######## block 1 ########
### Layout detail, block 1

Window x 4 to 44, y 82 to 122 µm. Cells in gray, sequential cells in the stronger gray; small squares are vias.
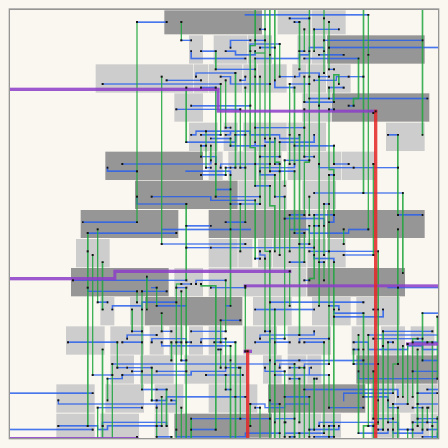
### Register map, names as in the netlist, block 1

Bar = 20 µm. Other sequential cells in the stronger gray, the rest of the logic in the fainter gray.
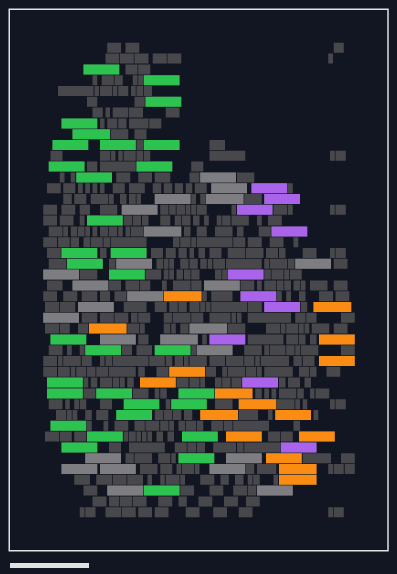
$ cat src/rtl/obstacle_gen.sv
// Obstacle generator: scrolls up to NSLOT obstacles left on each game tick,
// retires the ones that leave the screen and spawns new ones at the right
// edge after a pseudo-random gap that is never below min_empty.
module obstacle_gen #(
  parameter int NSLOT   = 4,
  parameter int XW      = 10,
  parameter int STEP    = 4,
  parameter int SPAWN_X = 640
) (
  input  logic                  clk,
  input  logic                  rst,
  input  logic                  game_clk,
  input  logic [8:0]            min_empty,
  input  logic                  start,
  input  logic                  crash,
  output logic [1:0]            state,
  output logic [NSLOT-1:0]      obs_valid,
  output logic [NSLOT*XW-1:0]   obs_x,
  output logic [2*NSLOT-1:0]    obs_type,
  output logic                  spawn
);

  typedef enum logic [1:0] {
    IDLE = 2'b00,
    RUN  = 2'b01,
    HALT = 2'b10
  } state_t;

  localparam logic [XW-1:0] STEP_X  = XW'(STEP);
  localparam logic [XW-1:0] SPAWN_V = XW'(SPAWN_X);
  localparam logic [9:0]    STEP_G  = 10'(STEP);
  localparam logic [9:0]    GAP_MAX = 10'd1023;

  state_t               cur_state;
  state_t               nxt_state;
  logic                 game_clk_d;
  logic                 tick;
  logic [15:0]          lfsr;
  logic [9:0]           gap_cnt;
  logic [9:0]           next_gap;

  logic [NSLOT-1:0]     valid_n;
  logic [NSLOT*XW-1:0]  x_n;
  logic [2*NSLOT-1:0]   type_n;
  logic [9:0]           gap_n;
  logic [9:0]           next_gap_n;
  logic                 spawn_n;
  logic                 free_found;
  logic [NSLOT-1:0]     spawn_sel;

  assign tick  = game_clk & ~game_clk_d;
  assign state = cur_state;

  // Next-state and next slot contents; the free slot is chosen from the
  // pre-edge valid flags so a slot retiring on this tick is not reused yet.
  always_comb begin
    nxt_state  = cur_state;
    valid_n    = obs_valid;
    x_n        = obs_x;
    type_n     = obs_type;
    gap_n      = gap_cnt;
    next_gap_n = next_gap;
    spawn_n    = 1'b0;
    free_found = 1'b0;
    spawn_sel  = '0;

    for (int i = 0; i < NSLOT; i++) begin
      if (!obs_valid[i] && !free_found) begin
        free_found   = 1'b1;
        spawn_sel[i] = 1'b1;
      end
    end

    case (cur_state)
      IDLE, HALT: begin
        if (start) begin
          nxt_state  = RUN;
          valid_n    = '0;
          gap_n      = '0;
          next_gap_n = {1'b0, min_empty};
        end
      end
      RUN: begin
        if (crash) begin
          nxt_state = HALT;
        end else if (tick) begin
          for (int i = 0; i < NSLOT; i++) begin
            if (obs_valid[i]) begin
              if (obs_x[i*XW +: XW] >= STEP_X) begin
                x_n[i*XW +: XW] = obs_x[i*XW +: XW] - STEP_X;
              end else begin
                valid_n[i] = 1'b0;
              end
            end
          end
          if ((gap_cnt >= next_gap) && free_found) begin
            for (int i = 0; i < NSLOT; i++) begin
              if (spawn_sel[i]) begin
                valid_n[i]        = 1'b1;
                x_n[i*XW +: XW]   = SPAWN_V;
                type_n[2*i +: 2]  = lfsr[7:6];
              end
            end
            gap_n      = '0;
            next_gap_n = {1'b0, min_empty} + {4'b0, lfsr[5:0]};
            spawn_n    = 1'b1;
          end else if (gap_cnt > GAP_MAX - STEP_G) begin
            gap_n = GAP_MAX;
          end else begin
            gap_n = gap_cnt + STEP_G;
          end
        end
      end
      default: nxt_state = IDLE;
    endcase
  end

  // State, slot, gap and LFSR registers; the LFSR free-runs in every state.
  always_ff @(posedge clk or negedge rst) begin
    if (!rst) begin
      cur_state  <= IDLE;
      obs_valid  <= '0;
      obs_x      <= '0;
      obs_type   <= '0;
      spawn      <= 1'b0;
      gap_cnt    <= '0;
      next_gap   <= '0;
      game_clk_d <= 1'b0;
      lfsr       <= 16'hACE1;
    end else begin
      cur_state  <= nxt_state;
      obs_valid  <= valid_n;
      obs_x      <= x_n;
      obs_type   <= type_n;
      spawn      <= spawn_n;
      gap_cnt    <= gap_n;
      next_gap   <= next_gap_n;
      game_clk_d <= game_clk;
      lfsr       <= {lfsr[14:0], lfsr[15] ^ lfsr[13] ^ lfsr[12] ^ lfsr[10]};
    end
  end

endmodule

$ cat config.mk
export PLATFORM = sky130hd
export DESIGN_NAME = obstacle_gen
export DESIGN_NICKNAME = d
export VERILOG_FILES = /design/src/rtl/obstacle_gen.sv
export SDC_FILE = /design/constraint.sdc
export NUM_CORES = 1
export LEC_CHECK = 0
export CORE_AREA = 8 8 87 128
export CTS_CLUSTER_SIZE = 25
export DETAILED_ROUTE_END_ITERATION = 8
export DIE_AREA = 0 0 95 136
export GPL_ROUTABILITY_DRIVEN = 0
export GPL_TIMING_DRIVEN = 0
export PLACE_DENSITY = 0.83
export SLEW_MARGIN = 20
export SYNTH_ARGS = -nofsm -noshare
export SYNTH_HDL_FRONTEND = slang
export SYNTH_SLANG_ARGS = --single-unit
$ cat constraint.sdc
create_clock -name clk -period 2.3 [get_ports clk]
set_clock_uncertainty 0.05 [all_clocks]
set_input_delay 0.23 -clock clk [delete_from_list [all_inputs] [get_ports clk]]
set_output_delay 0.23 -clock clk [all_outputs]
set_load 0.005 [all_outputs]
==> CHANGELOG.md <==
### Implementation results

- Initial Utilization: 46.8%
- Overall power consumption: 3.66 mW
- Global routing usage summed across all routing layers: between 10% and 20%
- CP Buf/Inv Count: 1
- Worst hold path endpoint: lfsr[9]
- Max stage delay on crit path: 0.44 ns
- Diodes inserted: 0
- Launching point of the worst reg2reg path: gap_cnt[3]
- CTS HTree Levels: 3
- Final setup viols: 0
- Area leader, netlist: sky130_fd_sc_hd__dfrtp_1
- Hold buffers post-CTS: 1
- Seq/Total Area, Yosys: a little under half
- Run status: complete, no violations
- Least-Margin Pin Slew: approximately 0.63 ns
- Crit path arrival time: ~2.4 ns
- Number of setup buffers added after CTS: 7
- Residual overflow from global routing: 0
- Logic share of the area: around 40%
- Slowest stage cell on the critical path: sky130_fd_sc_hd__dfrtp_2
- Worst r2r dst: obs_type[1]
- Library cells used by synthesis: approximately 57
- Post-synthesis instance area: 4410 µm²
- Routed Wire Length: ~11000 µm
- Leakage power: 2.61 nW
- Top-level I/O count: between 60 and 70
- Non-clock inverter total of the final layout: 27
- Top layer reached by signal wires: met4
- Final setup TNS: 0 ns
- Post-Layout Inst Area: about 5800 µm²
Notes on 'Layout detail' of block 1 above:
- M4: red
- M3: purple
- M1: blue
- M2: green
- sequential cells in the window: 14
- most frequent: dfrtp_1 (13), nor2_1 (12)
- netlist names of flops here include: obs_x (12)
- cells with their middle in the window: 91

Notes on 'Register map, names as in the netlist' of block 1 above:
- lfsr: orange (placed flops 16)
- next_gap: purple (placed flops 10)
- obs_x: green (placed flops 32)
- not colored: 25


######## block 2 ########
### Metal layers overlaid, block 2

Two of the layers only.
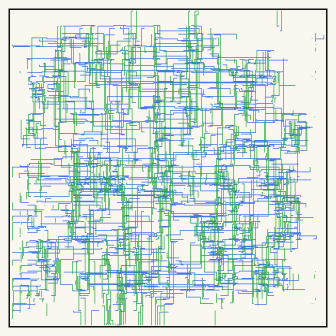
### Layout detail, block 2

Window x 14 to 54, y 82 to 122 µm. Cells in gray, sequential cells in the stronger gray; small squares are vias.
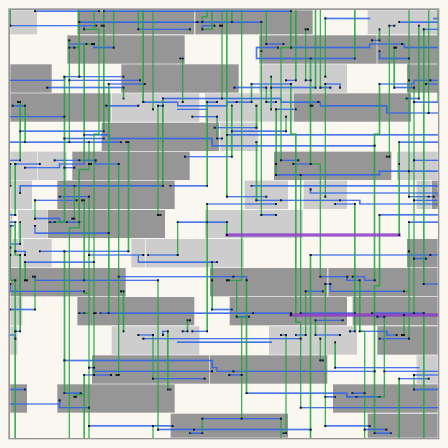
### Register map, names as in the netlist, block 2

Bar = 50 µm. Other sequential cells in the stronger gray, the rest of the logic in the fainter gray.
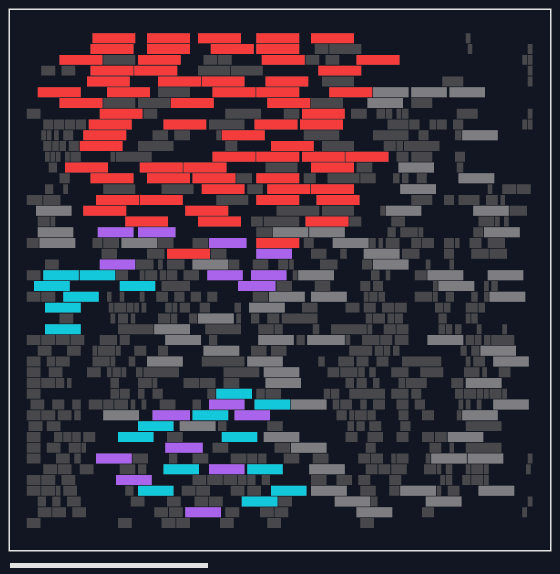
### src/rtl/wb_uart_prog_pkg.sv
// Shared definitions for the Wishbone-programmed UART transmitter.
package wb_uart_prog_pkg;

    // Register offsets, indexed by adr[3:2]
    localparam logic [1:0] ADDR_TXDATA = 2'd0;
    localparam logic [1:0] ADDR_CTRL   = 2'd1;
    localparam logic [1:0] ADDR_STATUS = 2'd2;

    // Serialiser states
    typedef enum logic [1:0] {IDLE, START, DATA, STOP} tx_state_e;

    // CTRL bit positions; cpb occupies [15:0]
    localparam int unsigned CTRL_TX_EN  = 16;
    localparam int unsigned CTRL_IRQ_EN = 17;

    // STATUS bit positions
    localparam int unsigned STAT_BUSY      = 0;
    localparam int unsigned STAT_FULL      = 1;
    localparam int unsigned STAT_EMPTY     = 2;
    localparam int unsigned STAT_LEVEL_LSB = 4;
    localparam int unsigned STAT_OVERFLOW  = 8;

endpackage

### src/rtl/wb_uart_prog_fifo.sv
// Synchronous byte FIFO; head is visible on o_data while not empty.
// FIFO_DEPTH must be a power of two so the pointers wrap naturally.
module wb_uart_prog_fifo #(
    parameter int unsigned FIFO_DEPTH = 8,
    localparam int unsigned AW = (FIFO_DEPTH > 1) ? $clog2(FIFO_DEPTH) : 1,
    localparam int unsigned LW = AW + 1
) (
    input  logic          i_clk,
    input  logic          i_rst,
    input  logic          i_push,
    input  logic [7:0]    i_data,
    input  logic          i_pop,
    output logic [7:0]    o_data,
    output logic          o_full,
    output logic          o_empty,
    output logic [LW-1:0] o_level
);

    logic [7:0]    r_mem [FIFO_DEPTH];
    logic [AW-1:0] r_wptr;
    logic [AW-1:0] r_rptr;
    logic [LW-1:0] r_count;
    logic          w_wr_en;
    logic          w_rd_en;

    // Full/empty come from the pre-edge count, so a push at full is dropped
    // even when a pop happens on the same edge.
    assign o_full  = (r_count == LW'(FIFO_DEPTH));
    assign o_empty = (r_count == '0);
    assign o_level = r_count;
    assign o_data  = r_mem[r_rptr];
    assign w_wr_en = i_push & ~o_full;
    assign w_rd_en = i_pop & ~o_empty;

    // Storage write; contents need no reset
    always_ff @(posedge i_clk) begin
        if (w_wr_en) begin
            r_mem[r_wptr] <= i_data;
        end
    end

    // Pointer and occupancy tracking
    always_ff @(posedge i_clk or posedge i_rst) begin
        if (i_rst) begin
            r_wptr  <= '0;
            r_rptr  <= '0;
            r_count <= '0;
        end else begin
            if (w_wr_en) begin
                r_wptr <= r_wptr + 1'b1;
            end
            if (w_rd_en) begin
                r_rptr <= r_rptr + 1'b1;
            end
            if (w_wr_en && !w_rd_en) begin
                r_count <= r_count + 1'b1;
            end else if (!w_wr_en && w_rd_en) begin
                r_count <= r_count - 1'b1;
            end
        end
    end

endmodule

### src/rtl/wb_uart_prog_tx.sv
// Wishbone responder that buffers firmware bytes and shifts them out as
// UART 8N1 with a programmable bit time.
module wb_uart_prog_tx
    import wb_uart_prog_pkg::*;
#(
    parameter logic [31:0] BASE_ADDR  = 32'h3000_0000,
    parameter int unsigned FIFO_DEPTH = 8,
    parameter logic [15:0] CPB_RESET  = 16'd868
) (
    input  logic        wb_clk_i,
    input  logic        wb_rst_i,
    input  logic        wbs_stb_i,
    input  logic        wbs_cyc_i,
    input  logic        wbs_we_i,
    input  logic [3:0]  wbs_sel_i,
    input  logic [31:0] wbs_dat_i,
    input  logic [31:0] wbs_adr_i,
    output logic        wbs_ack_o,
    output logic [31:0] wbs_dat_o,
    output logic        uart_tx_o,
    output logic        irq_o
);

    localparam int unsigned LW = ((FIFO_DEPTH > 1) ? $clog2(FIFO_DEPTH) : 1) + 1;

    logic          w_hit, w_acc, w_wr, w_rd, w_push, w_pop;
    logic [1:0]    w_off;
    logic [31:0]   w_rdata;
    logic          r_ack;
    logic [31:0]   r_dat;
    logic [15:0]   r_cpb;
    logic          r_tx_en, r_irq_en, r_ovf, r_irq;
    logic          w_full, w_empty;
    logic [7:0]    w_head;
    logic [LW-1:0] w_level;
    tx_state_e     r_state, w_state_d;
    logic [7:0]    r_shreg;
    logic [2:0]    r_bit_idx;
    logic [15:0]   r_cnt, r_bit_time;
    logic          w_bit_done, w_start, w_uart_tx;
    logic          w_unused;

    assign w_hit  = wbs_stb_i & wbs_cyc_i & (wbs_adr_i[31:4] == BASE_ADDR[31:4]);
    assign w_acc  = w_hit & ~r_ack;
    assign w_wr   = w_acc & wbs_we_i;
    assign w_rd   = w_acc & ~wbs_we_i;
    assign w_off  = wbs_adr_i[3:2];
    assign w_push = w_wr & (w_off == ADDR_TXDATA) & wbs_sel_i[0];
    assign w_unused = ^{wbs_adr_i[1:0], wbs_dat_i[31:18], wbs_sel_i[3]};

    wb_uart_prog_fifo #(
        .FIFO_DEPTH (FIFO_DEPTH)
    ) u_fifo (
        .i_clk   (wb_clk_i),
        .i_rst   (wb_rst_i),
        .i_push  (w_push),
        .i_data  (wbs_dat_i[7:0]),
        .i_pop   (w_pop),
        .o_data  (w_head),
        .o_full  (w_full),
        .o_empty (w_empty),
        .o_level (w_level)
    );

    // Read data multiplexer
    always_comb begin
        w_rdata = '0;
        case (w_off)
            ADDR_CTRL: begin
                w_rdata[15:0]        = r_cpb;
                w_rdata[CTRL_TX_EN]  = r_tx_en;
                w_rdata[CTRL_IRQ_EN] = r_irq_en;
            end
            ADDR_STATUS: begin
                w_rdata[STAT_BUSY]                         = (r_state != IDLE);
                w_rdata[STAT_FULL]                         = w_full;
                w_rdata[STAT_EMPTY]                        = w_empty;
                w_rdata[STAT_LEVEL_LSB+3:STAT_LEVEL_LSB]   = 4'(w_level);
                w_rdata[STAT_OVERFLOW]                     = r_ovf;
            end
            default: ;
        endcase
    end

    // Bus handshake, control registers, sticky overflow and registered irq
    always_ff @(posedge wb_clk_i or posedge wb_rst_i) begin
        if (wb_rst_i) begin
            r_ack    <= 1'b0;
            r_dat    <= '0;
            r_cpb    <= CPB_RESET;
            r_tx_en  <= 1'b0;
            r_irq_en <= 1'b0;
            r_ovf    <= 1'b0;
            r_irq    <= 1'b0;
        end else begin
            r_ack <= w_acc;
            r_dat <= w_rd ? w_rdata : '0;
            if (w_wr && (w_off == ADDR_CTRL)) begin
                if (wbs_sel_i[0]) r_cpb[7:0]  <= wbs_dat_i[7:0];
                if (wbs_sel_i[1]) r_cpb[15:8] <= wbs_dat_i[15:8];
                if (wbs_sel_i[2]) begin
                    r_tx_en  <= wbs_dat_i[CTRL_TX_EN];
                    r_irq_en <= wbs_dat_i[CTRL_IRQ_EN];
                end
            end
            if (w_push && w_full) begin
                r_ovf <= 1'b1;
            end else if (w_wr && (w_off == ADDR_STATUS) && wbs_sel_i[1] &&
                         wbs_dat_i[STAT_OVERFLOW]) begin
                r_ovf <= 1'b0;
            end
            r_irq <= r_irq_en & w_empty & (r_state == IDLE);
        end
    end

    assign w_start    = (r_state == IDLE) & r_tx_en & ~w_empty;
    assign w_pop      = w_start;
    assign w_bit_done = (r_cnt == r_bit_time - 16'd1);

    // FSM state register
    always_ff @(posedge wb_clk_i or posedge wb_rst_i) begin
        if (wb_rst_i) begin
            r_state <= IDLE;
        end else begin
            r_state <= w_state_d;
        end
    end

    // FSM next-state logic
    always_comb begin
        w_state_d = r_state;
        case (r_state)
            IDLE:    if (w_start) w_state_d = START;
            START:   if (w_bit_done) w_state_d = DATA;
            DATA:    if (w_bit_done && (r_bit_idx == 3'd7)) w_state_d = STOP;
            STOP:    if (w_bit_done) w_state_d = IDLE;
            default: w_state_d = IDLE;
        endcase
    end

    // Shift register, bit index and bit-time counter; cpb is frozen per frame
    always_ff @(posedge wb_clk_i or posedge wb_rst_i) begin
        if (wb_rst_i) begin
            r_shreg    <= '0;
            r_bit_idx  <= '0;
            r_cnt      <= '0;
            r_bit_time <= 16'd1;
        end else if (w_start) begin
            r_shreg    <= w_head;
            r_bit_idx  <= '0;
            r_cnt      <= '0;
            r_bit_time <= (r_cpb == 16'd0) ? 16'd1 : r_cpb;
        end else if (r_state != IDLE) begin
            if (w_bit_done) begin
                r_cnt <= '0;
                if (r_state == DATA) begin
                    r_shreg   <= {1'b0, r_shreg[7:1]};
                    r_bit_idx <= r_bit_idx + 3'd1;
                end
            end else begin
                r_cnt <= r_cnt + 16'd1;
            end
        end
    end

    // FSM output decode; reset forces IDLE so the line goes high at once
    always_comb begin
        w_uart_tx = 1'b1;
        case (r_state)
            START:   w_uart_tx = 1'b0;
            DATA:    w_uart_tx = r_shreg[0];
            default: w_uart_tx = 1'b1;
        endcase
    end

    assign wbs_ack_o = r_ack;
    assign wbs_dat_o = r_dat;
    assign uart_tx_o = w_uart_tx;
    assign irq_o     = r_irq;

endmodule

### config.mk
export PLATFORM = sky130hd
export DESIGN_NAME = wb_uart_prog_tx
export DESIGN_NICKNAME = d
export VERILOG_FILES = /design/src/rtl/wb_uart_prog_pkg.sv /design/src/rtl/wb_uart_prog_fifo.sv /design/src/rtl/wb_uart_prog_tx.sv
export SDC_FILE = /design/constraint.sdc
export NUM_CORES = 1
export LEC_CHECK = 0
export ABC_AREA = 0
export CELL_PAD_IN_SITES_DETAIL_PLACEMENT = 0
export CELL_PAD_IN_SITES_GLOBAL_PLACEMENT = 1
export CORE_MARGIN = 4
export CORE_UTILIZATION = 45
export CTS_CLUSTER_DIAMETER = 50
export DETAILED_ROUTE_END_ITERATION = 7
export PLACE_DENSITY_LB_ADDON = 0.1
export SLEW_MARGIN = 10
export SYNTH_ARGS = -nofsm -noshare
export SYNTH_HDL_FRONTEND = slang
export SYNTH_SLANG_ARGS = --single-unit
### constraint.sdc
create_clock -name wb_clk_i -period 3.65 [get_ports wb_clk_i]
set_input_delay 0.365 -clock wb_clk_i [delete_from_list [all_inputs] [get_ports wb_clk_i]]
set_output_delay 0.365 -clock wb_clk_i [all_outputs]
set_load 0.02 [all_outputs]
==> CHANGELOG.md <==
### Implementation results

- Run status: complete, no violations
- Final worst-path cycle share: 89.8%
- Slew margin rel.: between 40 and 50%
- Fin Clk Skew: just under 0.009 ns
- Total cells reported by yosys after synthesis: around 550
- Critical path depth in cells: 8
- Final hold vios: 0
- Group drawing the most power: registers
- Most numerous logic cells after layout: 88 x sky130_fd_sc_hd__dfrtp_1, 76 x sky130_fd_sc_hd__clkdlybuf4s50_1, 64 x sky130_fd_sc_hd__edfxtp_1
- Residual overflow from global routing: 0
- Worst r2r dst: r_bit_idx[0]
- Clock sinks: around 160
- Half-perimeter wire length after placement: 11500 µm
- XOR/XNOR Area Share: between 4 and 5%
- Tap Cells: roughly 220
- Internal reg-to-reg setup slack: around 0.37 ns
- Top-level I/O count: around 110
- Number of antenna violations at the first check in global routing: 0
- Top layer reached by signal wires: met4
- Post-route insts no fill: slightly below 900
- Cell count of the worst reg-to-reg path: 8
- Area Overhead vs Synth: 21.7%
- Global routing usage summed across all routing layers: a little under a fifth
- VDD IR max: about 0.38 mV
About 'Metal layers overlaid' of block 2:
- M1: blue (wire length 7490 µm)
- M2: green (wire length 7310 µm)

About 'Layout detail' of block 2:
- M3: purple
- M1: blue
- M2: green
- netlist names of flops here include: u_fifo.r_mem (26)
- cells with their middle in the window: 47
- most frequent: edfxtp_1 (26), mux4_2 (6), buf_4 (5)
- sequential cells in the window: 26

About 'Register map, names as in the netlist' of block 2:
- wbs_dat_o: cyan (placed flops 18)
- u_fifo.r_mem: red (placed flops 64)
- r_cpb: purple (placed flops 16)


######## block 3 ########
`config.mk`:
```
export PLATFORM = sky130hd
export DESIGN_NAME = mac_pwr_ctrl
export DESIGN_NICKNAME = d
export VERILOG_FILES = /design/src/rtl/mac_pwr_ctrl.sv
export SDC_FILE = /design/constraint.sdc
export NUM_CORES = 1
export LEC_CHECK = 0
export ABC_AREA = 1
export CELL_PAD_IN_SITES_DETAIL_PLACEMENT = 0
export CELL_PAD_IN_SITES_GLOBAL_PLACEMENT = 1
export CORE_MARGIN = 2
export CORE_UTILIZATION = 43
export CTS_BUF_LIST = sky130_fd_sc_hd__clkbuf_16
export CTS_CLUSTER_SIZE = 28
export DETAILED_ROUTE_END_ITERATION = 6
export GPL_TIMING_DRIVEN = 0
export PLACE_DENSITY = 0.85
export SYNTH_ARGS = -nofsm -noshare
export SYNTH_HDL_FRONTEND = slang
export SYNTH_SLANG_ARGS = --single-unit
```
`constraint.sdc`:
```
create_clock -name clk -period 2.14 [get_ports clk]
set_input_delay 0.214 -clock clk [delete_from_list [all_inputs] [get_ports clk]]
set_output_delay 0.214 -clock clk [all_outputs]
set_load 0.01 [all_outputs]
```
`src/rtl/mac_pwr_ctrl.sv`:
```
// ---------------------------------------------------------------------------
// mac_pwr_ctrl
//
// Power-mode controller for a multi-rail MAC. It accepts a mode-change request
// and steps the rails through a safe sequence:
//   stall the datapath -> clamp outputs -> break unused rails -> make target
//   rails -> wait for rails to settle -> release clamp and restart datapath.
//
// Mode codes: OFF=000, RPM=001, LPM=011, ESM=010, FPM=110 (others illegal).
// Rail map:   OFF none | RPM ml+al | LPM ml+ah | ESM mh+al | FPM mh+al+boost
//
// Parameters
//   DRAIN_CYCLES  : cycles the datapath is stalled before isolation (1..15)
//   SETTLE_CYCLES : cycles allowed for rails to settle after switch-on (1..255)
//
// Ports
//   clk          : single clock
//   reset        : asynchronous active-high reset
//   req_valid    : mode-change request valid
//   req_mode     : requested mode code
//   req_ready    : high only while idle; a request is taken on valid & ready
//   mode_ack     : one-cycle pulse on completion or same-mode accept
//   mode_err     : one-cycle pulse when an illegal code is rejected
//   state_select : mode code driven to the MAC
//   sw_ml/mh/al/ah : rail enables for VddML, VddMH, VddAL, VddAH
//   al_boost     : selects the high level on VddAL
//   iso_en       : output isolation clamp, active high
//   mac_en       : MAC input-stream enable
// ---------------------------------------------------------------------------
module mac_pwr_ctrl #(
    parameter int unsigned DRAIN_CYCLES  = 2,
    parameter int unsigned SETTLE_CYCLES = 4
) (
    input  logic       clk,
    input  logic       reset,
    input  logic       req_valid,
    input  logic [2:0] req_mode,
    output logic       req_ready,
    output logic       mode_ack,
    output logic       mode_err,
    output logic [2:0] state_select,
    output logic       sw_ml,
    output logic       sw_mh,
    output logic       sw_al,
    output logic       sw_ah,
    output logic       al_boost,
    output logic       iso_en,
    output logic       mac_en
);

    localparam logic [2:0] MODE_OFF = 3'b000;
    localparam logic [2:0] MODE_RPM = 3'b001;
    localparam logic [2:0] MODE_LPM = 3'b011;
    localparam logic [2:0] MODE_ESM = 3'b010;
    localparam logic [2:0] MODE_FPM = 3'b110;

    // Counters load N-1 and leave the state when they reach zero, so a state
    // entered with this load value lasts exactly N cycles.
    localparam logic [7:0] DRAIN_LOAD  = 8'(DRAIN_CYCLES - 1);
    localparam logic [7:0] SETTLE_LOAD = 8'(SETTLE_CYCLES - 1);

    typedef enum logic [2:0] {
        ST_IDLE,
        ST_DRAIN,
        ST_ISO,
        ST_BREAK,
        ST_MAKE,
        ST_SETTLE,
        ST_RELEASE
    } state_t;

    // Rail vector order: {ml, mh, al, ah}
    function automatic logic [3:0] rails_of(input logic [2:0] mode);
        logic [3:0] r;
        case (mode)
            MODE_RPM: r = 4'b1010;
            MODE_LPM: r = 4'b1001;
            MODE_ESM: r = 4'b0110;
            MODE_FPM: r = 4'b0110;
            default:  r = 4'b0000;
        endcase
        return r;
    endfunction

    function automatic logic is_legal(input logic [2:0] mode);
        return (mode == MODE_OFF) || (mode == MODE_RPM) || (mode == MODE_LPM) ||
               (mode == MODE_ESM) || (mode == MODE_FPM);
    endfunction

    state_t     state_q,    state_d;
    logic [7:0] cnt_q,      cnt_d;
    logic [2:0] cur_mode_q, cur_mode_d;
    logic [2:0] tgt_mode_q, tgt_mode_d;
    logic [2:0] sel_q,      sel_d;
    logic [3:0] rails_q,    rails_d;
    logic       boost_q,    boost_d;
    logic       iso_q,      iso_d;
    logic       mac_q,      mac_d;
    logic       ready_q,    ready_d;
    logic       ack_q,      ack_d;
    logic       err_q,      err_d;

    logic       accept;
    logic [3:0] tgt_rails;

    // ready_q is only high in IDLE; the state term keeps accept safe even if
    // the two ever disagreed.
    assign accept    = req_valid && ready_q && (state_q == ST_IDLE);
    assign tgt_rails = rails_of(tgt_mode_q);

    // Every output is a register written on entry to the state that owns it,
    // so output changes line up with state changes and nothing glitches.
    always_comb begin
        state_d    = state_q;
        cnt_d      = cnt_q;
        cur_mode_d = cur_mode_q;
        tgt_mode_d = tgt_mode_q;
        sel_d      = sel_q;
        rails_d    = rails_q;
        boost_d    = boost_q;
        iso_d      = iso_q;
        mac_d      = mac_q;
        ready_d    = ready_q;
        ack_d      = 1'b0;
        err_d      = 1'b0;

        case (state_q)
            ST_IDLE: begin
                if (accept) begin
                    if (!is_legal(req_mode)) begin
                        err_d = 1'b1;
                    end else if (req_mode == cur_mode_q) begin
                        ack_d = 1'b1;
                    end else begin
                        tgt_mode_d = req_mode;
                        cnt_d      = DRAIN_LOAD;
                        mac_d      = 1'b0;
                        ready_d    = 1'b0;
                        state_d    = ST_DRAIN;
                    end
                end
            end

            ST_DRAIN: begin
                if (cnt_q == 8'd0) begin
                    iso_d   = 1'b1;
                    state_d = ST_ISO;
                end else begin
                    cnt_d = cnt_q - 8'd1;
                end
            end

            ST_ISO: begin
                // Break before make: only rails shared with the target survive.
                rails_d = rails_q & tgt_rails;
                state_d = ST_BREAK;
            end

            ST_BREAK: begin
                rails_d = tgt_rails;
                boost_d = (tgt_mode_q == MODE_FPM);
                sel_d   = tgt_mode_q;
                state_d = ST_MAKE;
            end

            ST_MAKE: begin
                cnt_d   = SETTLE_LOAD;
                state_d = ST_SETTLE;
            end

            ST_SETTLE: begin
                if (cnt_q == 8'd0) begin
                    // With all rails off the MAC stays clamped and stalled.
                    if (tgt_mode_q != MODE_OFF) begin
                        iso_d = 1'b0;
                        mac_d = 1'b1;
                    end
                    state_d = ST_RELEASE;
                end else begin
                    cnt_d = cnt_q - 8'd1;
                end
            end

            ST_RELEASE: begin
                ack_d      = 1'b1;
                ready_d    = 1'b1;
                cur_mode_d = tgt_mode_q;
                state_d    = ST_IDLE;
            end

            default: begin
                ready_d = 1'b1;
                state_d = ST_IDLE;
            end
        endcase
    end

    always_ff @(posedge clk or posedge reset) begin
        if (reset) begin
            state_q    <= ST_IDLE;
            cnt_q      <= 8'd0;
            cur_mode_q <= MODE_OFF;
            tgt_mode_q <= MODE_OFF;
            sel_q      <= MODE_OFF;
            rails_q    <= 4'b0000;
            boost_q    <= 1'b0;
            iso_q      <= 1'b1;
            mac_q      <= 1'b0;
            ready_q    <= 1'b1;
            ack_q      <= 1'b0;
            err_q      <= 1'b0;
        end else begin
            state_q    <= state_d;
            cnt_q      <= cnt_d;
            cur_mode_q <= cur_mode_d;
            tgt_mode_q <= tgt_mode_d;
            sel_q      <= sel_d;
            rails_q    <= rails_d;
            boost_q    <= boost_d;
            iso_q      <= iso_d;
            mac_q      <= mac_d;
            ready_q    <= ready_d;
            ack_q      <= ack_d;
            err_q      <= err_d;
        end
    end

    assign req_ready    = ready_q;
    assign mode_ack     = ack_q;
    assign mode_err     = err_q;
    assign state_select = sel_q;
    assign sw_ml        = rails_q[3];
    assign sw_mh        = rails_q[2];
    assign sw_al        = rails_q[1];
    assign sw_ah        = rails_q[0];
    assign al_boost     = boost_q;
    assign iso_en       = iso_q;
    assign mac_en       = mac_q;

endmodule

```
### Metal layers overlaid, block 3

Two of the layers only.
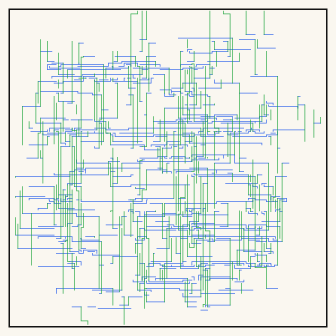
- M2: green (wire length 1600 µm)
- M1: blue (wire length 1550 µm)

### Layout detail, block 3

Window x 0 to 40, y 24 to 64 µm. Cells in gray, sequential cells in the stronger gray; small squares are vias.
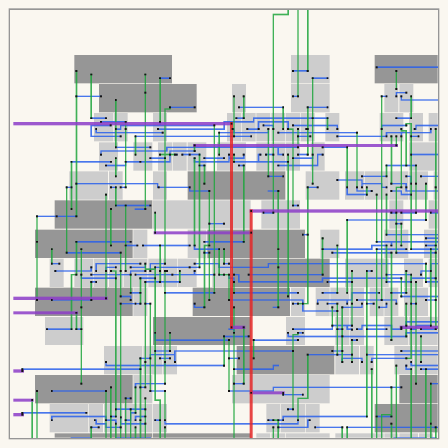
- M1: blue
- M3: purple
- M4: red
- M2: green
- most frequent: nand2_1 (27), inv_1 (14), dfrtp_1 (13)
- cells with their middle in the window: 101
- sequential cells in the window: 14
- netlist names of flops here include: cur_mode_q (3), rails_q (3), tgt_mode_q (3)

==> CHANGELOG.md <==
### Implementation results

- Run status: complete, no violations
- Least-Margin Pin Slew: around 1.1 ns
- Slew margin rel.: roughly 26%
- Residual overflow from global routing: 0
- Critical Path, Cell by Cell: clkdlybuf4s50_1
- Final Wtd Congestion: between 0.7 and 0.8
- Number of iterations in the first detailed-routing pass: 4
- Min Hold Slack: 0.466 ns
- Met3 Resource Use GR: 5.46%
- Half-perimeter wire length after placement: roughly 2500 µm
- Seq/Total Area, Yosys: between 40% and 50%
- Top layer reached by signal wires: met4
- Final critical-path required period: around 1.6 ns
- Detail-routed net length per standard cell: 12.0 µm
- Max-cap check violation count: 0
- Final setup TNS: 0 ns
- Top Registers: cnt_q (8), rails_q (4)
- Fraction of area in non-clock buffers: 9.54%
- Initial detailed-routing violation count: approximately 61
- Amount of wire on met3 after detailed routing: around 140 µm
- Capture point of the critical path: req_ready
- Busiest grt layer: met2

######## block 4 ########
<file path="src/rtl/serializer_pkg.sv">
// serializer_pkg
//   Shared definitions for the parallel-to-serial converter:
//   - state_e     : the two controller states (IDLE, SHIFT)
//   - cnt_width() : bit width of the modulo-N bit counter
package serializer_pkg;

  typedef enum logic {
    IDLE  = 1'b0,
    SHIFT = 1'b1
  } state_e;

  // The counter must hold 0..n-1. One bit is the minimum width.
  function automatic int cnt_width(input int n);
    return (n <= 2) ? 1 : $clog2(n);
  endfunction

endpackage

</file>
<file path="src/rtl/mod_n_counter.sv">
// mod_n_counter
//   Modulo-N up counter that tracks which bit of the frame is on the wire.
//   Ports:
//     clk    - clock, rising edge
//     reset  - asynchronous active-high reset, forces count to 0
//     en     - advance the count by one (wraps N-1 -> 0)
//     clr    - synchronous clear, takes priority over en
//     tc_o   - terminal count, high while the count equals N-1
module mod_n_counter #(
  parameter int N = 8,
  parameter int W = serializer_pkg::cnt_width(N)
) (
  input  logic clk,
  input  logic reset,
  input  logic en,
  input  logic clr,
  output logic tc_o
);

  localparam logic [W-1:0] LAST = W'(N - 1);

  logic [W-1:0] count_q;
  logic [W-1:0] count_d;

  // Next count: clear wins, otherwise step with wrap at the terminal value.
  always_comb begin
    count_d = count_q;
    if (clr) begin
      count_d = '0;
    end else if (en) begin
      if (count_q == LAST) begin
        count_d = '0;
      end else begin
        count_d = count_q + W'(1);
      end
    end
  end

  always_ff @(posedge clk or posedge reset) begin
    if (reset) begin
      count_q <= '0;
    end else begin
      count_q <= count_d;
    end
  end

  assign tc_o = (count_q == LAST);

endmodule

</file>
<file path="src/rtl/parallel_serializer.sv">
// parallel_serializer
//   Loads an N-bit word through a valid/ready handshake and shifts it out
//   one bit per enabled cycle, LSB-first or MSB-first.
//   Ports:
//     clk        - clock, rising edge
//     reset      - asynchronous active-high reset
//     data_i     - parallel word, sampled only on the load edge
//     load_valid - a word is offered on data_i
//     load_ready - the block is idle and will accept a word
//     en         - shift tick, one bit advances per edge with en=1
//     serial_o   - current serial bit (0 when idle)
//     frame_o    - high while serial_o carries a frame bit
//     done_o     - one-cycle pulse in the cycle after the last bit
module parallel_serializer
  import serializer_pkg::*;
#(
  parameter int N         = 8,
  parameter bit MSB_FIRST = 1'b0
) (
  input  logic         clk,
  input  logic         reset,
  input  logic [N-1:0] data_i,
  input  logic         load_valid,
  output logic         load_ready,
  input  logic         en,
  output logic         serial_o,
  output logic         frame_o,
  output logic         done_o
);

  localparam int CW = cnt_width(N);

  state_e       state_q, state_d;
  logic [N-1:0] shift_q, shift_d;
  logic         done_q,  done_d;

  logic load_fire;
  logic shift_fire;
  logic last_bit;

  // en is only meaningful while shifting, and a load takes the whole edge,
  // so an en arriving with the load never shifts.
  assign load_fire  = (state_q == IDLE)  && load_valid;
  assign shift_fire = (state_q == SHIFT) && en;

  mod_n_counter #(
    .N (N),
    .W (CW)
  ) u_bit_cnt (
    .clk   (clk),
    .reset (reset),
    .en    (shift_fire),
    .clr   (load_fire),
    .tc_o  (last_bit)
  );

  // State register: controller state, shift register and the done pulse.
  always_ff @(posedge clk or posedge reset) begin
    if (reset) begin
      state_q <= IDLE;
      shift_q <= '0;
      done_q  <= 1'b0;
    end else begin
      state_q <= state_d;
      shift_q <= shift_d;
      done_q  <= done_d;
    end
  end

  // Next state: load in IDLE, shift toward the output end in SHIFT, and
  // leave SHIFT on the enabled edge that moves past the last bit.
  always_comb begin
    state_d = state_q;
    shift_d = shift_q;
    done_d  = 1'b0;
    case (state_q)
      IDLE: begin
        if (load_valid) begin
          shift_d = data_i;
          state_d = SHIFT;
        end
      end
      SHIFT: begin
        if (en) begin
          if (MSB_FIRST) begin
            shift_d = {shift_q[N-2:0], 1'b0};
          end else begin
            shift_d = {1'b0, shift_q[N-1:1]};
          end
          if (last_bit) begin
            state_d = IDLE;
            done_d  = 1'b1;
          end
        end
      end
      default: begin
        state_d = IDLE;
      end
    endcase
  end

  // Outputs are decoded from registered state only, so reset clears them
  // immediately and the first bit appears the cycle after the load edge.
  always_comb begin
    load_ready = (state_q == IDLE);
    frame_o    = (state_q == SHIFT);
    serial_o   = 1'b0;
    if (state_q == SHIFT) begin
      serial_o = MSB_FIRST ? shift_q[N-1] : shift_q[0];
    end
    done_o = done_q;
  end

endmodule

</file>
<file path="config.mk">
export PLATFORM = sky130hd
export DESIGN_NAME = parallel_serializer
export DESIGN_NICKNAME = d
export VERILOG_FILES = /design/src/rtl/serializer_pkg.sv /design/src/rtl/mod_n_counter.sv /design/src/rtl/parallel_serializer.sv
export SDC_FILE = /design/constraint.sdc
export NUM_CORES = 1
export LEC_CHECK = 0
export ABC_CLOCK_PERIOD_IN_PS = 1600
export CAP_MARGIN = 30
export CORE_MARGIN = 10
export CORE_UTILIZATION = 45
export DETAILED_ROUTE_END_ITERATION = 10
export PLACE_DENSITY = 0.73
export SYNTH_ARGS = -nofsm -noshare
export SYNTH_HDL_FRONTEND = slang
export SYNTH_SLANG_ARGS = --single-unit
export TNS_END_PERCENT = 5
</file>
<file path="constraint.sdc">
create_clock -name clk -period 1.6 [get_ports clk]
set_input_delay 0.24 -clock clk [delete_from_list [all_inputs] [get_ports clk]]
set_output_delay 0.24 -clock clk [all_outputs]
set_load 0.05 [all_outputs]
</file>
==> CHANGELOG.md <==
### Implementation results

- Routed metal-1 wire length: approximately 650 µm
- Register share of total power: around 42%
- Busiest grt layer: met2
- Area of the core region: ~1500 µm²
- VDD IR max: 0.658 mV
- Switching fraction of total power: 35.1%
- Comb area leader: multiplexers
- CTS clock-pin slew for the worst setup and hold paths: approximately 0.080 ns
- Final Wtd Congestion: around 0.73
- Launching point of the worst reg2reg path: u_bit_cnt.count_q[0]
- Log Warnings: 27
- Run status: complete, no violations
- Area Overhead vs Synth: 36.3%
- Main area contributors after synthesis: sky130_fd_sc_hd__dfrtp_1 48%, sky130_fd_sc_hd__mux2i_1 12%, sky130_fd_sc_hd__a221o_1 5.9%
- Seq cells: 13
- Top Registers: shift_q (8), u_bit_cnt.count_q (3)
- Metal2 WL: 644 µm
- Power attributed to combinational cells: 0.561 mW
- Global routing usage summed across all routing layers: 9.37%
- Part of the power in combinational logic: a little over two fifths
- Leakage power: 0.489 nW
- # fillers: approximately 120
- Tap Cells: 16
- WS Path Type: reg -> out
- Half-perimeter wire length after placement: about 1100 µm
- Largest driver fanout on the critical path: 8
### Nets reached from selected ports, block 4

Bar = 20 µm.
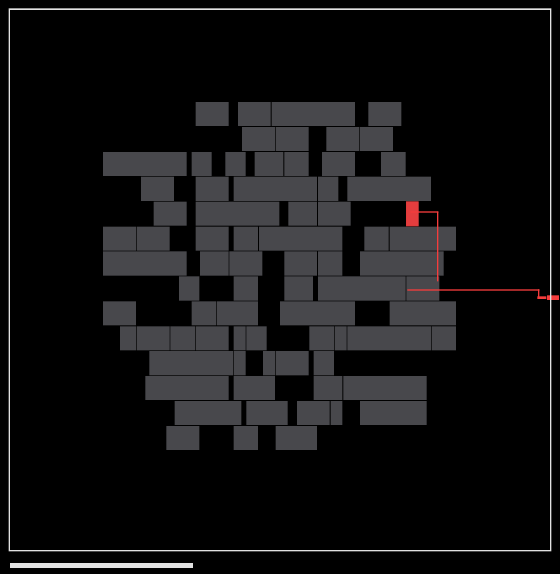
- reset: red (bits 1; direction input; edge right; end cells 1; wire 26.2 µm)


######## block 5 ########
## config.mk

```make
export PLATFORM = sky130hd
export DESIGN_NAME = countdown_timer_flat
export DESIGN_NICKNAME = d
export VERILOG_FILES = /design/src/rtl/countdown_timer_if.sv /design/src/rtl/countdown_timer.sv /design/src/flat_wrapper.sv
export SDC_FILE = /design/constraint.sdc
export NUM_CORES = 1
export LEC_CHECK = 0
export ABC_CLOCK_PERIOD_IN_PS = 5200
export CORE_ASPECT_RATIO = 1.4
export CORE_UTILIZATION = 45
export DETAILED_ROUTE_END_ITERATION = 6
export PLACE_DENSITY = 0.68
export SYNTH_ARGS = -nofsm -noshare
export SYNTH_HDL_FRONTEND = slang
export SYNTH_SLANG_ARGS = --single-unit
```

## constraint.sdc

```tcl
create_clock -name clk -period 5.2 [get_ports clk]
set_input_delay 0.78 -clock clk [delete_from_list [all_inputs] [get_ports clk]]
set_output_delay 0.78 -clock clk [all_outputs]
set_load 0.01 [all_outputs]
```

## src/rtl/countdown_timer_if.sv

```systemverilog
// countdown_timer_if
//   Bundles the control, preset and display/status signals of the
//   countdown timer.
//
//   Handshake: there is no ready path. load/start/pause are sampled on
//   every rising clk edge without acknowledgement. d3..d0, running,
//   expired and state_dbg are levels that are valid in every cycle.
//   done_tick is a single-cycle strobe that marks the first cycle in DONE.
//
//   master: drives load/start/pause/preset_*, observes the outputs.
//   slave : the timer itself.
interface countdown_timer_if;
    logic       load;
    logic       start;
    logic       pause;
    logic [3:0] preset_m;
    logic [2:0] preset_s1;
    logic [3:0] preset_s0;
    logic [3:0] preset_t;
    logic [3:0] d3;
    logic [3:0] d2;
    logic [3:0] d1;
    logic [3:0] d0;
    logic       running;
    logic       expired;
    logic       done_tick;
    logic [1:0] state_dbg;

    modport master (
        output load, start, pause, preset_m, preset_s1, preset_s0, preset_t,
        input  d3, d2, d1, d0, running, expired, done_tick, state_dbg
    );

    modport slave (
        input  load, start, pause, preset_m, preset_s1, preset_s0, preset_t,
        output d3, d2, d1, d0, running, expired, done_tick, state_dbg
    );
endinterface

```

## src/rtl/countdown_timer.sv

```systemverilog
// countdown_timer
//   Minute/second/tenth BCD countdown timer. A preset is loaded in IDLE,
//   counted down once per prescaler tick in RUN, frozen in PAUSE, and the
//   timer parks in DONE at 0:00.0 with a one-cycle done_tick on entry.
//
//   Parameters:
//     DVSR - clk cycles per tenth-second tick (>= 2)
//     PW   - prescaler width, 2**PW > DVSR-1
//   Ports:
//     clk   - system clock
//     reset - asynchronous, active-high
//     tif   - countdown_timer_if.slave (controls, presets, digits, status,
//             state_dbg exposes the FSM state encoding)
module countdown_timer #(
    parameter int DVSR = 5000000,
    parameter int PW   = 23
) (
    input  logic              clk,
    input  logic              reset,
    countdown_timer_if.slave  tif
);

    typedef enum logic [1:0] {
        IDLE  = 2'd0,
        RUN   = 2'd1,
        PAUSE = 2'd2,
        DONE  = 2'd3
    } state_t;

    localparam logic [PW-1:0] PRESC_MAX = PW'(DVSR - 1);

    state_t        state_q, state_d;
    logic [PW-1:0] presc_q, presc_d;
    logic [3:0]    m_q,  m_d;
    logic [2:0]    s1_q, s1_d;
    logic [3:0]    s0_q, s0_d;
    logic [3:0]    t_q,  t_d;
    logic          done_tick_q;

    // Clamped preset digits.
    logic [3:0] ld_m, ld_s0, ld_t;
    logic [2:0] ld_s1;

    assign ld_m  = (tif.preset_m  > 4'd9) ? 4'd9 : tif.preset_m;
    assign ld_s1 = (tif.preset_s1 > 3'd5) ? 3'd5 : tif.preset_s1;
    assign ld_s0 = (tif.preset_s0 > 4'd9) ? 4'd9 : tif.preset_s0;
    assign ld_t  = (tif.preset_t  > 4'd9) ? 4'd9 : tif.preset_t;

    logic tick;
    logic digits_zero;
    logic last_tenth;

    assign tick        = (presc_q == PRESC_MAX);
    assign digits_zero = (m_q == 4'd0) && (s1_q == 3'd0) && (s0_q == 4'd0) && (t_q == 4'd0);
    // One tenth left: the next tick lands on 0:00.0 and ends the count.
    assign last_tenth  = (m_q == 4'd0) && (s1_q == 3'd0) && (s0_q == 4'd0) && (t_q == 4'd1);

    // BCD borrow chain t -> s0 -> s1 -> m.
    logic [3:0] dec_m, dec_s0, dec_t;
    logic [2:0] dec_s1;

    always_comb begin
        dec_m  = m_q;
        dec_s1 = s1_q;
        dec_s0 = s0_q;
        dec_t  = t_q;
        if (t_q != 4'd0) begin
            dec_t = t_q - 4'd1;
        end else begin
            dec_t = 4'd9;
            if (s0_q != 4'd0) begin
                dec_s0 = s0_q - 4'd1;
            end else begin
                dec_s0 = 4'd9;
                if (s1_q != 3'd0) begin
                    dec_s1 = s1_q - 3'd1;
                end else begin
                    dec_s1 = 3'd5;
                    // m is never zero here while counting; the guard keeps
                    // the minutes digit from wrapping regardless.
                    if (m_q != 4'd0) begin
                        dec_m = m_q - 4'd1;
                    end
                end
            end
        end
    end

    // Next-state and datapath updates.
    always_comb begin
        state_d = state_q;
        presc_d = presc_q;
        m_d     = m_q;
        s1_d    = s1_q;
        s0_d    = s0_q;
        t_d     = t_q;
        case (state_q)
            IDLE: begin
                if (tif.load) begin
                    m_d  = ld_m;
                    s1_d = ld_s1;
                    s0_d = ld_s0;
                    t_d  = ld_t;
                end else if (tif.start && !digits_zero) begin
                    state_d = RUN;
                    presc_d = '0;
                end
            end
            RUN: begin
                presc_d = tick ? '0 : presc_q + PW'(1);
                if (tick) begin
                    if (last_tenth) begin
                        // Expiry beats a coincident pause.
                        m_d     = 4'd0;
                        s1_d    = 3'd0;
                        s0_d    = 4'd0;
                        t_d     = 4'd0;
                        state_d = DONE;
                    end else begin
                        m_d  = dec_m;
                        s1_d = dec_s1;
                        s0_d = dec_s0;
                        t_d  = dec_t;
                        if (tif.pause) begin
                            state_d = PAUSE;
                        end
                    end
                end else if (tif.pause) begin
                    state_d = PAUSE;
                end
            end
            PAUSE: begin
                if (tif.load) begin
                    m_d     = ld_m;
                    s1_d    = ld_s1;
                    s0_d    = ld_s0;
                    t_d     = ld_t;
                    presc_d = '0;
                    state_d = IDLE;
                end else if (tif.start) begin
                    // Prescaler resumes from its held phase.
                    state_d = RUN;
                end
            end
            DONE: begin
                if (tif.load) begin
                    m_d     = ld_m;
                    s1_d    = ld_s1;
                    s0_d    = ld_s0;
                    t_d     = ld_t;
                    presc_d = '0;
                    state_d = IDLE;
                end
            end
            default: begin
                state_d = IDLE;
            end
        endcase
    end

    always_ff @(posedge clk or posedge reset) begin
        if (reset) begin
            state_q     <= IDLE;
            presc_q     <= '0;
            m_q         <= 4'd0;
            s1_q        <= 3'd0;
            s0_q        <= 4'd0;
            t_q         <= 4'd0;
            done_tick_q <= 1'b0;
        end else begin
            state_q     <= state_d;
            presc_q     <= presc_d;
            m_q         <= m_d;
            s1_q        <= s1_d;
            s0_q        <= s0_d;
            t_q         <= t_d;
            done_tick_q <= (state_q == RUN) && (state_d == DONE);
        end
    end

    assign tif.d3        = m_q;
    assign tif.d2        = {1'b0, s1_q};
    assign tif.d1        = s0_q;
    assign tif.d0        = t_q;
    assign tif.running   = (state_q == RUN);
    assign tif.expired   = (state_q == DONE);
    assign tif.done_tick = done_tick_q;
    assign tif.state_dbg = state_q;

endmodule

```

## src/flat_wrapper.sv

```systemverilog
// flat-port wrapper written by rule: the top's interface ports become plain ports
module countdown_timer_flat 
#(
    parameter int DVSR = 5000000,
    parameter int PW   = 23
)
  (clk, reset, tif_load, tif_start, tif_pause, tif_preset_m, tif_preset_s1, tif_preset_s0, tif_preset_t, tif_d3, tif_d2, tif_d1, tif_d0, tif_running, tif_expired, tif_done_tick, tif_state_dbg);
  countdown_timer_if tif_i ();
  input  logic clk;
  input  logic reset;
  input wire logic [$bits(tif_i.load)-1:0] tif_load;
  input wire logic [$bits(tif_i.start)-1:0] tif_start;
  input wire logic [$bits(tif_i.pause)-1:0] tif_pause;
  input wire logic [$bits(tif_i.preset_m)-1:0] tif_preset_m;
  input wire logic [$bits(tif_i.preset_s1)-1:0] tif_preset_s1;
  input wire logic [$bits(tif_i.preset_s0)-1:0] tif_preset_s0;
  input wire logic [$bits(tif_i.preset_t)-1:0] tif_preset_t;
  output wire logic [$bits(tif_i.d3)-1:0] tif_d3;
  output wire logic [$bits(tif_i.d2)-1:0] tif_d2;
  output wire logic [$bits(tif_i.d1)-1:0] tif_d1;
  output wire logic [$bits(tif_i.d0)-1:0] tif_d0;
  output wire logic [$bits(tif_i.running)-1:0] tif_running;
  output wire logic [$bits(tif_i.expired)-1:0] tif_expired;
  output wire logic [$bits(tif_i.done_tick)-1:0] tif_done_tick;
  output wire logic [$bits(tif_i.state_dbg)-1:0] tif_state_dbg;
  assign tif_i.load = tif_load;
  assign tif_i.start = tif_start;
  assign tif_i.pause = tif_pause;
  assign tif_i.preset_m = tif_preset_m;
  assign tif_i.preset_s1 = tif_preset_s1;
  assign tif_i.preset_s0 = tif_preset_s0;
  assign tif_i.preset_t = tif_preset_t;
  assign tif_d3 = tif_i.d3;
  assign tif_d2 = tif_i.d2;
  assign tif_d1 = tif_i.d1;
  assign tif_d0 = tif_i.d0;
  assign tif_running = tif_i.running;
  assign tif_expired = tif_i.expired;
  assign tif_done_tick = tif_i.done_tick;
  assign tif_state_dbg = tif_i.state_dbg;
  countdown_timer #(.DVSR(DVSR), .PW(PW)) u_core (.clk(clk), .reset(reset), .tif(tif_i));
endmodule
```

### Metal layers overlaid, block 5

Two of the layers only.
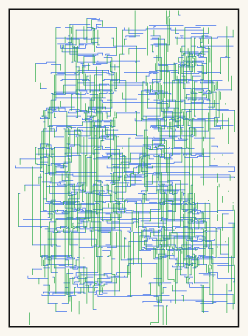
- M1: blue (wire length 3020 µm)
- M2: green (wire length 3530 µm)

### Layout detail, block 5

Window x 0 to 40, y 50 to 90 µm. Cells in gray, sequential cells in the stronger gray; small squares are vias.
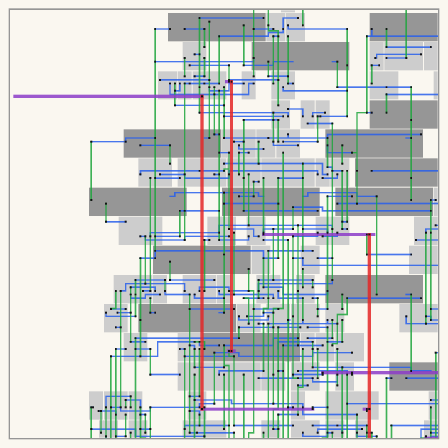
- M3: purple
- M1: blue
- M4: red
- M2: green
- cells with their middle in the window: 82
- most frequent: dfrtp_1 (14), o21ai_0 (8), nor2_1 (7)
- netlist names of flops here include: u_core.presc_q (11), u_core.tif.d1 (3)
- sequential cells in the window: 14

==> CHANGELOG.md <==
### Implementation results

- Run status: complete, no violations
- Final setup TNS: 0 ns
- Most frequent cells after synthesis: 41 x sky130_fd_sc_hd__dfrtp_1, 33 x sky130_fd_sc_hd__nor2_1, 27 x sky130_fd_sc_hd__o21ai_0
- Cell depth of the worst hold path: 1
- DRC violation count after routing: 0
- Half-perimeter wire length after placement: around 5000 µm
- Fraction of area in non-clock buffers: approximately an eighth
- CP Buf/Inv Count: 2
- Critical Path Source Type: flip-flop
- Dpl cell area: 3130 µm²
- Setup repair after global routing missed its margin: false
- Register bank with the most flops: u_core.presc_q
- Max frequency: 272 MHz
- Max-cap check violation count: 0
- Clk root buf: sky130_fd_sc_hd__clkbuf_8
- Part of the power in combinational logic: ~44%
- Largest net degree at the start of global routing: approximately 42

######## block 6 ########
### Nets reached from selected ports, block 6

Bar = 20 µm.
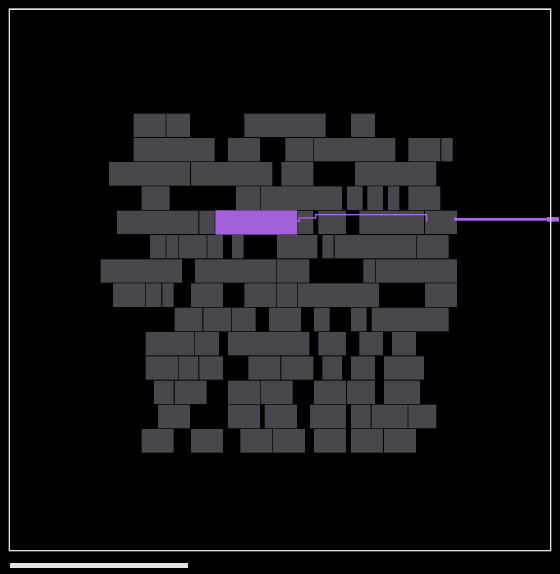
==> src/rtl/input_action_gen.sv <==
// input_action_gen: turns a two-slot USB HID keycode into per-frame game
// action pulses aligned to the VGA frame tick.
// Optional feature macro: AUTOREPEAT_EN (DAS/ARR auto-repeat on cursor moves).
// With the macro undefined, moves are one-shot on a fresh press.
module input_action_gen #(
    parameter int         DAS_FRAMES = 12,
    parameter int         ARR_FRAMES = 4,
    parameter int         CNT_W      = 5,
    parameter logic [7:0] KEY_UP     = 8'h1A,
    parameter logic [7:0] KEY_DOWN   = 8'h16,
    parameter logic [7:0] KEY_LEFT   = 8'h04,
    parameter logic [7:0] KEY_RIGHT  = 8'h07,
    parameter logic [7:0] KEY_SWAP   = 8'h2C,
    parameter logic [7:0] KEY_RAISE  = 8'h15
) (
    input  logic        Clk,
    input  logic        Reset,
    input  logic        frame_clk,
    input  logic [15:0] keycode,
    output logic        move_up,
    output logic        move_down,
    output logic        move_left,
    output logic        move_right,
    output logic        swap,
    output logic        raise,
    output logic        any_key
);

    // Parameter sanity, evaluated at elaboration
    if (DAS_FRAMES < 1 || ARR_FRAMES < 1 ||
        DAS_FRAMES >= (1 << CNT_W) || ARR_FRAMES >= (1 << CNT_W)) begin : g_param_check
        $error("input_action_gen: DAS_FRAMES/ARR_FRAMES must be >=1 and fit in CNT_W bits");
    end

    // A key slot matches only a real code; 8'h00 means "no key"
    function automatic logic key_hit(input logic [15:0] kc, input logic [7:0] key);
        return (key != 8'h00) && ((kc[7:0] == key) || (kc[15:8] == key));
    endfunction

    logic       s1, s2, s3;
    logic       tick;
    logic [5:0] held;       // 0 up, 1 down, 2 left, 3 right, 4 swap, 5 raise
    logic [4:0] prev_held;
    logic [4:0] new_press;
    logic [3:0] fire;
    logic [3:0] fire_ok;
    logic       ud_conflict, lr_conflict;

    // Frame edge detect: two-flop synchronizer then edge register
    always_ff @(posedge Clk or posedge Reset) begin
        if (Reset) begin
            s1 <= 1'b0;
            s2 <= 1'b0;
            s3 <= 1'b0;
        end else begin
            s1 <= frame_clk;
            s2 <= s1;
            s3 <= s2;
        end
    end

    assign tick = s2 & ~s3;

    assign held = {key_hit(keycode, KEY_RAISE), key_hit(keycode, KEY_SWAP),
                   key_hit(keycode, KEY_RIGHT), key_hit(keycode, KEY_LEFT),
                   key_hit(keycode, KEY_DOWN),  key_hit(keycode, KEY_UP)};
    assign new_press   = held[4:0] & ~prev_held;
    assign ud_conflict = held[0] & held[1];
    assign lr_conflict = held[2] & held[3];

`ifdef AUTOREPEAT_EN
    typedef enum logic [1:0] {IDLE, DELAY, REPEAT} dir_state_t;

    dir_state_t       state [4];
    logic [CNT_W-1:0] cnt   [4];

    // Fire decision per direction from its FSM state and the current sample
    always_comb begin
        fire = '0;
        for (int i = 0; i < 4; i++) begin
            case (state[i])
                IDLE:    fire[i] = new_press[i];
                DELAY:   fire[i] = held[i] && (cnt[i] == CNT_W'(DAS_FRAMES));
                REPEAT:  fire[i] = held[i] && (cnt[i] == CNT_W'(ARR_FRAMES));
                default: fire[i] = 1'b0;
            endcase
        end
    end

    // Direction FSMs: advance once per frame tick, counter restarts at 1 on every fire
    always_ff @(posedge Clk or posedge Reset) begin
        if (Reset) begin
            for (int i = 0; i < 4; i++) begin
                state[i] <= IDLE;
                cnt[i]   <= '0;
            end
        end else if (tick) begin
            for (int i = 0; i < 4; i++) begin
                case (state[i])
                    IDLE: begin
                        if (new_press[i]) begin
                            state[i] <= DELAY;
                            cnt[i]   <= CNT_W'(1);
                        end
                    end
                    DELAY: begin
                        if (!held[i]) begin
                            state[i] <= IDLE;
                        end else if (cnt[i] == CNT_W'(DAS_FRAMES)) begin
                            state[i] <= REPEAT;
                            cnt[i]   <= CNT_W'(1);
                        end else begin
                            cnt[i] <= cnt[i] + CNT_W'(1);
                        end
                    end
                    REPEAT: begin
                        if (!held[i]) begin
                            state[i] <= IDLE;
                        end else if (cnt[i] == CNT_W'(ARR_FRAMES)) begin
                            cnt[i] <= CNT_W'(1);
                        end else begin
                            cnt[i] <= cnt[i] + CNT_W'(1);
                        end
                    end
                    default: state[i] <= IDLE;
                endcase
            end
        end
    end
`else
    assign fire = new_press[3:0];
`endif

    // Opposing directions held together cancel each other's fires for that frame
    assign fire_ok = fire & ~{lr_conflict, lr_conflict, ud_conflict, ud_conflict};

    // Registered action outputs: pulses last one Clk, levels hold until next tick
    always_ff @(posedge Clk or posedge Reset) begin
        if (Reset) begin
            move_up    <= 1'b0;
            move_down  <= 1'b0;
            move_left  <= 1'b0;
            move_right <= 1'b0;
            swap       <= 1'b0;
            raise      <= 1'b0;
            any_key    <= 1'b0;
            prev_held  <= '0;
        end else begin
            move_up    <= tick & fire_ok[0];
            move_down  <= tick & fire_ok[1];
            move_left  <= tick & fire_ok[2];
            move_right <= tick & fire_ok[3];
            swap       <= tick & new_press[4];
            if (tick) begin
                raise     <= held[5];
                any_key   <= |keycode;
                prev_held <= held[4:0];
            end
        end
    end

endmodule

==> config.mk <==
export PLATFORM = sky130hd
export DESIGN_NAME = input_action_gen
export DESIGN_NICKNAME = d
export VERILOG_FILES = /design/src/rtl/input_action_gen.sv
export SDC_FILE = /design/constraint.sdc
export NUM_CORES = 1
export LEC_CHECK = 0
export CORE_MARGIN = 10
export CORE_UTILIZATION = 47
export CTS_CLUSTER_DIAMETER = 60
export CTS_CLUSTER_SIZE = 40
export DETAILED_ROUTE_END_ITERATION = 8
export PLACE_DENSITY = 0.85
export SKIP_CTS_REPAIR_TIMING = 1
export SYNTH_ARGS = -nofsm -noshare
export SYNTH_HDL_FRONTEND = slang
export SYNTH_SLANG_ARGS = --single-unit
==> constraint.sdc <==
create_clock -name Clk -period 2.4 [get_ports Clk]
set_input_delay 0.6 -clock Clk [delete_from_list [all_inputs] [get_ports Clk]]
set_output_delay 0.6 -clock Clk [all_outputs]
set_load 0.05 [all_outputs]
==> CHANGELOG.md <==
### Implementation results

- Top delay family on crit path: buffers and inverters
- Dominant flop cell: sky130_fd_sc_hd__dfrtp_1
- Routed Wire Length: just over 2000 µm
- Slew margin rel.: 62.7%
- Final critical-path required period: between 2 and 2.5 ns
- Asr flop ratio synth: 100%
- Vias in the first global route: 667
- Initial detailed-routing violation count: 16
- Final Wtd Congestion: roughly 0.76
- Most numerous logic cells after layout: 25 x sky130_fd_sc_hd__clkdlybuf4s50_1, 15 x sky130_fd_sc_hd__dfrtp_1, 7 x sky130_fd_sc_hd__nor4b_1
- Capture point of the critical path: any_key
- Share of synthesized cell area in full adder, half adder and majority cells: 0%
- Main area contributors after synthesis: sky130_fd_sc_hd__dfrtp_1 49%, sky130_fd_sc_hd__nor4b_1 7.9%, sky130_fd_sc_hd__a22oi_1 4.9%
- Routed metal-1 wire length: ~880 µm
- Syn Nets: about 83
- Final core area utilization: a little over two thirds
- Register bank with the most flops: prev_held
- Area Overhead vs Synth: 37.6%
- Initial Utilization: roughly 50%
- Cell depth of the worst hold path: 0
- Run status: complete, no violations
- Overall power consumption: 0.472 mW
- Final Max Tran Viols: 0
Notes on 'Nets reached from selected ports' of block 6 above:
- swap: purple (bits 1; direction output; edge right; end cells 1; wire 26.9 µm)


######## block 7 ########
### Metal layers overlaid, block 7

Two of the layers only.
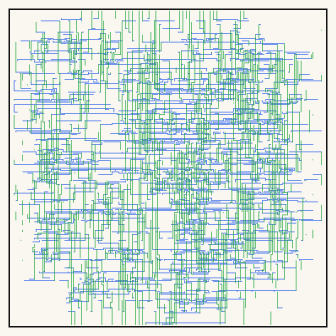
### Register map, names as in the netlist, block 7

Bar = 20 µm. Other sequential cells in the stronger gray, the rest of the logic in the fainter gray.
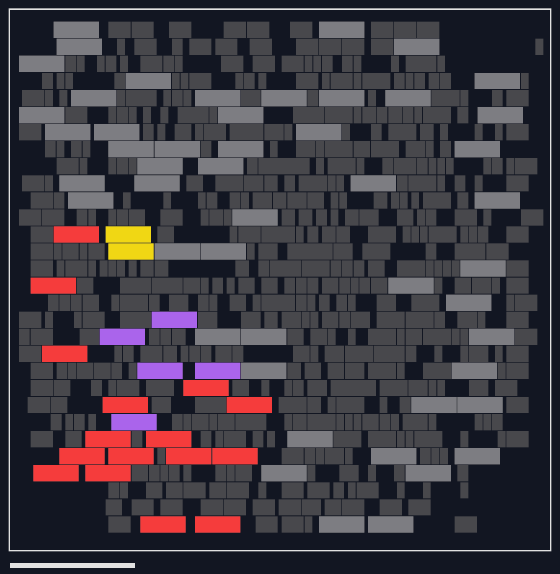
[src/rtl/cdd_pkg.sv]
// Shared widths, iteration count and FSM state type for the 32/16 restoring divider.
package cdd_pkg;
  localparam int CDD_DW   = 32;
  localparam int CDD_QW   = 16;
  localparam int CDD_CNTW = 5;
  localparam int CDD_ITER = 16;

  typedef enum logic [1:0] {IDLE, BUSY, DONE} state_t;
endpackage

[src/rtl/cdd_step.sv]
// One combinational restoring-division iteration: shift in a dividend bit, trial-subtract B.
module cdd_step
  import cdd_pkg::*;
(
  input  logic [CDD_QW-1:0] p,
  input  logic              din,
  input  logic [CDD_QW-1:0] b,
  output logic [CDD_QW-1:0] p_next,
  output logic              qbit
);
  logic [CDD_QW:0] t;

  assign t    = {p, din};
  assign qbit = (t >= {1'b0, b});
  // Only the low 16 bits of the partial remainder feed the next iteration, so
  // the subtraction is done modulo 2^16 and the 17th bit is never stored.
  assign p_next = t[CDD_QW-1:0] - (qbit ? b : '0);
endmodule

[src/rtl/cdd32_16_seq.sv]
// Sequential 32/16 unsigned restoring divider, one iteration per clock, valid/ready on both sides.
// Optional overflow/divide-by-zero fast path and err flag: define CDD_OVF_DETECT_EN.
module cdd32_16_seq
  import cdd_pkg::*;
(
  input  logic              clk,
  input  logic              rst,
  input  logic              in_valid,
  output logic              in_ready,
  input  logic [CDD_DW-1:0] A,
  input  logic [CDD_QW-1:0] B,
  output logic              out_valid,
  input  logic              out_ready,
  output logic [CDD_QW-1:0] Q,
  output logic [CDD_QW-1:0] R,
  output logic              err
);
  state_t              state, nxt;
  logic                armed;
  logic [CDD_QW-1:0]   p, d, b_q, qr;
  logic [CDD_CNTW-1:0] cnt;
  logic [CDD_QW-1:0]   p_step;
  logic                qbit;
  logic                acc, fast, last;

  cdd_step u_step (
    .p      (p),
    .din    (d[CDD_QW-1]),
    .b      (b_q),
    .p_next (p_step),
    .qbit   (qbit)
  );

  assign acc  = in_valid && in_ready;
  assign last = (cnt == CDD_CNTW'(CDD_ITER - 1));
`ifdef CDD_OVF_DETECT_EN
  assign fast = (B == '0) || (A[CDD_DW-1:CDD_QW] >= B);
`else
  assign fast = 1'b0;
`endif

  // armed keeps in_ready low while rst is sampled high, so in_ready stays a
  // pure function of registered state.
  assign in_ready  = armed && (state == IDLE);
  assign out_valid = (state == DONE);
  assign Q         = qr;
  assign R         = p;

  always_ff @(posedge clk) begin
    if (rst) begin
      state <= IDLE;
      armed <= 1'b0;
    end else begin
      state <= nxt;
      armed <= 1'b1;
    end
  end

  always_comb begin
    nxt = state;
    case (state)
      IDLE: if (acc) nxt = fast ? DONE : BUSY;
      BUSY: if (last) nxt = DONE;
      DONE: if (out_ready) nxt = IDLE;
      default: nxt = IDLE;
    endcase
  end

  always_ff @(posedge clk) begin
    if (rst) begin
      p   <= '0;
      d   <= '0;
      b_q <= '0;
      qr  <= '0;
      cnt <= '0;
    end else if (state == IDLE && acc) begin
      b_q <= B;
      cnt <= '0;
      if (fast) begin
        p  <= A[CDD_QW-1:0];
        qr <= '1;
      end else begin
        p <= A[CDD_DW-1:CDD_QW];
        d <= A[CDD_QW-1:0];
      end
    end else if (state == BUSY) begin
      p   <= p_step;
      d   <= {d[CDD_QW-2:0], 1'b0};
      qr  <= {qr[CDD_QW-2:0], qbit};
      cnt <= cnt + CDD_CNTW'(1);
    end
  end

`ifdef CDD_OVF_DETECT_EN
  logic err_q;
  always_ff @(posedge clk) begin
    if (rst)                       err_q <= 1'b0;
    else if (state == IDLE && acc) err_q <= fast;
  end
  assign err = err_q;
`else
  assign err = 1'b0;
`endif
endmodule
[config.mk]
export PLATFORM = sky130hd
export DESIGN_NAME = cdd32_16_seq
export DESIGN_NICKNAME = d
export VERILOG_FILES = /design/src/rtl/cdd_pkg.sv /design/src/rtl/cdd_step.sv /design/src/rtl/cdd32_16_seq.sv
export SDC_FILE = /design/constraint.sdc
export NUM_CORES = 1
export LEC_CHECK = 0
export CAP_MARGIN = 0
export CORE_UTILIZATION = 55
export CTS_CLUSTER_DIAMETER = 30
export DETAILED_ROUTE_END_ITERATION = 8
export PLACE_DENSITY_LB_ADDON = 0.3
export SYNTH_ARGS = -nofsm -noshare
export SYNTH_HDL_FRONTEND = slang
export SYNTH_SLANG_ARGS = --single-unit
[constraint.sdc]
create_clock -name clk -period 6.4 [get_ports clk]
set_clock_uncertainty 0.2 [all_clocks]
set_input_delay 1.28 -clock clk [delete_from_list [all_inputs] [get_ports clk]]
set_output_delay 1.28 -clock clk [all_outputs]
set_load 0.02 [all_outputs]
==> CHANGELOG.md <==
### Implementation results

- Run status: complete, no violations
- Final Wtd Congestion: 0.934
- Worst hold path endpoint: d[7]
- Multi-input gate area: 2250 µm²
- Most numerous logic cells after layout: 118 x sky130_fd_sc_hd__nand2_1, 84 x sky130_fd_sc_hd__clkdlybuf4s50_1, 72 x sky130_fd_sc_hd__dfxtp_1
- Initial Utilization: between 50% and 60%
- Final core area utilization: roughly 73%
- Yosys chip area: between 3000 and 4000 µm²
- Setup repair after global routing missed its margin: false
- Main area contributors after synthesis: sky130_fd_sc_hd__dfxtp_1 37%, sky130_fd_sc_hd__nand2_1 11%, sky130_fd_sc_hd__ha_1 11%
- Multi-input combinational cell count: 371
- CTS clock-pin slew for the worst setup and hold paths: 0.08 ns
- Library cells used by synthesis: around 52
- Most instantiated library cell after synthesis: sky130_fd_sc_hd__nand2_1
- Non-clock inverter total of the final layout: 23
- Power per Cell Area: around 260 nW/µm²
- Logic share of the area: a little under half
- Signal buffers: 90
- Slew margin rel.: between 30% and 40%
- Cell count of the worst reg-to-reg path: 18
- Clk root buf: sky130_fd_sc_hd__clkbuf_8
- Most area-hungry cell class in the final design: logic gates
- Clock sinks: 72
- Multiplexer share of the synthesized area: less than 1%
- Share of layout cells above drive strength 1: ~5.4%
- Share of synthesized cell area in full adder, half adder and majority cells: roughly 11%
- Critical path depth in cells: 18
- Area Overhead vs Synth: 27.9%
About 'Metal layers overlaid' of block 7:
- M2: green (wire length 4670 µm)
- M1: blue (wire length 4420 µm)

About 'Register map, names as in the netlist' of block 7:
- state: yellow (placed flops 2)
- cnt: purple (placed flops 5)
- d: red (placed flops 16; where bottom left)
- not colored: 49


######## block 8 ########
### Nets reached from selected ports, block 8

Bar = 50 µm.
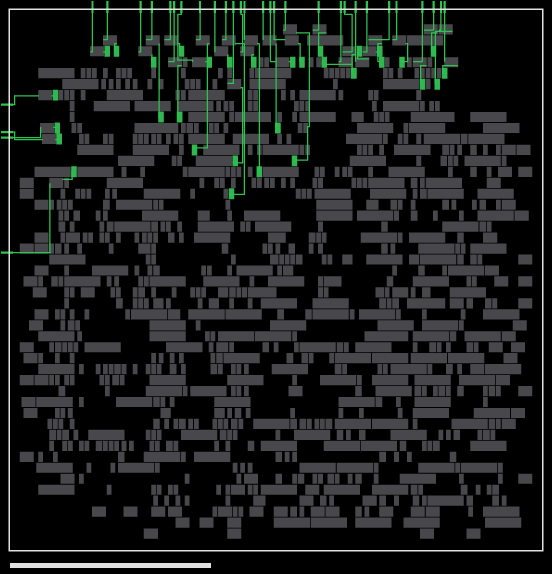
### config.mk
export PLATFORM = sky130hd
export DESIGN_NAME = sub32_seq
export DESIGN_NICKNAME = d
export VERILOG_FILES = /design/src/rtl/sub32_seq.sv
export SDC_FILE = /design/constraint.sdc
export NUM_CORES = 1
export LEC_CHECK = 0
export ABC_AREA = 1
export CELL_PAD_IN_SITES_DETAIL_PLACEMENT = 0
export CELL_PAD_IN_SITES_GLOBAL_PLACEMENT = 1
export CORE_AREA = 2 2 130 132
export CTS_CLUSTER_DIAMETER = 60
export DETAILED_ROUTE_END_ITERATION = 16
export DIE_AREA = 0 0 132 134
export PLACE_DENSITY_LB_ADDON = 0.1
export SYNTH_ARGS = -nofsm -noshare
export SYNTH_HDL_FRONTEND = slang
export SYNTH_SLANG_ARGS = --single-unit
### constraint.sdc
create_clock -name clk -period 5.2 [get_ports clk]
set_input_delay 1.04 -clock clk [delete_from_list [all_inputs] [get_ports clk]]
set_output_delay 1.04 -clock clk [all_outputs]
set_load 0.005 [all_outputs]
### src/rtl/sub32_seq.sv
// Digit-serial 32-bit subtractor: DIGIT_W bits per RUN cycle, LSB first, borrow chained.
// Optional signed-overflow output is built only when SUB32_OVF_EN is defined.
module sub32_seq #(
  parameter int unsigned DIGIT_W = 1
) (
  input  logic        clk,
  input  logic        rst,
  input  logic        start,
  input  logic [31:0] a,
  input  logic [31:0] b,
  input  logic        bin,
  output logic        ready,
  output logic        busy,
  output logic        done,
  output logic [31:0] diff,
  output logic        bout
`ifdef SUB32_OVF_EN
  ,
  output logic        ovf
`endif
);

  localparam int unsigned N     = 32 / DIGIT_W;
  localparam int unsigned CNT_W = (N > 1) ? $clog2(N) : 1;
  localparam int unsigned DW1   = DIGIT_W + 1;

  typedef enum logic [1:0] {
    S_IDLE = 2'd0,
    S_RUN  = 2'd1,
    S_DONE = 2'd2
  } state_t;

  state_t             r_state;
  state_t             w_next;
  logic               w_accept;
  logic               w_last;

  logic [31:0]        r_a;
  logic [31:0]        r_b;
  logic               r_borrow;
  logic [31:0]        r_acc;
  logic [CNT_W-1:0]   r_cnt;
  logic [DW1-1:0]     w_dig;
  logic [31:0]        w_acc_next;
`ifdef SUB32_OVF_EN
  logic               r_a_msb;
  logic               r_b_msb;
`endif

  // State register
  always_ff @(posedge clk or posedge rst) begin
    if (rst) begin
      r_state <= S_IDLE;
    end else begin
      r_state <= w_next;
    end
  end

  // Next-state decode; start is only honoured in IDLE and DONE
  always_comb begin
    w_next   = r_state;
    w_accept = 1'b0;
    w_last   = 1'b0;
    case (r_state)
      S_IDLE: begin
        if (start) begin
          w_accept = 1'b1;
          w_next   = S_RUN;
        end
      end
      S_RUN: begin
        if (r_cnt == CNT_W'(N - 1)) begin
          w_last = 1'b1;
          w_next = S_DONE;
        end
      end
      S_DONE: begin
        if (start) begin
          w_accept = 1'b1;
          w_next   = S_RUN;
        end else begin
          w_next = S_IDLE;
        end
      end
      default: w_next = S_IDLE;
    endcase
  end

  // One digit of subtraction; the top bit of the (DIGIT_W+1)-bit result is the borrow
  assign w_dig = {1'b0, r_a[DIGIT_W-1:0]} - {1'b0, r_b[DIGIT_W-1:0]} - DW1'(r_borrow);

  generate
    if (DIGIT_W == 32) begin : g_full
      assign w_acc_next = w_dig[31:0];
    end else begin : g_part
      assign w_acc_next = {w_dig[DIGIT_W-1:0], r_acc[31:DIGIT_W]};
    end
  endgenerate

  // Operand shifters, partial result and digit counter
  always_ff @(posedge clk or posedge rst) begin
    if (rst) begin
      r_a      <= '0;
      r_b      <= '0;
      r_borrow <= 1'b0;
      r_acc    <= '0;
      r_cnt    <= '0;
`ifdef SUB32_OVF_EN
      r_a_msb  <= 1'b0;
      r_b_msb  <= 1'b0;
`endif
    end else if (w_accept) begin
      r_a      <= a;
      r_b      <= b;
      r_borrow <= bin;
      r_cnt    <= '0;
`ifdef SUB32_OVF_EN
      r_a_msb  <= a[31];
      r_b_msb  <= b[31];
`endif
    end else if (r_state == S_RUN) begin
      r_a      <= r_a >> DIGIT_W;
      r_b      <= r_b >> DIGIT_W;
      r_borrow <= w_dig[DIGIT_W];
      r_acc    <= w_acc_next;
      r_cnt    <= r_cnt + CNT_W'(1);
    end
  end

  // Visible result changes only on the final digit, so partial sums never leak out
  always_ff @(posedge clk or posedge rst) begin
    if (rst) begin
      diff <= '0;
      bout <= 1'b0;
`ifdef SUB32_OVF_EN
      ovf  <= 1'b0;
`endif
    end else if (w_last) begin
      diff <= w_acc_next;
      bout <= w_dig[DIGIT_W];
`ifdef SUB32_OVF_EN
      ovf  <= (r_a_msb != r_b_msb) && (w_acc_next[31] != r_a_msb);
`endif
    end
  end

  // Status flags registered from the next state so they align with r_state
  always_ff @(posedge clk or posedge rst) begin
    if (rst) begin
      ready <= 1'b1;
      busy  <= 1'b0;
      done  <= 1'b0;
    end else begin
      ready <= (w_next != S_RUN);
      busy  <= (w_next == S_RUN);
      done  <= (w_next == S_DONE);
    end
  end

endmodule

==> CHANGELOG.md <==
### Implementation results

- CP Buf/Inv Count: 3
- Post-Layout Inst Area: between 7000 and 8000 µm²
- Clock buffer instance count of the final layout: 18
- Run status: complete, no violations
- Most area-hungry cell class in the final design: flip-flops and latches
- Final setup viols: 0
- Global routing usage summed across all routing layers: roughly 15%
- Diodes inserted: 0
- Reg area: around 3500 µm²
- Number of flops mapped to enable cells by yosys: 0
- Overall power consumption: roughly 4.6 mW
- Initial detailed-routing violation count: between 200 and 250
- Crit path arrival time: 3.32 ns
- Critical Path, Cell by Cell: clkdlybuf4s50_1 -> nand2_4 -> nand2_2 -> inv_2 -> buf_4 -> nand2_1 -> nand2_1
- Cell count of the worst reg-to-reg path: 7
- Num rows: between 40 and 50
- Most frequent cells after synthesis: 364 x sky130_fd_sc_hd__nand2_1, 138 x sky130_fd_sc_hd__dfrtp_1, 135 x sky130_fd_sc_hd__inv_1
- Max stage delay on crit path: ~0.50 ns
- Number of nets with antenna violations after routing: 0
- Met2 Use GR: between 20% and 30%
- Area of the core region: around 16000 µm²
- Power Sequential: roughly 1.8 mW
- Clock sinks: approximately 140
- Capture point of the critical path: r_b[5]
- Final setup TNS: 0 ns
- Met3 Resource Use GR: ~4%
- Clock group: 1.22 mW
About 'Nets reached from selected ports' of block 8:
- b: green (bits 32; direction input; edge 28 top, 4 left; end cells 32; wire 661 µm)


######## block 9 ########
### Register map, names as in the netlist, block 9

Bar = 50 µm. Other sequential cells in the stronger gray, the rest of the logic in the fainter gray.
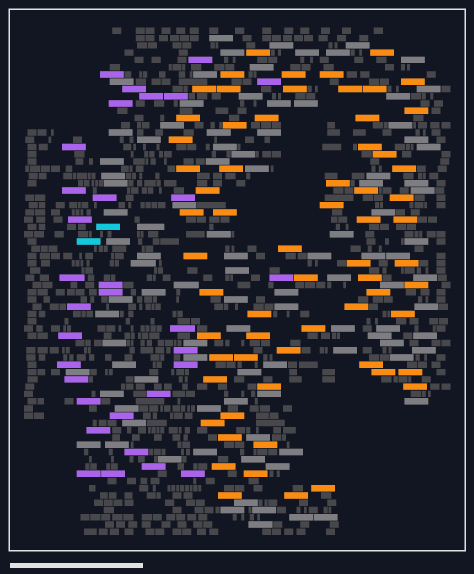
### Nets reached from selected ports, block 9

Bar = 50 µm.
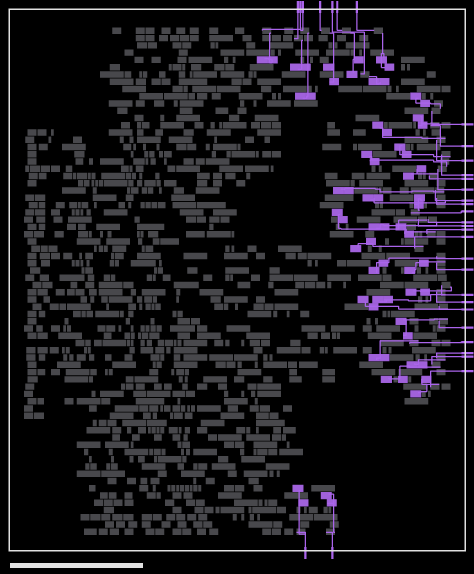
$ cat config.mk
export PLATFORM = sky130hd
export DESIGN_NAME = fetch_ctrl
export DESIGN_NICKNAME = d
export VERILOG_FILES = /design/src/rtl/fetch_ctrl.sv
export SDC_FILE = /design/constraint.sdc
export NUM_CORES = 1
export LEC_CHECK = 0
export ABC_AREA = 0
export CORE_ASPECT_RATIO = 1.2
export CORE_MARGIN = 5
export CORE_UTILIZATION = 30
export CTS_BUF_LIST = sky130_fd_sc_hd__clkbuf_8
export DETAILED_ROUTE_END_ITERATION = 7
export PLACE_DENSITY = 0.57
export SKIP_CTS_REPAIR_TIMING = 1
export SLEW_MARGIN = 20
export SYNTH_ARGS = -nofsm -noshare
export SYNTH_HDL_FRONTEND = slang
export SYNTH_SLANG_ARGS = --single-unit
$ cat constraint.sdc
create_clock -name clk_i -period 4.16 [get_ports clk_i]
set_input_delay 0.832 -clock clk_i [delete_from_list [all_inputs] [get_ports clk_i]]
set_output_delay 0.832 -clock clk_i [all_outputs]
set_load 0.01 [all_outputs]
$ cat src/rtl/fetch_ctrl.sv
// Instruction-fetch controller: owns the fetch PC, drives the instruction-memory
// handshake and fills the IF/ID register through a one-entry skid buffer.
module fetch_ctrl #(
    parameter logic [31:0] RESET_PC = 32'h0000_3000
) (
    input  logic        clk_i,
    input  logic        reset_ni,
    input  logic [1:0]  pc_control_i,
    input  logic [31:0] branch_target_i,
    input  logic [31:0] jr_target_i,
    input  logic [31:0] jump_target_i,
    input  logic        stall_i,
    output logic        imem_req_o,
    output logic [31:0] imem_addr_o,
    input  logic        imem_ready_i,
    input  logic [31:0] imem_rdata_i,
    output logic [31:0] instr_d_o,
    output logic [31:0] pc_d_o,
    output logic        valid_d_o
);

    localparam int unsigned XLEN = 32;
    localparam logic [XLEN-1:0] WORD_MASK  = ~XLEN'(3);
    localparam logic [XLEN-1:0] RESET_PC_A = RESET_PC & WORD_MASK;

    typedef enum logic [1:0] {
        ST_BOOT = 2'd0,
        ST_RUN  = 2'd1,
        ST_KILL = 2'd2
    } state_e;

    typedef struct packed {
        logic [XLEN-1:0] pc;
        logic [XLEN-1:0] instr;
    } ifid_t;

    state_e          state_q, state_d;
    logic [XLEN-1:0] pc_f_q, pc_f_d;
    logic            imem_req_q, imem_req_d;
    logic [XLEN-1:0] imem_addr_q, imem_addr_d;
    ifid_t           ifid_q, ifid_d;
    logic            valid_d_q, valid_d_d;
    ifid_t           buf_q, buf_d;
    logic            buf_valid_q, buf_valid_d;

    logic            ld;
    logic            redirect;
    logic            run_xfer;
    logic [XLEN-1:0] target;

    // Per-cycle handshake and decode-stage control terms.
    always_comb begin
        ld       = ~valid_d_q | ~stall_i;
        redirect = (state_q == ST_RUN) & valid_d_q & ~stall_i & (pc_control_i != 2'd0);
        run_xfer = (state_q == ST_RUN) & imem_req_q & imem_ready_i;
        case (pc_control_i)
            2'd1:    target = branch_target_i & WORD_MASK;
            2'd2:    target = jr_target_i & WORD_MASK;
            2'd3:    target = jump_target_i & WORD_MASK;
            default: target = pc_f_q;
        endcase
    end

    // State register.
    always_ff @(posedge clk_i or negedge reset_ni) begin
        if (!reset_ni) begin
            state_q <= ST_BOOT;
        end else begin
            state_q <= state_d;
        end
    end

    // Next state: KILL drains a request that a redirect made stale.
    always_comb begin
        state_d = state_q;
        case (state_q)
            ST_BOOT: state_d = ST_RUN;
            ST_RUN: begin
                if (redirect && imem_req_q && !imem_ready_i) begin
                    state_d = ST_KILL;
                end
            end
            ST_KILL: begin
                if (imem_ready_i) begin
                    state_d = ST_RUN;
                end
            end
            default: state_d = ST_BOOT;
        endcase
    end

    // Request outputs for the coming cycle; KILL holds the abandoned address.
    always_comb begin
        imem_req_d  = 1'b0;
        imem_addr_d = pc_f_d;
        case (state_d)
            ST_RUN: imem_req_d = ~buf_valid_d;
            ST_KILL: begin
                imem_req_d  = 1'b1;
                imem_addr_d = imem_addr_q;
            end
            default: imem_req_d = 1'b0;
        endcase
    end

    // Fetch PC, skid buffer and IF/ID next values.
    always_comb begin
        pc_f_d      = pc_f_q;
        ifid_d      = ifid_q;
        valid_d_d   = valid_d_q;
        buf_d       = buf_q;
        buf_valid_d = buf_valid_q;

        if (run_xfer) begin
            pc_f_d = pc_f_q + XLEN'(4);
        end

        if (redirect) begin
            pc_f_d      = target;
            valid_d_d   = 1'b0;
            buf_valid_d = 1'b0;
        end else if (ld) begin
            if (buf_valid_q) begin
                ifid_d      = buf_q;
                valid_d_d   = 1'b1;
                buf_valid_d = 1'b0;
            end else if (run_xfer) begin
                ifid_d.pc    = pc_f_q;
                ifid_d.instr = imem_rdata_i;
                valid_d_d    = 1'b1;
            end else begin
                valid_d_d = 1'b0;
            end
        end else if (run_xfer) begin
            // Buffer is empty whenever a request is outstanding, so no overwrite.
            buf_d.pc    = pc_f_q;
            buf_d.instr = imem_rdata_i;
            buf_valid_d = 1'b1;
        end
    end

    // Datapath registers.
    always_ff @(posedge clk_i or negedge reset_ni) begin
        if (!reset_ni) begin
            pc_f_q      <= RESET_PC_A;
            imem_req_q  <= 1'b0;
            imem_addr_q <= RESET_PC_A;
            ifid_q      <= '0;
            valid_d_q   <= 1'b0;
            buf_q       <= '0;
            buf_valid_q <= 1'b0;
        end else begin
            pc_f_q      <= pc_f_d;
            imem_req_q  <= imem_req_d;
            imem_addr_q <= imem_addr_d;
            ifid_q      <= ifid_d;
            valid_d_q   <= valid_d_d;
            buf_q       <= buf_d;
            buf_valid_q <= buf_valid_d;
        end
    end

    assign imem_req_o  = imem_req_q;
    assign imem_addr_o = imem_addr_q;
    assign instr_d_o   = ifid_q.instr;
    assign pc_d_o      = ifid_q.pc;
    assign valid_d_o   = valid_d_q;

endmodule

==> CHANGELOG.md <==
### Implementation results

- Routed metal-1 wire length: between 10000 and 15000 µm
- XOR/XNOR Area Share: ~2.3%
- Most instantiated library cell after synthesis: sky130_fd_sc_hd__dfrtp_1
- Min Hold Slack: between 0.4 and 0.5 ns
- Internal portion of total power: 5.36 mW
- Kind of path behind the tightest hold check: in -> async
- Met1 Use GR: between 10% and 20%
- Fin Clk Skew: 0.0248 ns
- Amount of wire on met3 after detailed routing: about 1500 µm
- Launching point of the worst reg2reg path: state_q[1]
- Final setup viols: 0
- Routed vias: about 7000
- Library cells used by synthesis: roughly 56
- Post-Place Worst Slack: around 0.80 ns
- Area leader, netlist: sky130_fd_sc_hd__dfrtp_1
- Run status: complete, no violations
- CTS clock-pin slew for the worst setup and hold paths: approximately 0.1 ns
- Share of total power in the clock network: 17.3%
- # fillers: between 2000 and 3000
- CTS HTree Levels: 4
- Met2 Use GR: a little under a quarter
- Instance count after placement with tap cells included: about 1400
- Final setup margin: between 1 and 1.5 ns
About 'Register map, names as in the netlist' of block 9:
- state_q: cyan (placed flops 2)
- buf_q: orange (placed flops 64)
- imem_addr_o: purple (placed flops 32)
- not colored: 99

About 'Nets reached from selected ports' of block 9:
- imem_rdata_i: purple (bits 32; direction input; edge 23 right, 7 top, 2 bottom; end cells 64; wire 1180 µm)


######## block 10 ########
### Clock routing, block 10

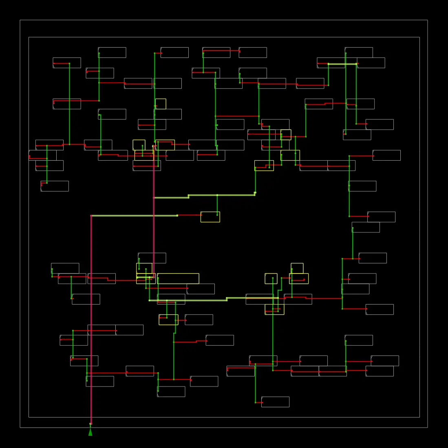
### Layout detail, block 10

Window x 7 to 47, y 61 to 101 µm. Cells in gray, sequential cells in the stronger gray; small squares are vias.
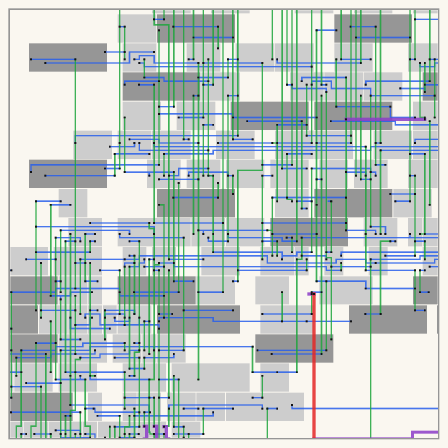
### src/rtl/mem_bus_pkg.sv
// rtl/mem_bus_pkg.sv - shared types and constants for the fetch/data memory bus arbiter
package mem_bus_pkg;

    typedef enum logic [1:0] {
        IDLE = 2'd0,
        REQ  = 2'd1,
        RESP = 2'd2
    } state_e;

    typedef enum logic {
        OWN_INST = 1'b0,
        OWN_DATA = 1'b1
    } owner_e;

    localparam logic [3:0] INST_BE = 4'hF;

endpackage

### src/rtl/mem_bus_prio.sv
// rtl/mem_bus_prio.sv - data-first arbitration with a fetch starvation override
module mem_bus_prio #(
    parameter int STARVE_LIMIT = 4,
    parameter int SW           = $clog2(STARVE_LIMIT + 1)
) (
    input  logic          inst_req_i,
    input  logic          data_req_i,
    input  logic          flush_i,
    input  logic [SW-1:0] streak_i,
    output logic          grant_inst_o,
    output logic          grant_data_o
);

    logic inst_ok;
    logic starved;

    // A redirecting flush makes the current fetch address stale, so it may not win.
    assign inst_ok      = inst_req_i && !flush_i;
    assign starved      = (streak_i == SW'(STARVE_LIMIT));
    assign grant_data_o = data_req_i && !(inst_ok && starved);
    assign grant_inst_o = inst_ok && !grant_data_o;

endmodule

### src/rtl/mem_bus_arbiter.sv
// rtl/mem_bus_arbiter.sv - single-outstanding arbiter sharing one SRAM port between fetch and data
module mem_bus_arbiter
    import mem_bus_pkg::*;
#(
    parameter int STARVE_LIMIT = 4
) (
    input  logic        clk,
    input  logic        reset,
    input  logic        flush,
    input  logic        inst_req,
    input  logic [31:0] inst_addr,
    output logic        inst_addr_ok,
    output logic        inst_data_ok,
    output logic [31:0] inst_rdata,
    input  logic        data_req,
    input  logic        data_wr,
    input  logic [3:0]  data_be,
    input  logic [31:0] data_addr,
    input  logic [31:0] data_wdata,
    output logic        data_addr_ok,
    output logic        data_data_ok,
    output logic [31:0] data_rdata,
    output logic        mem_req,
    output logic        mem_wr,
    output logic [3:0]  mem_be,
    output logic [31:0] mem_addr,
    output logic [31:0] mem_wdata,
    input  logic        mem_addr_ok,
    input  logic        mem_data_ok,
    input  logic [31:0] mem_rdata
);

    localparam int SW = $clog2(STARVE_LIMIT + 1);

    state_e        state_q;
    owner_e        owner_q;
    logic          discard_q;
    logic [SW-1:0] streak_q;
    logic [SW-1:0] streak_d;
    logic          mem_req_q;
    logic          mem_wr_q;
    logic [3:0]    mem_be_q;
    logic [31:0]   mem_addr_q;
    logic [31:0]   mem_wdata_q;

    logic grant_inst;
    logic grant_data;
    logic in_idle;
    logic resp_done;

    mem_bus_prio #(
        .STARVE_LIMIT(STARVE_LIMIT),
        .SW          (SW)
    ) u_prio (
        .inst_req_i  (inst_req),
        .data_req_i  (data_req),
        .flush_i     (flush),
        .streak_i    (streak_q),
        .grant_inst_o(grant_inst),
        .grant_data_o(grant_data)
    );

    // Handshake strobes are masked while reset is held so nothing leaks from a stale state.
    assign in_idle      = (state_q == IDLE) && !reset;
    assign resp_done    = (state_q == RESP) && mem_data_ok && !reset;

    assign inst_addr_ok = in_idle && grant_inst;
    assign data_addr_ok = in_idle && grant_data;
    assign data_data_ok = resp_done && (owner_q == OWN_DATA);
    assign inst_data_ok = resp_done && (owner_q == OWN_INST) && !discard_q && !flush;

    assign inst_rdata   = mem_rdata;
    assign data_rdata   = mem_rdata;

    assign mem_req      = mem_req_q;
    assign mem_wr       = mem_wr_q;
    assign mem_be       = mem_be_q;
    assign mem_addr     = mem_addr_q;
    assign mem_wdata    = mem_wdata_q;

    always_comb begin
        streak_d = streak_q;
        if (data_addr_ok && inst_req) begin
            if (streak_q != SW'(STARVE_LIMIT)) begin
                streak_d = streak_q + SW'(1);
            end
        end else if (inst_addr_ok) begin
            streak_d = '0;
        end
    end

    always_ff @(posedge clk) begin
        if (reset) begin
            state_q     <= IDLE;
            owner_q     <= OWN_INST;
            discard_q   <= 1'b0;
            streak_q    <= '0;
            mem_req_q   <= 1'b0;
            mem_wr_q    <= 1'b0;
            mem_be_q    <= 4'h0;
            mem_addr_q  <= 32'h0;
            mem_wdata_q <= 32'h0;
        end else begin
            streak_q <= streak_d;
            case (state_q)
                IDLE: begin
                    if (data_addr_ok) begin
                        state_q     <= REQ;
                        owner_q     <= OWN_DATA;
                        mem_req_q   <= 1'b1;
                        mem_wr_q    <= data_wr;
                        mem_be_q    <= data_be;
                        mem_addr_q  <= data_addr;
                        mem_wdata_q <= data_wdata;
                    end else if (inst_addr_ok) begin
                        state_q     <= REQ;
                        owner_q     <= OWN_INST;
                        mem_req_q   <= 1'b1;
                        mem_wr_q    <= 1'b0;
                        mem_be_q    <= INST_BE;
                        mem_addr_q  <= inst_addr;
                        mem_wdata_q <= 32'h0;
                    end
                end
                REQ: begin
                    if (flush && (owner_q == OWN_INST)) begin
                        discard_q <= 1'b1;
                    end
                    if (mem_addr_ok) begin
                        state_q   <= RESP;
                        mem_req_q <= 1'b0;
                    end
                end
                RESP: begin
                    if (mem_data_ok) begin
                        state_q   <= IDLE;
                        discard_q <= 1'b0;
                    end else if (flush && (owner_q == OWN_INST)) begin
                        discard_q <= 1'b1;
                    end
                end
                default: begin
                    state_q   <= IDLE;
                    mem_req_q <= 1'b0;
                    discard_q <= 1'b0;
                end
            endcase
        end
    end

endmodule
### config.mk
export PLATFORM = sky130hd
export DESIGN_NAME = mem_bus_arbiter
export DESIGN_NICKNAME = d
export VERILOG_FILES = /design/src/rtl/mem_bus_pkg.sv /design/src/rtl/mem_bus_prio.sv /design/src/rtl/mem_bus_arbiter.sv
export SDC_FILE = /design/constraint.sdc
export NUM_CORES = 1
export LEC_CHECK = 0
export CAP_MARGIN = 10
export CORE_MARGIN = 2
export CORE_UTILIZATION = 35
export DETAILED_ROUTE_END_ITERATION = 8
export PLACE_DENSITY = 0.82
export SLEW_MARGIN = 15
export SYNTH_ARGS = -nofsm -noshare
export SYNTH_HDL_FRONTEND = slang
export SYNTH_HIERARCHICAL = 1
export SYNTH_SLANG_ARGS = --single-unit
### constraint.sdc
create_clock -name clk -period 2 [get_ports clk]
set_input_delay 0.5 -clock clk [delete_from_list [all_inputs] [get_ports clk]]
set_output_delay 0.5 -clock clk [all_outputs]
set_load 0.02 [all_outputs]
==> CHANGELOG.md <==
### Implementation results

- Global routing usage summed across all routing layers: between 10% and 20%
- Final critical-path required period: about 1.9 ns
- Post-Place Worst Slack: -0.644 ns
- Run status: complete, no violations
- Initial detailed-routing violation count: 117
- Critical path depth in cells: 6
- CTS buffer count: 9
- Cell depth of the worst hold path: 2
- Vias in the first global route: ~3400
- Main area contributors after synthesis: sky130_fd_sc_hd__dfxtp_1 41%, sky130_fd_sc_hd__buf_4 14%, sky130_fd_sc_hd__a22o_1 7.6%
- Reg area: between 1500 and 2000 µm²
- Number of flops mapped to enable cells by yosys: 0
- Top layer reached by signal wires: met4
- P_sw: 1.91 mW
- Final setup margin: just over 0.06 ns
- Capture point of the critical path: inst_addr_ok
- CP Buf/Inv Count: 3
About 'Clock routing' of block 10:
clock buffer instance count of the final layout: 9
Fin Clk Skew: 0.0180 ns
Clock group: 1.23 mW
Skew-Pair Late Insertion Delay: 0.35 ns

About 'Layout detail' of block 10:
- M2: green
- M4: red
- M1: blue
- M3: purple
- sequential cells in the window: 17
- netlist names of flops here include: mem_wdata (11), streak_q (2)
- most frequent: clkdlybuf4s50_1 (23), dfxtp_1 (16), a22o_1 (13)
- cells with their middle in the window: 98


######## block 11 ########
==> src/rtl/encoder_8_to_3_seq_if.sv <==
// encoder_8_to_3_seq_if: request/offer/ack bundle between event sources, the encoder and its consumer
interface encoder_8_to_3_seq_if;
    logic [7:0] req_i;
    logic       ack_i;
    logic [2:0] code_o;
    logic       valid_o;
    logic [7:0] pending_o;
    logic       multi_o;

    modport master (
        output req_i, ack_i,
        input  code_o, valid_o, pending_o, multi_o
    );

    modport slave (
        input  req_i, ack_i,
        output code_o, valid_o, pending_o, multi_o
    );
endinterface

==> src/rtl/encoder_8_to_3_seq.sv <==
// encoder_8_to_3_seq: registered 8-to-3 priority encoder with sticky pending bits and a valid/ack offer
// Optional rotating priority is enabled by defining ENCODER_ROUND_ROBIN_EN; default is fixed priority (bit 7 highest).
module encoder_8_to_3_seq (
    input  logic                       clk,
    input  logic                       rst_n,
    encoder_8_to_3_seq_if.slave        bus
);
    typedef enum logic {IDLE, OFFER} state_t;

    state_t     r_state, w_state_next;
    logic [7:0] r_pending, w_pending_next, w_clear;
    logic [2:0] r_code, w_code_next, w_ptr, w_sel, w_idx;
    logic       r_multi, w_found, w_ack;

    assign w_ack          = (r_state == OFFER) && bus.ack_i;
    assign w_clear        = w_ack ? (8'b1 << r_code) : 8'h00;
    assign w_pending_next = (r_pending & ~w_clear) | bus.req_i;

`ifdef ENCODER_ROUND_ROBIN_EN
    logic [2:0] r_ptr;

    // Restart the search just below the acknowledged index so busy high bits cannot starve low ones
    always_ff @(posedge clk or negedge rst_n) begin
        if (!rst_n) r_ptr <= 3'd7;
        else if (w_ack) r_ptr <= r_code - 3'd1;
    end

    assign w_ptr = r_ptr;
`else
    assign w_ptr = 3'd7;
`endif

    // Descend from the pointer with wraparound; the first pending index found is selected
    always_comb begin
        w_found = 1'b0;
        w_sel   = 3'd0;
        w_idx   = 3'd0;
        for (int i = 0; i < 8; i++) begin
            w_idx = w_ptr - 3'(i);
            if (!w_found && r_pending[w_idx]) begin
                w_found = 1'b1;
                w_sel   = w_idx;
            end
        end
    end

    // Latch a code when idle and something is pending; hold it untouched until acknowledged
    always_comb begin
        w_state_next = r_state;
        w_code_next  = r_code;
        if (r_state == IDLE && w_found) begin
            w_state_next = OFFER;
            w_code_next  = w_sel;
        end else if (w_ack) begin
            w_state_next = IDLE;
        end
    end

    // State, offered code, pending set, and the more-than-one-pending flag of the next pending value
    always_ff @(posedge clk or negedge rst_n) begin
        if (!rst_n) begin
            r_state   <= IDLE;
            r_code    <= 3'd0;
            r_pending <= 8'h00;
            r_multi   <= 1'b0;
        end else begin
            r_state   <= w_state_next;
            r_code    <= w_code_next;
            r_pending <= w_pending_next;
            r_multi   <= (w_pending_next & (w_pending_next - 8'd1)) != 8'h00;
        end
    end

    assign bus.code_o    = r_code;
    assign bus.valid_o   = (r_state == OFFER);
    assign bus.pending_o = r_pending;
    assign bus.multi_o   = r_multi;
endmodule

==> src/flat_wrapper.sv <==
// flat-port wrapper written by rule: the top's interface ports become plain ports
module encoder_8_to_3_seq_flat 
  (clk, rst_n, bus_req_i, bus_ack_i, bus_code_o, bus_valid_o, bus_pending_o, bus_multi_o);
  encoder_8_to_3_seq_if bus_i ();
  input  logic clk;
  input  logic rst_n;
  input wire logic [$bits(bus_i.req_i)-1:0] bus_req_i;
  input wire logic [$bits(bus_i.ack_i)-1:0] bus_ack_i;
  output wire logic [$bits(bus_i.code_o)-1:0] bus_code_o;
  output wire logic [$bits(bus_i.valid_o)-1:0] bus_valid_o;
  output wire logic [$bits(bus_i.pending_o)-1:0] bus_pending_o;
  output wire logic [$bits(bus_i.multi_o)-1:0] bus_multi_o;
  assign bus_i.req_i = bus_req_i;
  assign bus_i.ack_i = bus_ack_i;
  assign bus_code_o = bus_i.code_o;
  assign bus_valid_o = bus_i.valid_o;
  assign bus_pending_o = bus_i.pending_o;
  assign bus_multi_o = bus_i.multi_o;
  encoder_8_to_3_seq u_core (.clk(clk), .rst_n(rst_n), .bus(bus_i));
endmodule
==> config.mk <==
export PLATFORM = sky130hd
export DESIGN_NAME = encoder_8_to_3_seq_flat
export DESIGN_NICKNAME = d
export VERILOG_FILES = /design/src/rtl/encoder_8_to_3_seq_if.sv /design/src/rtl/encoder_8_to_3_seq.sv /design/src/flat_wrapper.sv
export SDC_FILE = /design/constraint.sdc
export NUM_CORES = 1
export LEC_CHECK = 0
export CORE_AREA = 2 2 43 45
export CTS_BUF_LIST = sky130_fd_sc_hd__clkbuf_16
export DETAILED_ROUTE_END_ITERATION = 10
export DIE_AREA = 0 0 45 47
export HOLD_SLACK_MARGIN = 0.03
export PLACE_DENSITY_LB_ADDON = 0.2
export SYNTH_ARGS = -nofsm -noshare
export SYNTH_HDL_FRONTEND = slang
export SYNTH_SLANG_ARGS = --single-unit
==> constraint.sdc <==
create_clock -name clk -period 2.1 [get_ports clk]
set_clock_uncertainty 0.05 [all_clocks]
set_input_delay 0.21 -clock clk [delete_from_list [all_inputs] [get_ports clk]]
set_output_delay 0.21 -clock clk [all_outputs]
set_load 0.01 [all_outputs]
### Metal layers overlaid, block 11

Two of the layers only.
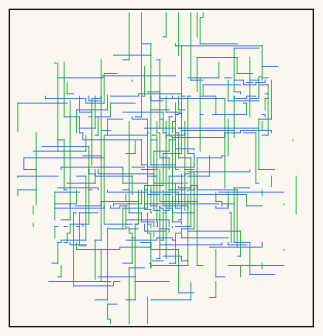
- M1: blue (wire length 735 µm)
- M2: green (wire length 809 µm)

### Register map, names as in the netlist, block 11

Bar = 10 µm. Other sequential cells in the stronger gray, the rest of the logic in the fainter gray.
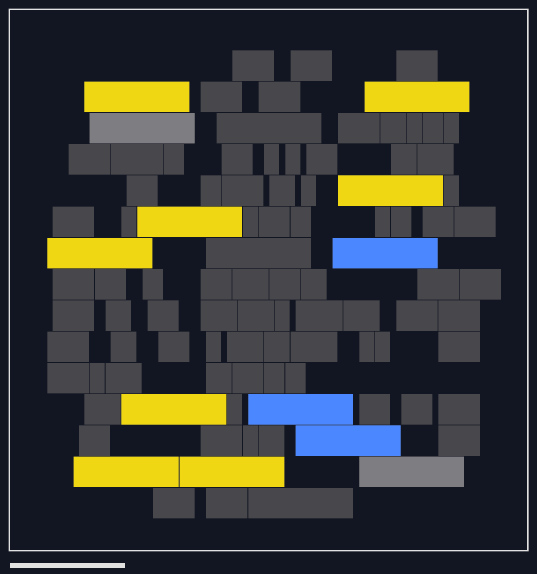
- u_core.bus.code_o: blue (placed flops 3)
- u_core.bus.pending_o: yellow (placed flops 8)

==> CHANGELOG.md <==
### Implementation results

- Worst r2r dst: u_core.bus.multi_o
- Final setup TNS: 0 ns
- Share of layout cells above drive strength 1: between 10% and 20%
- Number of flops mapped to enable cells by yosys: 0
- Most instantiated library cell after synthesis: sky130_fd_sc_hd__dfrtp_1
- # fillers: roughly 150
- Asr flop ratio synth: 100%
- Min Hold Slack: between 0.2 and 0.3 ns
- Largest driver fanout on the critical path: 8
- Final worst-path cycle share: between 90% and 100%
- Power Sequential: 0.403 mW
- Routed metal-1 wire length: approximately 740 µm
- Number of nets with antenna violations after routing: 0
- Final clock-cell share: roughly 7.7%
- Commonest non-fill, non-tap cell in the layout: sky130_fd_sc_hd__clkdlybuf4s50_1
- Half-perimeter wire length after placement: roughly 1200 µm
- Run status: complete, no violations
- Simple-gate portion of the synthesized area: between 10% and 20%
- VDD IR max: between 0.5 and 0.6 mV
- Tap Cells: 17
- Post-route insts no fill: around 120

######## block 12 ########
### Metal layers overlaid, block 12

Two of the layers only.
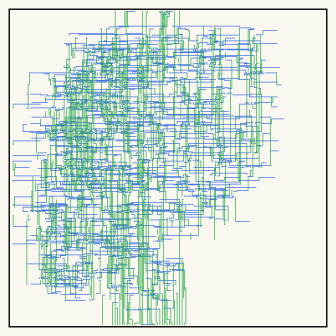
### Register map, names as in the netlist, block 12

Bar = 20 µm. Other sequential cells in the stronger gray, the rest of the logic in the fainter gray.
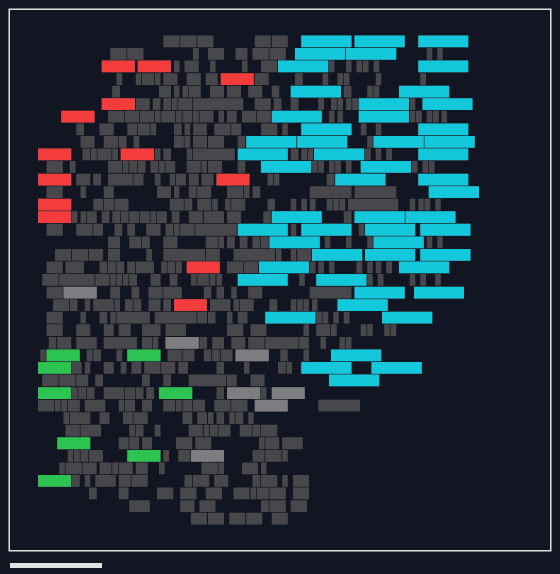
==> config.mk <==
export PLATFORM = sky130hd
export DESIGN_NAME = trsq_sequencer_flat
export DESIGN_NICKNAME = d
export VERILOG_FILES = /design/src/rtl/trsq_pkg.sv /design/src/rtl/trsq_sequencer_if.sv /design/src/rtl/trsq_call_stack.sv /design/src/rtl/trsq_sequencer.sv /design/src/flat_wrapper.sv
export SDC_FILE = /design/constraint.sdc
export NUM_CORES = 1
export LEC_CHECK = 0
export CAP_MARGIN = 20
export CORE_MARGIN = 5
export CORE_UTILIZATION = 40
export CTS_CLUSTER_SIZE = 10
export DETAILED_ROUTE_END_ITERATION = 7
export GPL_ROUTABILITY_DRIVEN = 0
export GPL_TIMING_DRIVEN = 0
export PLACE_DENSITY = 0.7
export SYNTH_ARGS = -nofsm -noshare
export SYNTH_HDL_FRONTEND = slang
export SYNTH_SLANG_ARGS = --single-unit
==> constraint.sdc <==
create_clock -name clk_ip -period 4.1 [get_ports clk_ip]
set_clock_uncertainty 0.15 [all_clocks]
set_input_delay 0.82 -clock clk_ip [delete_from_list [all_inputs] [get_ports clk_ip]]
set_output_delay 0.82 -clock clk_ip [all_outputs]
set_load 0.05 [all_outputs]
==> src/rtl/trsq_pkg.sv <==
// Shared types for the TRSQ program sequencer: FSM states, next-PC selects
// and the stack-pointer width helper.
// Latency: n/a (declarations only). Backpressure: n/a.
package trsq_pkg;

  typedef enum logic {
    RUN,
    HALT
  } seq_state_t;

  typedef enum logic [2:0] {
    INC,
    SKIP,
    TARGET,
    POP,
    VECTOR,
    HOLD
  } pc_sel_t;

  // Width of the interrupt nesting counter (saturates at all-ones).
  localparam int NEST_W = 8;

  // Pointer must represent 0..depth inclusive so "full" is distinguishable.
  function automatic int sp_width(input int depth);
    return $clog2(depth + 1);
  endfunction

endpackage

==> src/rtl/trsq_sequencer_if.sv <==
// Decoder/ROM-side signal bundle of the TRSQ sequencer.
// Latency: n/a (wires only). Backpressure: none; strobes are single-cycle.
// Ports: master = decoder/datapath side, slave = sequencer side.
interface trsq_sequencer_if #(
  parameter int PC_W  = 13,
  parameter int N_IRQ = 4
);
  logic             jump_ip;
  logic             call_ip;
  logic             return_ip;
  logic             reti_ip;
  logic             halt_ip;
  logic             skip_ip;
  logic [PC_W-1:0]  target_ip;
  logic             gie_set_ip;
  logic             gie_clr_ip;
  logic [N_IRQ-1:0] irq_ip;
  logic [N_IRQ-1:0] irq_en_ip;
  logic             clr_err_ip;

  logic [PC_W-1:0]  pc_op;
  logic             squash_op;
  logic             save_op;
  logic             restore_op;
  logic [N_IRQ-1:0] irq_ack_op;
  logic             gie_op;
  logic             in_isr_op;
  logic             halted_op;
  logic             stack_ovf_op;
  logic             stack_unf_op;

  modport master (
    output jump_ip, call_ip, return_ip, reti_ip, halt_ip, skip_ip, target_ip,
           gie_set_ip, gie_clr_ip, irq_ip, irq_en_ip, clr_err_ip,
    input  pc_op, squash_op, save_op, restore_op, irq_ack_op, gie_op,
           in_isr_op, halted_op, stack_ovf_op, stack_unf_op
  );

  modport slave (
    input  jump_ip, call_ip, return_ip, reti_ip, halt_ip, skip_ip, target_ip,
           gie_set_ip, gie_clr_ip, irq_ip, irq_en_ip, clr_err_ip,
    output pc_op, squash_op, save_op, restore_op, irq_ack_op, gie_op,
           in_isr_op, halted_op, stack_ovf_op, stack_unf_op
  );
endinterface

==> src/rtl/trsq_call_stack.sv <==
// Return-address LIFO shared by CALL and interrupt entry.
// Latency: push/pop visible on top/full/empty one cycle after the edge.
// Backpressure: none; push when full is dropped, pop when empty is ignored.
// Ports: clk_ip/reset_ip, push/pop strobes, push_dat in, top/full/empty out.
module trsq_call_stack
  import trsq_pkg::*;
#(
  parameter int PC_W        = 13,
  parameter int STACK_DEPTH = 4
) (
  input  logic            clk_ip,
  input  logic            reset_ip,
  input  logic            push,
  input  logic            pop,
  input  logic [PC_W-1:0] push_dat,
  output logic [PC_W-1:0] top,
  output logic            full,
  output logic            empty
);
  localparam int SP_W = sp_width(STACK_DEPTH);

  logic [SP_W-1:0] sp;
  // Entry 0 is always the top of stack; pushes shift down, pops shift up.
  logic [PC_W-1:0] mem [STACK_DEPTH];

  assign full  = (sp == SP_W'(STACK_DEPTH));
  assign empty = (sp == '0);
  assign top   = mem[0];

  always_ff @(posedge clk_ip) begin
    if (reset_ip) begin
      sp <= '0;
    end else if (push && !full) begin
      sp <= sp + 1'b1;
    end else if (pop && !empty) begin
      sp <= sp - 1'b1;
    end
  end

  always_ff @(posedge clk_ip) begin
    if (push && !full) begin
      mem[0] <= push_dat;
      for (int i = 1; i < STACK_DEPTH; i++) mem[i] <= mem[i-1];
    end else if (pop && !empty) begin
      for (int i = 0; i < STACK_DEPTH - 1; i++) mem[i] <= mem[i+1];
    end
  end
endmodule

==> src/rtl/trsq_sequencer.sv <==
// Program sequencer: PC, return stack, halt/wake, vectored prioritised IRQs.
// Latency: PC updates on every edge; squash/save/restore/ack are combinational.
// Backpressure: none; HALT holds the PC and squashes until a pending request.
// Ports: clk_ip, reset_ip (sync, active-high), seq = decoder/ROM bundle.
module trsq_sequencer
  import trsq_pkg::*;
#(
  parameter int PC_W          = 13,
  parameter int STACK_DEPTH   = 4,
  parameter int N_IRQ         = 4,
  parameter int VECTOR_BASE   = 4,
  parameter int VECTOR_STRIDE = 2
) (
  input  logic             clk_ip,
  input  logic             reset_ip,
  trsq_sequencer_if.slave  seq
);
  seq_state_t        state, state_nxt;
  pc_sel_t           pc_sel;
  logic [PC_W-1:0]   pc, pc_nxt, push_dat, top, vec_pc;
  logic              gie, gie_nxt;
  logic [NEST_W-1:0] nest, nest_nxt;
  logic              ovf, unf, ovf_set, unf_set;
  logic              push, pop, full, empty;
  logic              take_irq, reti_exec, squash;
  logic [N_IRQ-1:0]  pending;
  logic [2:0]        irq_idx;

  assign pending = seq.irq_ip & seq.irq_en_ip;

  // Lowest set index wins: scan downward so the last hit is the lowest.
  always_comb begin
    irq_idx = '0;
    for (int i = N_IRQ - 1; i >= 0; i--) begin
      if (pending[i]) irq_idx = 3'(i);
    end
  end

  assign vec_pc = PC_W'(VECTOR_BASE) + PC_W'(irq_idx) * PC_W'(VECTOR_STRIDE);

  always_comb begin
    state_nxt = state;
    pc_sel    = INC;
    push      = 1'b0;
    pop       = 1'b0;
    push_dat  = pc + 1'b1;
    take_irq  = 1'b0;
    reti_exec = 1'b0;
    squash    = 1'b0;
    unf_set   = 1'b0;
    if (!reset_ip) begin
      unique case (state)
        RUN: begin
          if (gie && |pending) begin
            take_irq = 1'b1;
          end else if (seq.halt_ip) begin
            state_nxt = HALT;
          end else if (seq.call_ip) begin
            push   = 1'b1;
            pc_sel = TARGET;
          end else if (seq.jump_ip) begin
            pc_sel = TARGET;
          end else if (seq.return_ip || seq.reti_ip) begin
            reti_exec = !seq.return_ip;
            // Underflow falls through to pc+1 so execution keeps moving.
            if (empty) unf_set = 1'b1;
            else begin
              pop    = 1'b1;
              pc_sel = POP;
            end
          end else if (seq.skip_ip) begin
            pc_sel = SKIP;
          end
        end
        HALT: begin
          pc_sel = HOLD;
          squash = 1'b1;
          if (|pending) begin
            if (gie) take_irq = 1'b1;
            else     state_nxt = RUN;
          end
        end
      endcase
      // Entry pushes the current PC so the squashed instruction re-executes.
      if (take_irq) begin
        squash    = 1'b1;
        push      = 1'b1;
        push_dat  = pc;
        pc_sel    = VECTOR;
        state_nxt = RUN;
      end
    end
  end

  assign ovf_set = push && full;

  always_comb begin
    unique case (pc_sel)
      INC:     pc_nxt = pc + 1'b1;
      SKIP:    pc_nxt = pc + PC_W'(2);
      TARGET:  pc_nxt = seq.target_ip;
      POP:     pc_nxt = top;
      VECTOR:  pc_nxt = vec_pc;
      HOLD:    pc_nxt = pc;
      default: pc_nxt = pc;
    endcase
  end

  // GIE strobes are decoder outputs and are ignored while squashing.
  always_comb begin
    gie_nxt = gie;
    if (take_irq)                          gie_nxt = 1'b0;
    else if (state == RUN && !reset_ip) begin
      if (reti_exec)                       gie_nxt = 1'b1;
      else if (seq.gie_clr_ip)             gie_nxt = 1'b0;
      else if (seq.gie_set_ip)             gie_nxt = 1'b1;
    end
  end

  always_comb begin
    nest_nxt = nest;
    if (take_irq && nest != '1)            nest_nxt = nest + 1'b1;
    else if (reti_exec && nest != '0)      nest_nxt = nest - 1'b1;
  end

  always_ff @(posedge clk_ip) begin
    if (reset_ip) begin
      state <= RUN;
      pc    <= '0;
      gie   <= 1'b0;
      nest  <= '0;
      ovf   <= 1'b0;
      unf   <= 1'b0;
    end else begin
      state <= state_nxt;
      pc    <= pc_nxt;
      gie   <= gie_nxt;
      nest  <= nest_nxt;
      // A new error in the same cycle as the clear must survive.
      ovf   <= ovf_set | (ovf & !seq.clr_err_ip);
      unf   <= unf_set | (unf & !seq.clr_err_ip);
    end
  end

  trsq_call_stack #(
    .PC_W        (PC_W),
    .STACK_DEPTH (STACK_DEPTH)
  ) u_stack (
    .clk_ip   (clk_ip),
    .reset_ip (reset_ip),
    .push     (push),
    .pop      (pop),
    .push_dat (push_dat),
    .top      (top),
    .full     (full),
    .empty    (empty)
  );

  always_comb begin
    for (int i = 0; i < N_IRQ; i++) seq.irq_ack_op[i] = take_irq && (irq_idx == 3'(i));
  end

  assign seq.pc_op        = pc;
  assign seq.squash_op    = squash;
  assign seq.save_op      = take_irq;
  assign seq.restore_op   = reti_exec;
  assign seq.gie_op       = gie;
  assign seq.in_isr_op    = |nest;
  assign seq.halted_op    = (state == HALT);
  assign seq.stack_ovf_op = ovf;
  assign seq.stack_unf_op = unf;
endmodule
==> src/flat_wrapper.sv <==
// flat-port wrapper written by rule: the top's interface ports become plain ports
module trsq_sequencer_flat import trsq_pkg::*;
#(
  parameter int PC_W          = 13,
  parameter int STACK_DEPTH   = 4,
  parameter int N_IRQ         = 4,
  parameter int VECTOR_BASE   = 4,
  parameter int VECTOR_STRIDE = 2
)
  (clk_ip, reset_ip, seq_jump_ip, seq_call_ip, seq_return_ip, seq_reti_ip, seq_halt_ip, seq_skip_ip, seq_target_ip, seq_gie_set_ip, seq_gie_clr_ip, seq_irq_ip, seq_irq_en_ip, seq_clr_err_ip, seq_pc_op, seq_squash_op, seq_save_op, seq_restore_op, seq_irq_ack_op, seq_gie_op, seq_in_isr_op, seq_halted_op, seq_stack_ovf_op, seq_stack_unf_op);
  trsq_sequencer_if #(.PC_W(PC_W), .N_IRQ(N_IRQ)) seq_i ();
  input  logic clk_ip;
  input  logic reset_ip;
  input wire logic [$bits(seq_i.jump_ip)-1:0] seq_jump_ip;
  input wire logic [$bits(seq_i.call_ip)-1:0] seq_call_ip;
  input wire logic [$bits(seq_i.return_ip)-1:0] seq_return_ip;
  input wire logic [$bits(seq_i.reti_ip)-1:0] seq_reti_ip;
  input wire logic [$bits(seq_i.halt_ip)-1:0] seq_halt_ip;
  input wire logic [$bits(seq_i.skip_ip)-1:0] seq_skip_ip;
  input wire logic [$bits(seq_i.target_ip)-1:0] seq_target_ip;
  input wire logic [$bits(seq_i.gie_set_ip)-1:0] seq_gie_set_ip;
  input wire logic [$bits(seq_i.gie_clr_ip)-1:0] seq_gie_clr_ip;
  input wire logic [$bits(seq_i.irq_ip)-1:0] seq_irq_ip;
  input wire logic [$bits(seq_i.irq_en_ip)-1:0] seq_irq_en_ip;
  input wire logic [$bits(seq_i.clr_err_ip)-1:0] seq_clr_err_ip;
  output wire logic [$bits(seq_i.pc_op)-1:0] seq_pc_op;
  output wire logic [$bits(seq_i.squash_op)-1:0] seq_squash_op;
  output wire logic [$bits(seq_i.save_op)-1:0] seq_save_op;
  output wire logic [$bits(seq_i.restore_op)-1:0] seq_restore_op;
  output wire logic [$bits(seq_i.irq_ack_op)-1:0] seq_irq_ack_op;
  output wire logic [$bits(seq_i.gie_op)-1:0] seq_gie_op;
  output wire logic [$bits(seq_i.in_isr_op)-1:0] seq_in_isr_op;
  output wire logic [$bits(seq_i.halted_op)-1:0] seq_halted_op;
  output wire logic [$bits(seq_i.stack_ovf_op)-1:0] seq_stack_ovf_op;
  output wire logic [$bits(seq_i.stack_unf_op)-1:0] seq_stack_unf_op;
  assign seq_i.jump_ip = seq_jump_ip;
  assign seq_i.call_ip = seq_call_ip;
  assign seq_i.return_ip = seq_return_ip;
  assign seq_i.reti_ip = seq_reti_ip;
  assign seq_i.halt_ip = seq_halt_ip;
  assign seq_i.skip_ip = seq_skip_ip;
  assign seq_i.target_ip = seq_target_ip;
  assign seq_i.gie_set_ip = seq_gie_set_ip;
  assign seq_i.gie_clr_ip = seq_gie_clr_ip;
  assign seq_i.irq_ip = seq_irq_ip;
  assign seq_i.irq_en_ip = seq_irq_en_ip;
  assign seq_i.clr_err_ip = seq_clr_err_ip;
  assign seq_pc_op = seq_i.pc_op;
  assign seq_squash_op = seq_i.squash_op;
  assign seq_save_op = seq_i.save_op;
  assign seq_restore_op = seq_i.restore_op;
  assign seq_irq_ack_op = seq_i.irq_ack_op;
  assign seq_gie_op = seq_i.gie_op;
  assign seq_in_isr_op = seq_i.in_isr_op;
  assign seq_halted_op = seq_i.halted_op;
  assign seq_stack_ovf_op = seq_i.stack_ovf_op;
  assign seq_stack_unf_op = seq_i.stack_unf_op;
  trsq_sequencer #(.PC_W(PC_W), .STACK_DEPTH(STACK_DEPTH), .N_IRQ(N_IRQ), .VECTOR_BASE(VECTOR_BASE), .VECTOR_STRIDE(VECTOR_STRIDE)) u_core (.clk_ip(clk_ip), .reset_ip(reset_ip), .seq(seq_i));
endmodule
==> CHANGELOG.md <==
### Implementation results

- Internal reg-to-reg setup slack: 1.12 ns
- Number of nets with antenna violations after routing: 0
- Final setup viols: 0
- Clock buffer instance count of the final layout: 9
- Final core area utilization: between 40 and 50%
- TritonCTS clock tree: done
- Yosys warning tally: 0
- Power per Cell Area: about 420 nW/µm²
- Slew margin rel.: approximately 38%
- Wire length of the first global-routing pass: around 20000 µm
- Routed metal-1 wire length: roughly 5500 µm
- Run status: complete, no violations
- Non-clock inverter total of the final layout: 7
- Launching point of the worst reg2reg path: u_core.seq.gie_op
- Critical Path, Cell by Cell: clkdlybuf4s50_1 -> a22oi_1 -> a21o_1 -> buf_2 -> nor3_1 -> clkdlybuf4s50_1
- Max FFs per register: between 50 and 60
- Top-level I/O count: 57
- Post-route insts no fill: roughly 700
- Routed Wire Length: around 13000 µm
- Final Max Tran Viols: 0
- Area of the core region: between 10000 and 15000 µm²
- Register bank with the most flops: u_core.u_stack.mem
- CTS buffer count: 9
## Picture notes: 'Metal layers overlaid' of block 12
- M2: green (wire length 6200 µm)
- M1: blue (wire length 5520 µm)

## Picture notes: 'Register map, names as in the netlist' of block 12
- u_core.u_stack.mem: cyan (placed flops 52)
- u_core.nest: green (placed flops 8)
- u_core.seq.pc_op: red (placed flops 13)



==> gallery <==
Clock routing.
picture 1
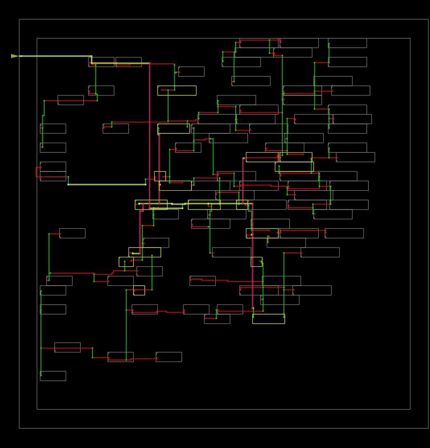
picture 2
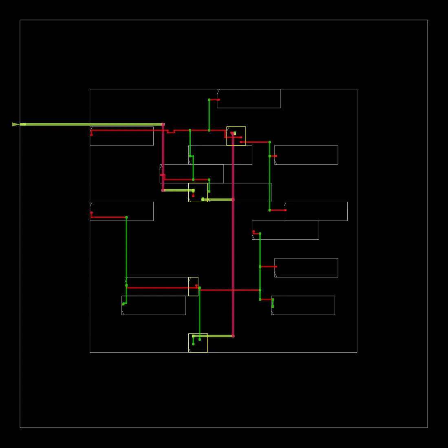
picture 3
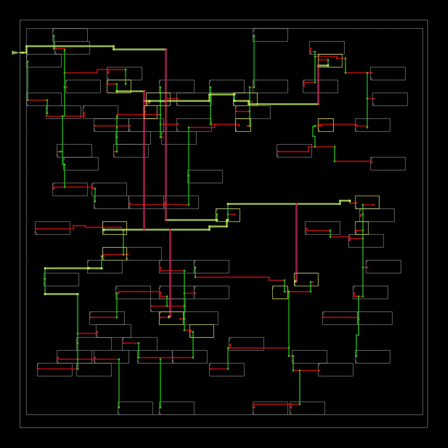
picture 4
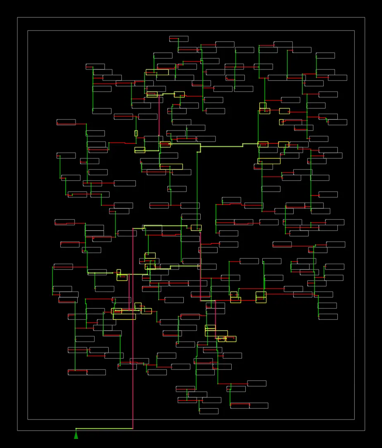
picture 5
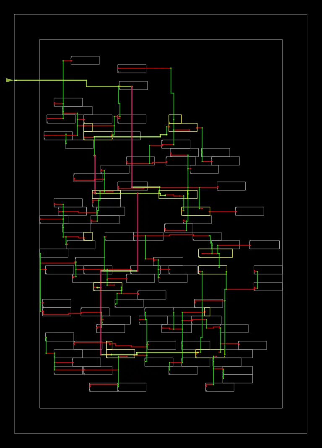
picture 6
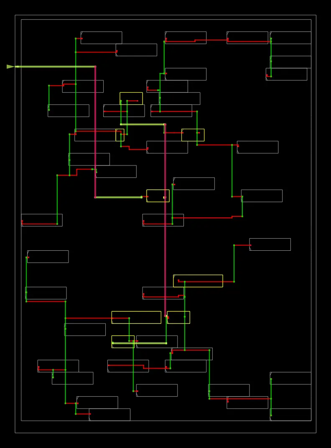
Of these, most sequential cells: picture 4
| from | picture |
|---|---|
| block 4 | picture 2 |
| block 7 | picture 3 |
| block 5 | picture 6 |
| block 9 | picture 4 |
| block 1 | picture 5 |
| block 12 | picture 1 |


==> gallery <==
Routed metal per tile.
image #1
12 x 12 tiles, from dark blue (low) to red (high), scaled to the fullest tile. Values are wire area over tile area, all layers added.
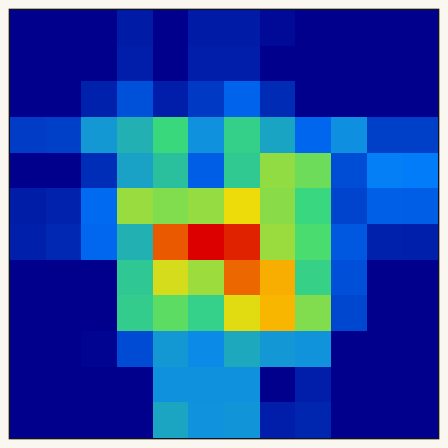
image #2
12 x 12 tiles, from dark blue (low) to red (high), scaled to the fullest tile. Values are wire area over tile area, all layers added.
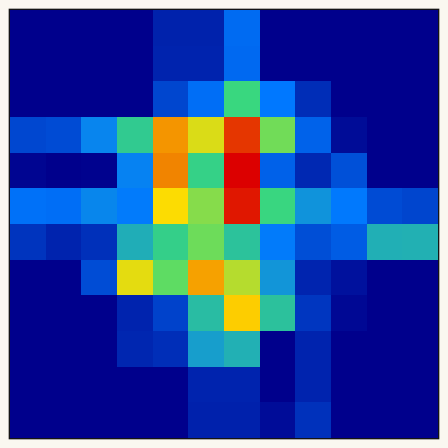
image #3
9 x 9 tiles, from dark blue (low) to red (high), scaled to the fullest tile. Values are wire area over tile area, all layers added.
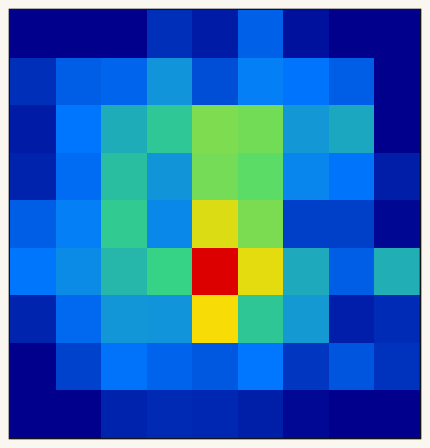
For block 11, see image #3.
For block 4, see image #2.
For block 6, see image #1.

Power is estimated from default activity; no workload was simulated.
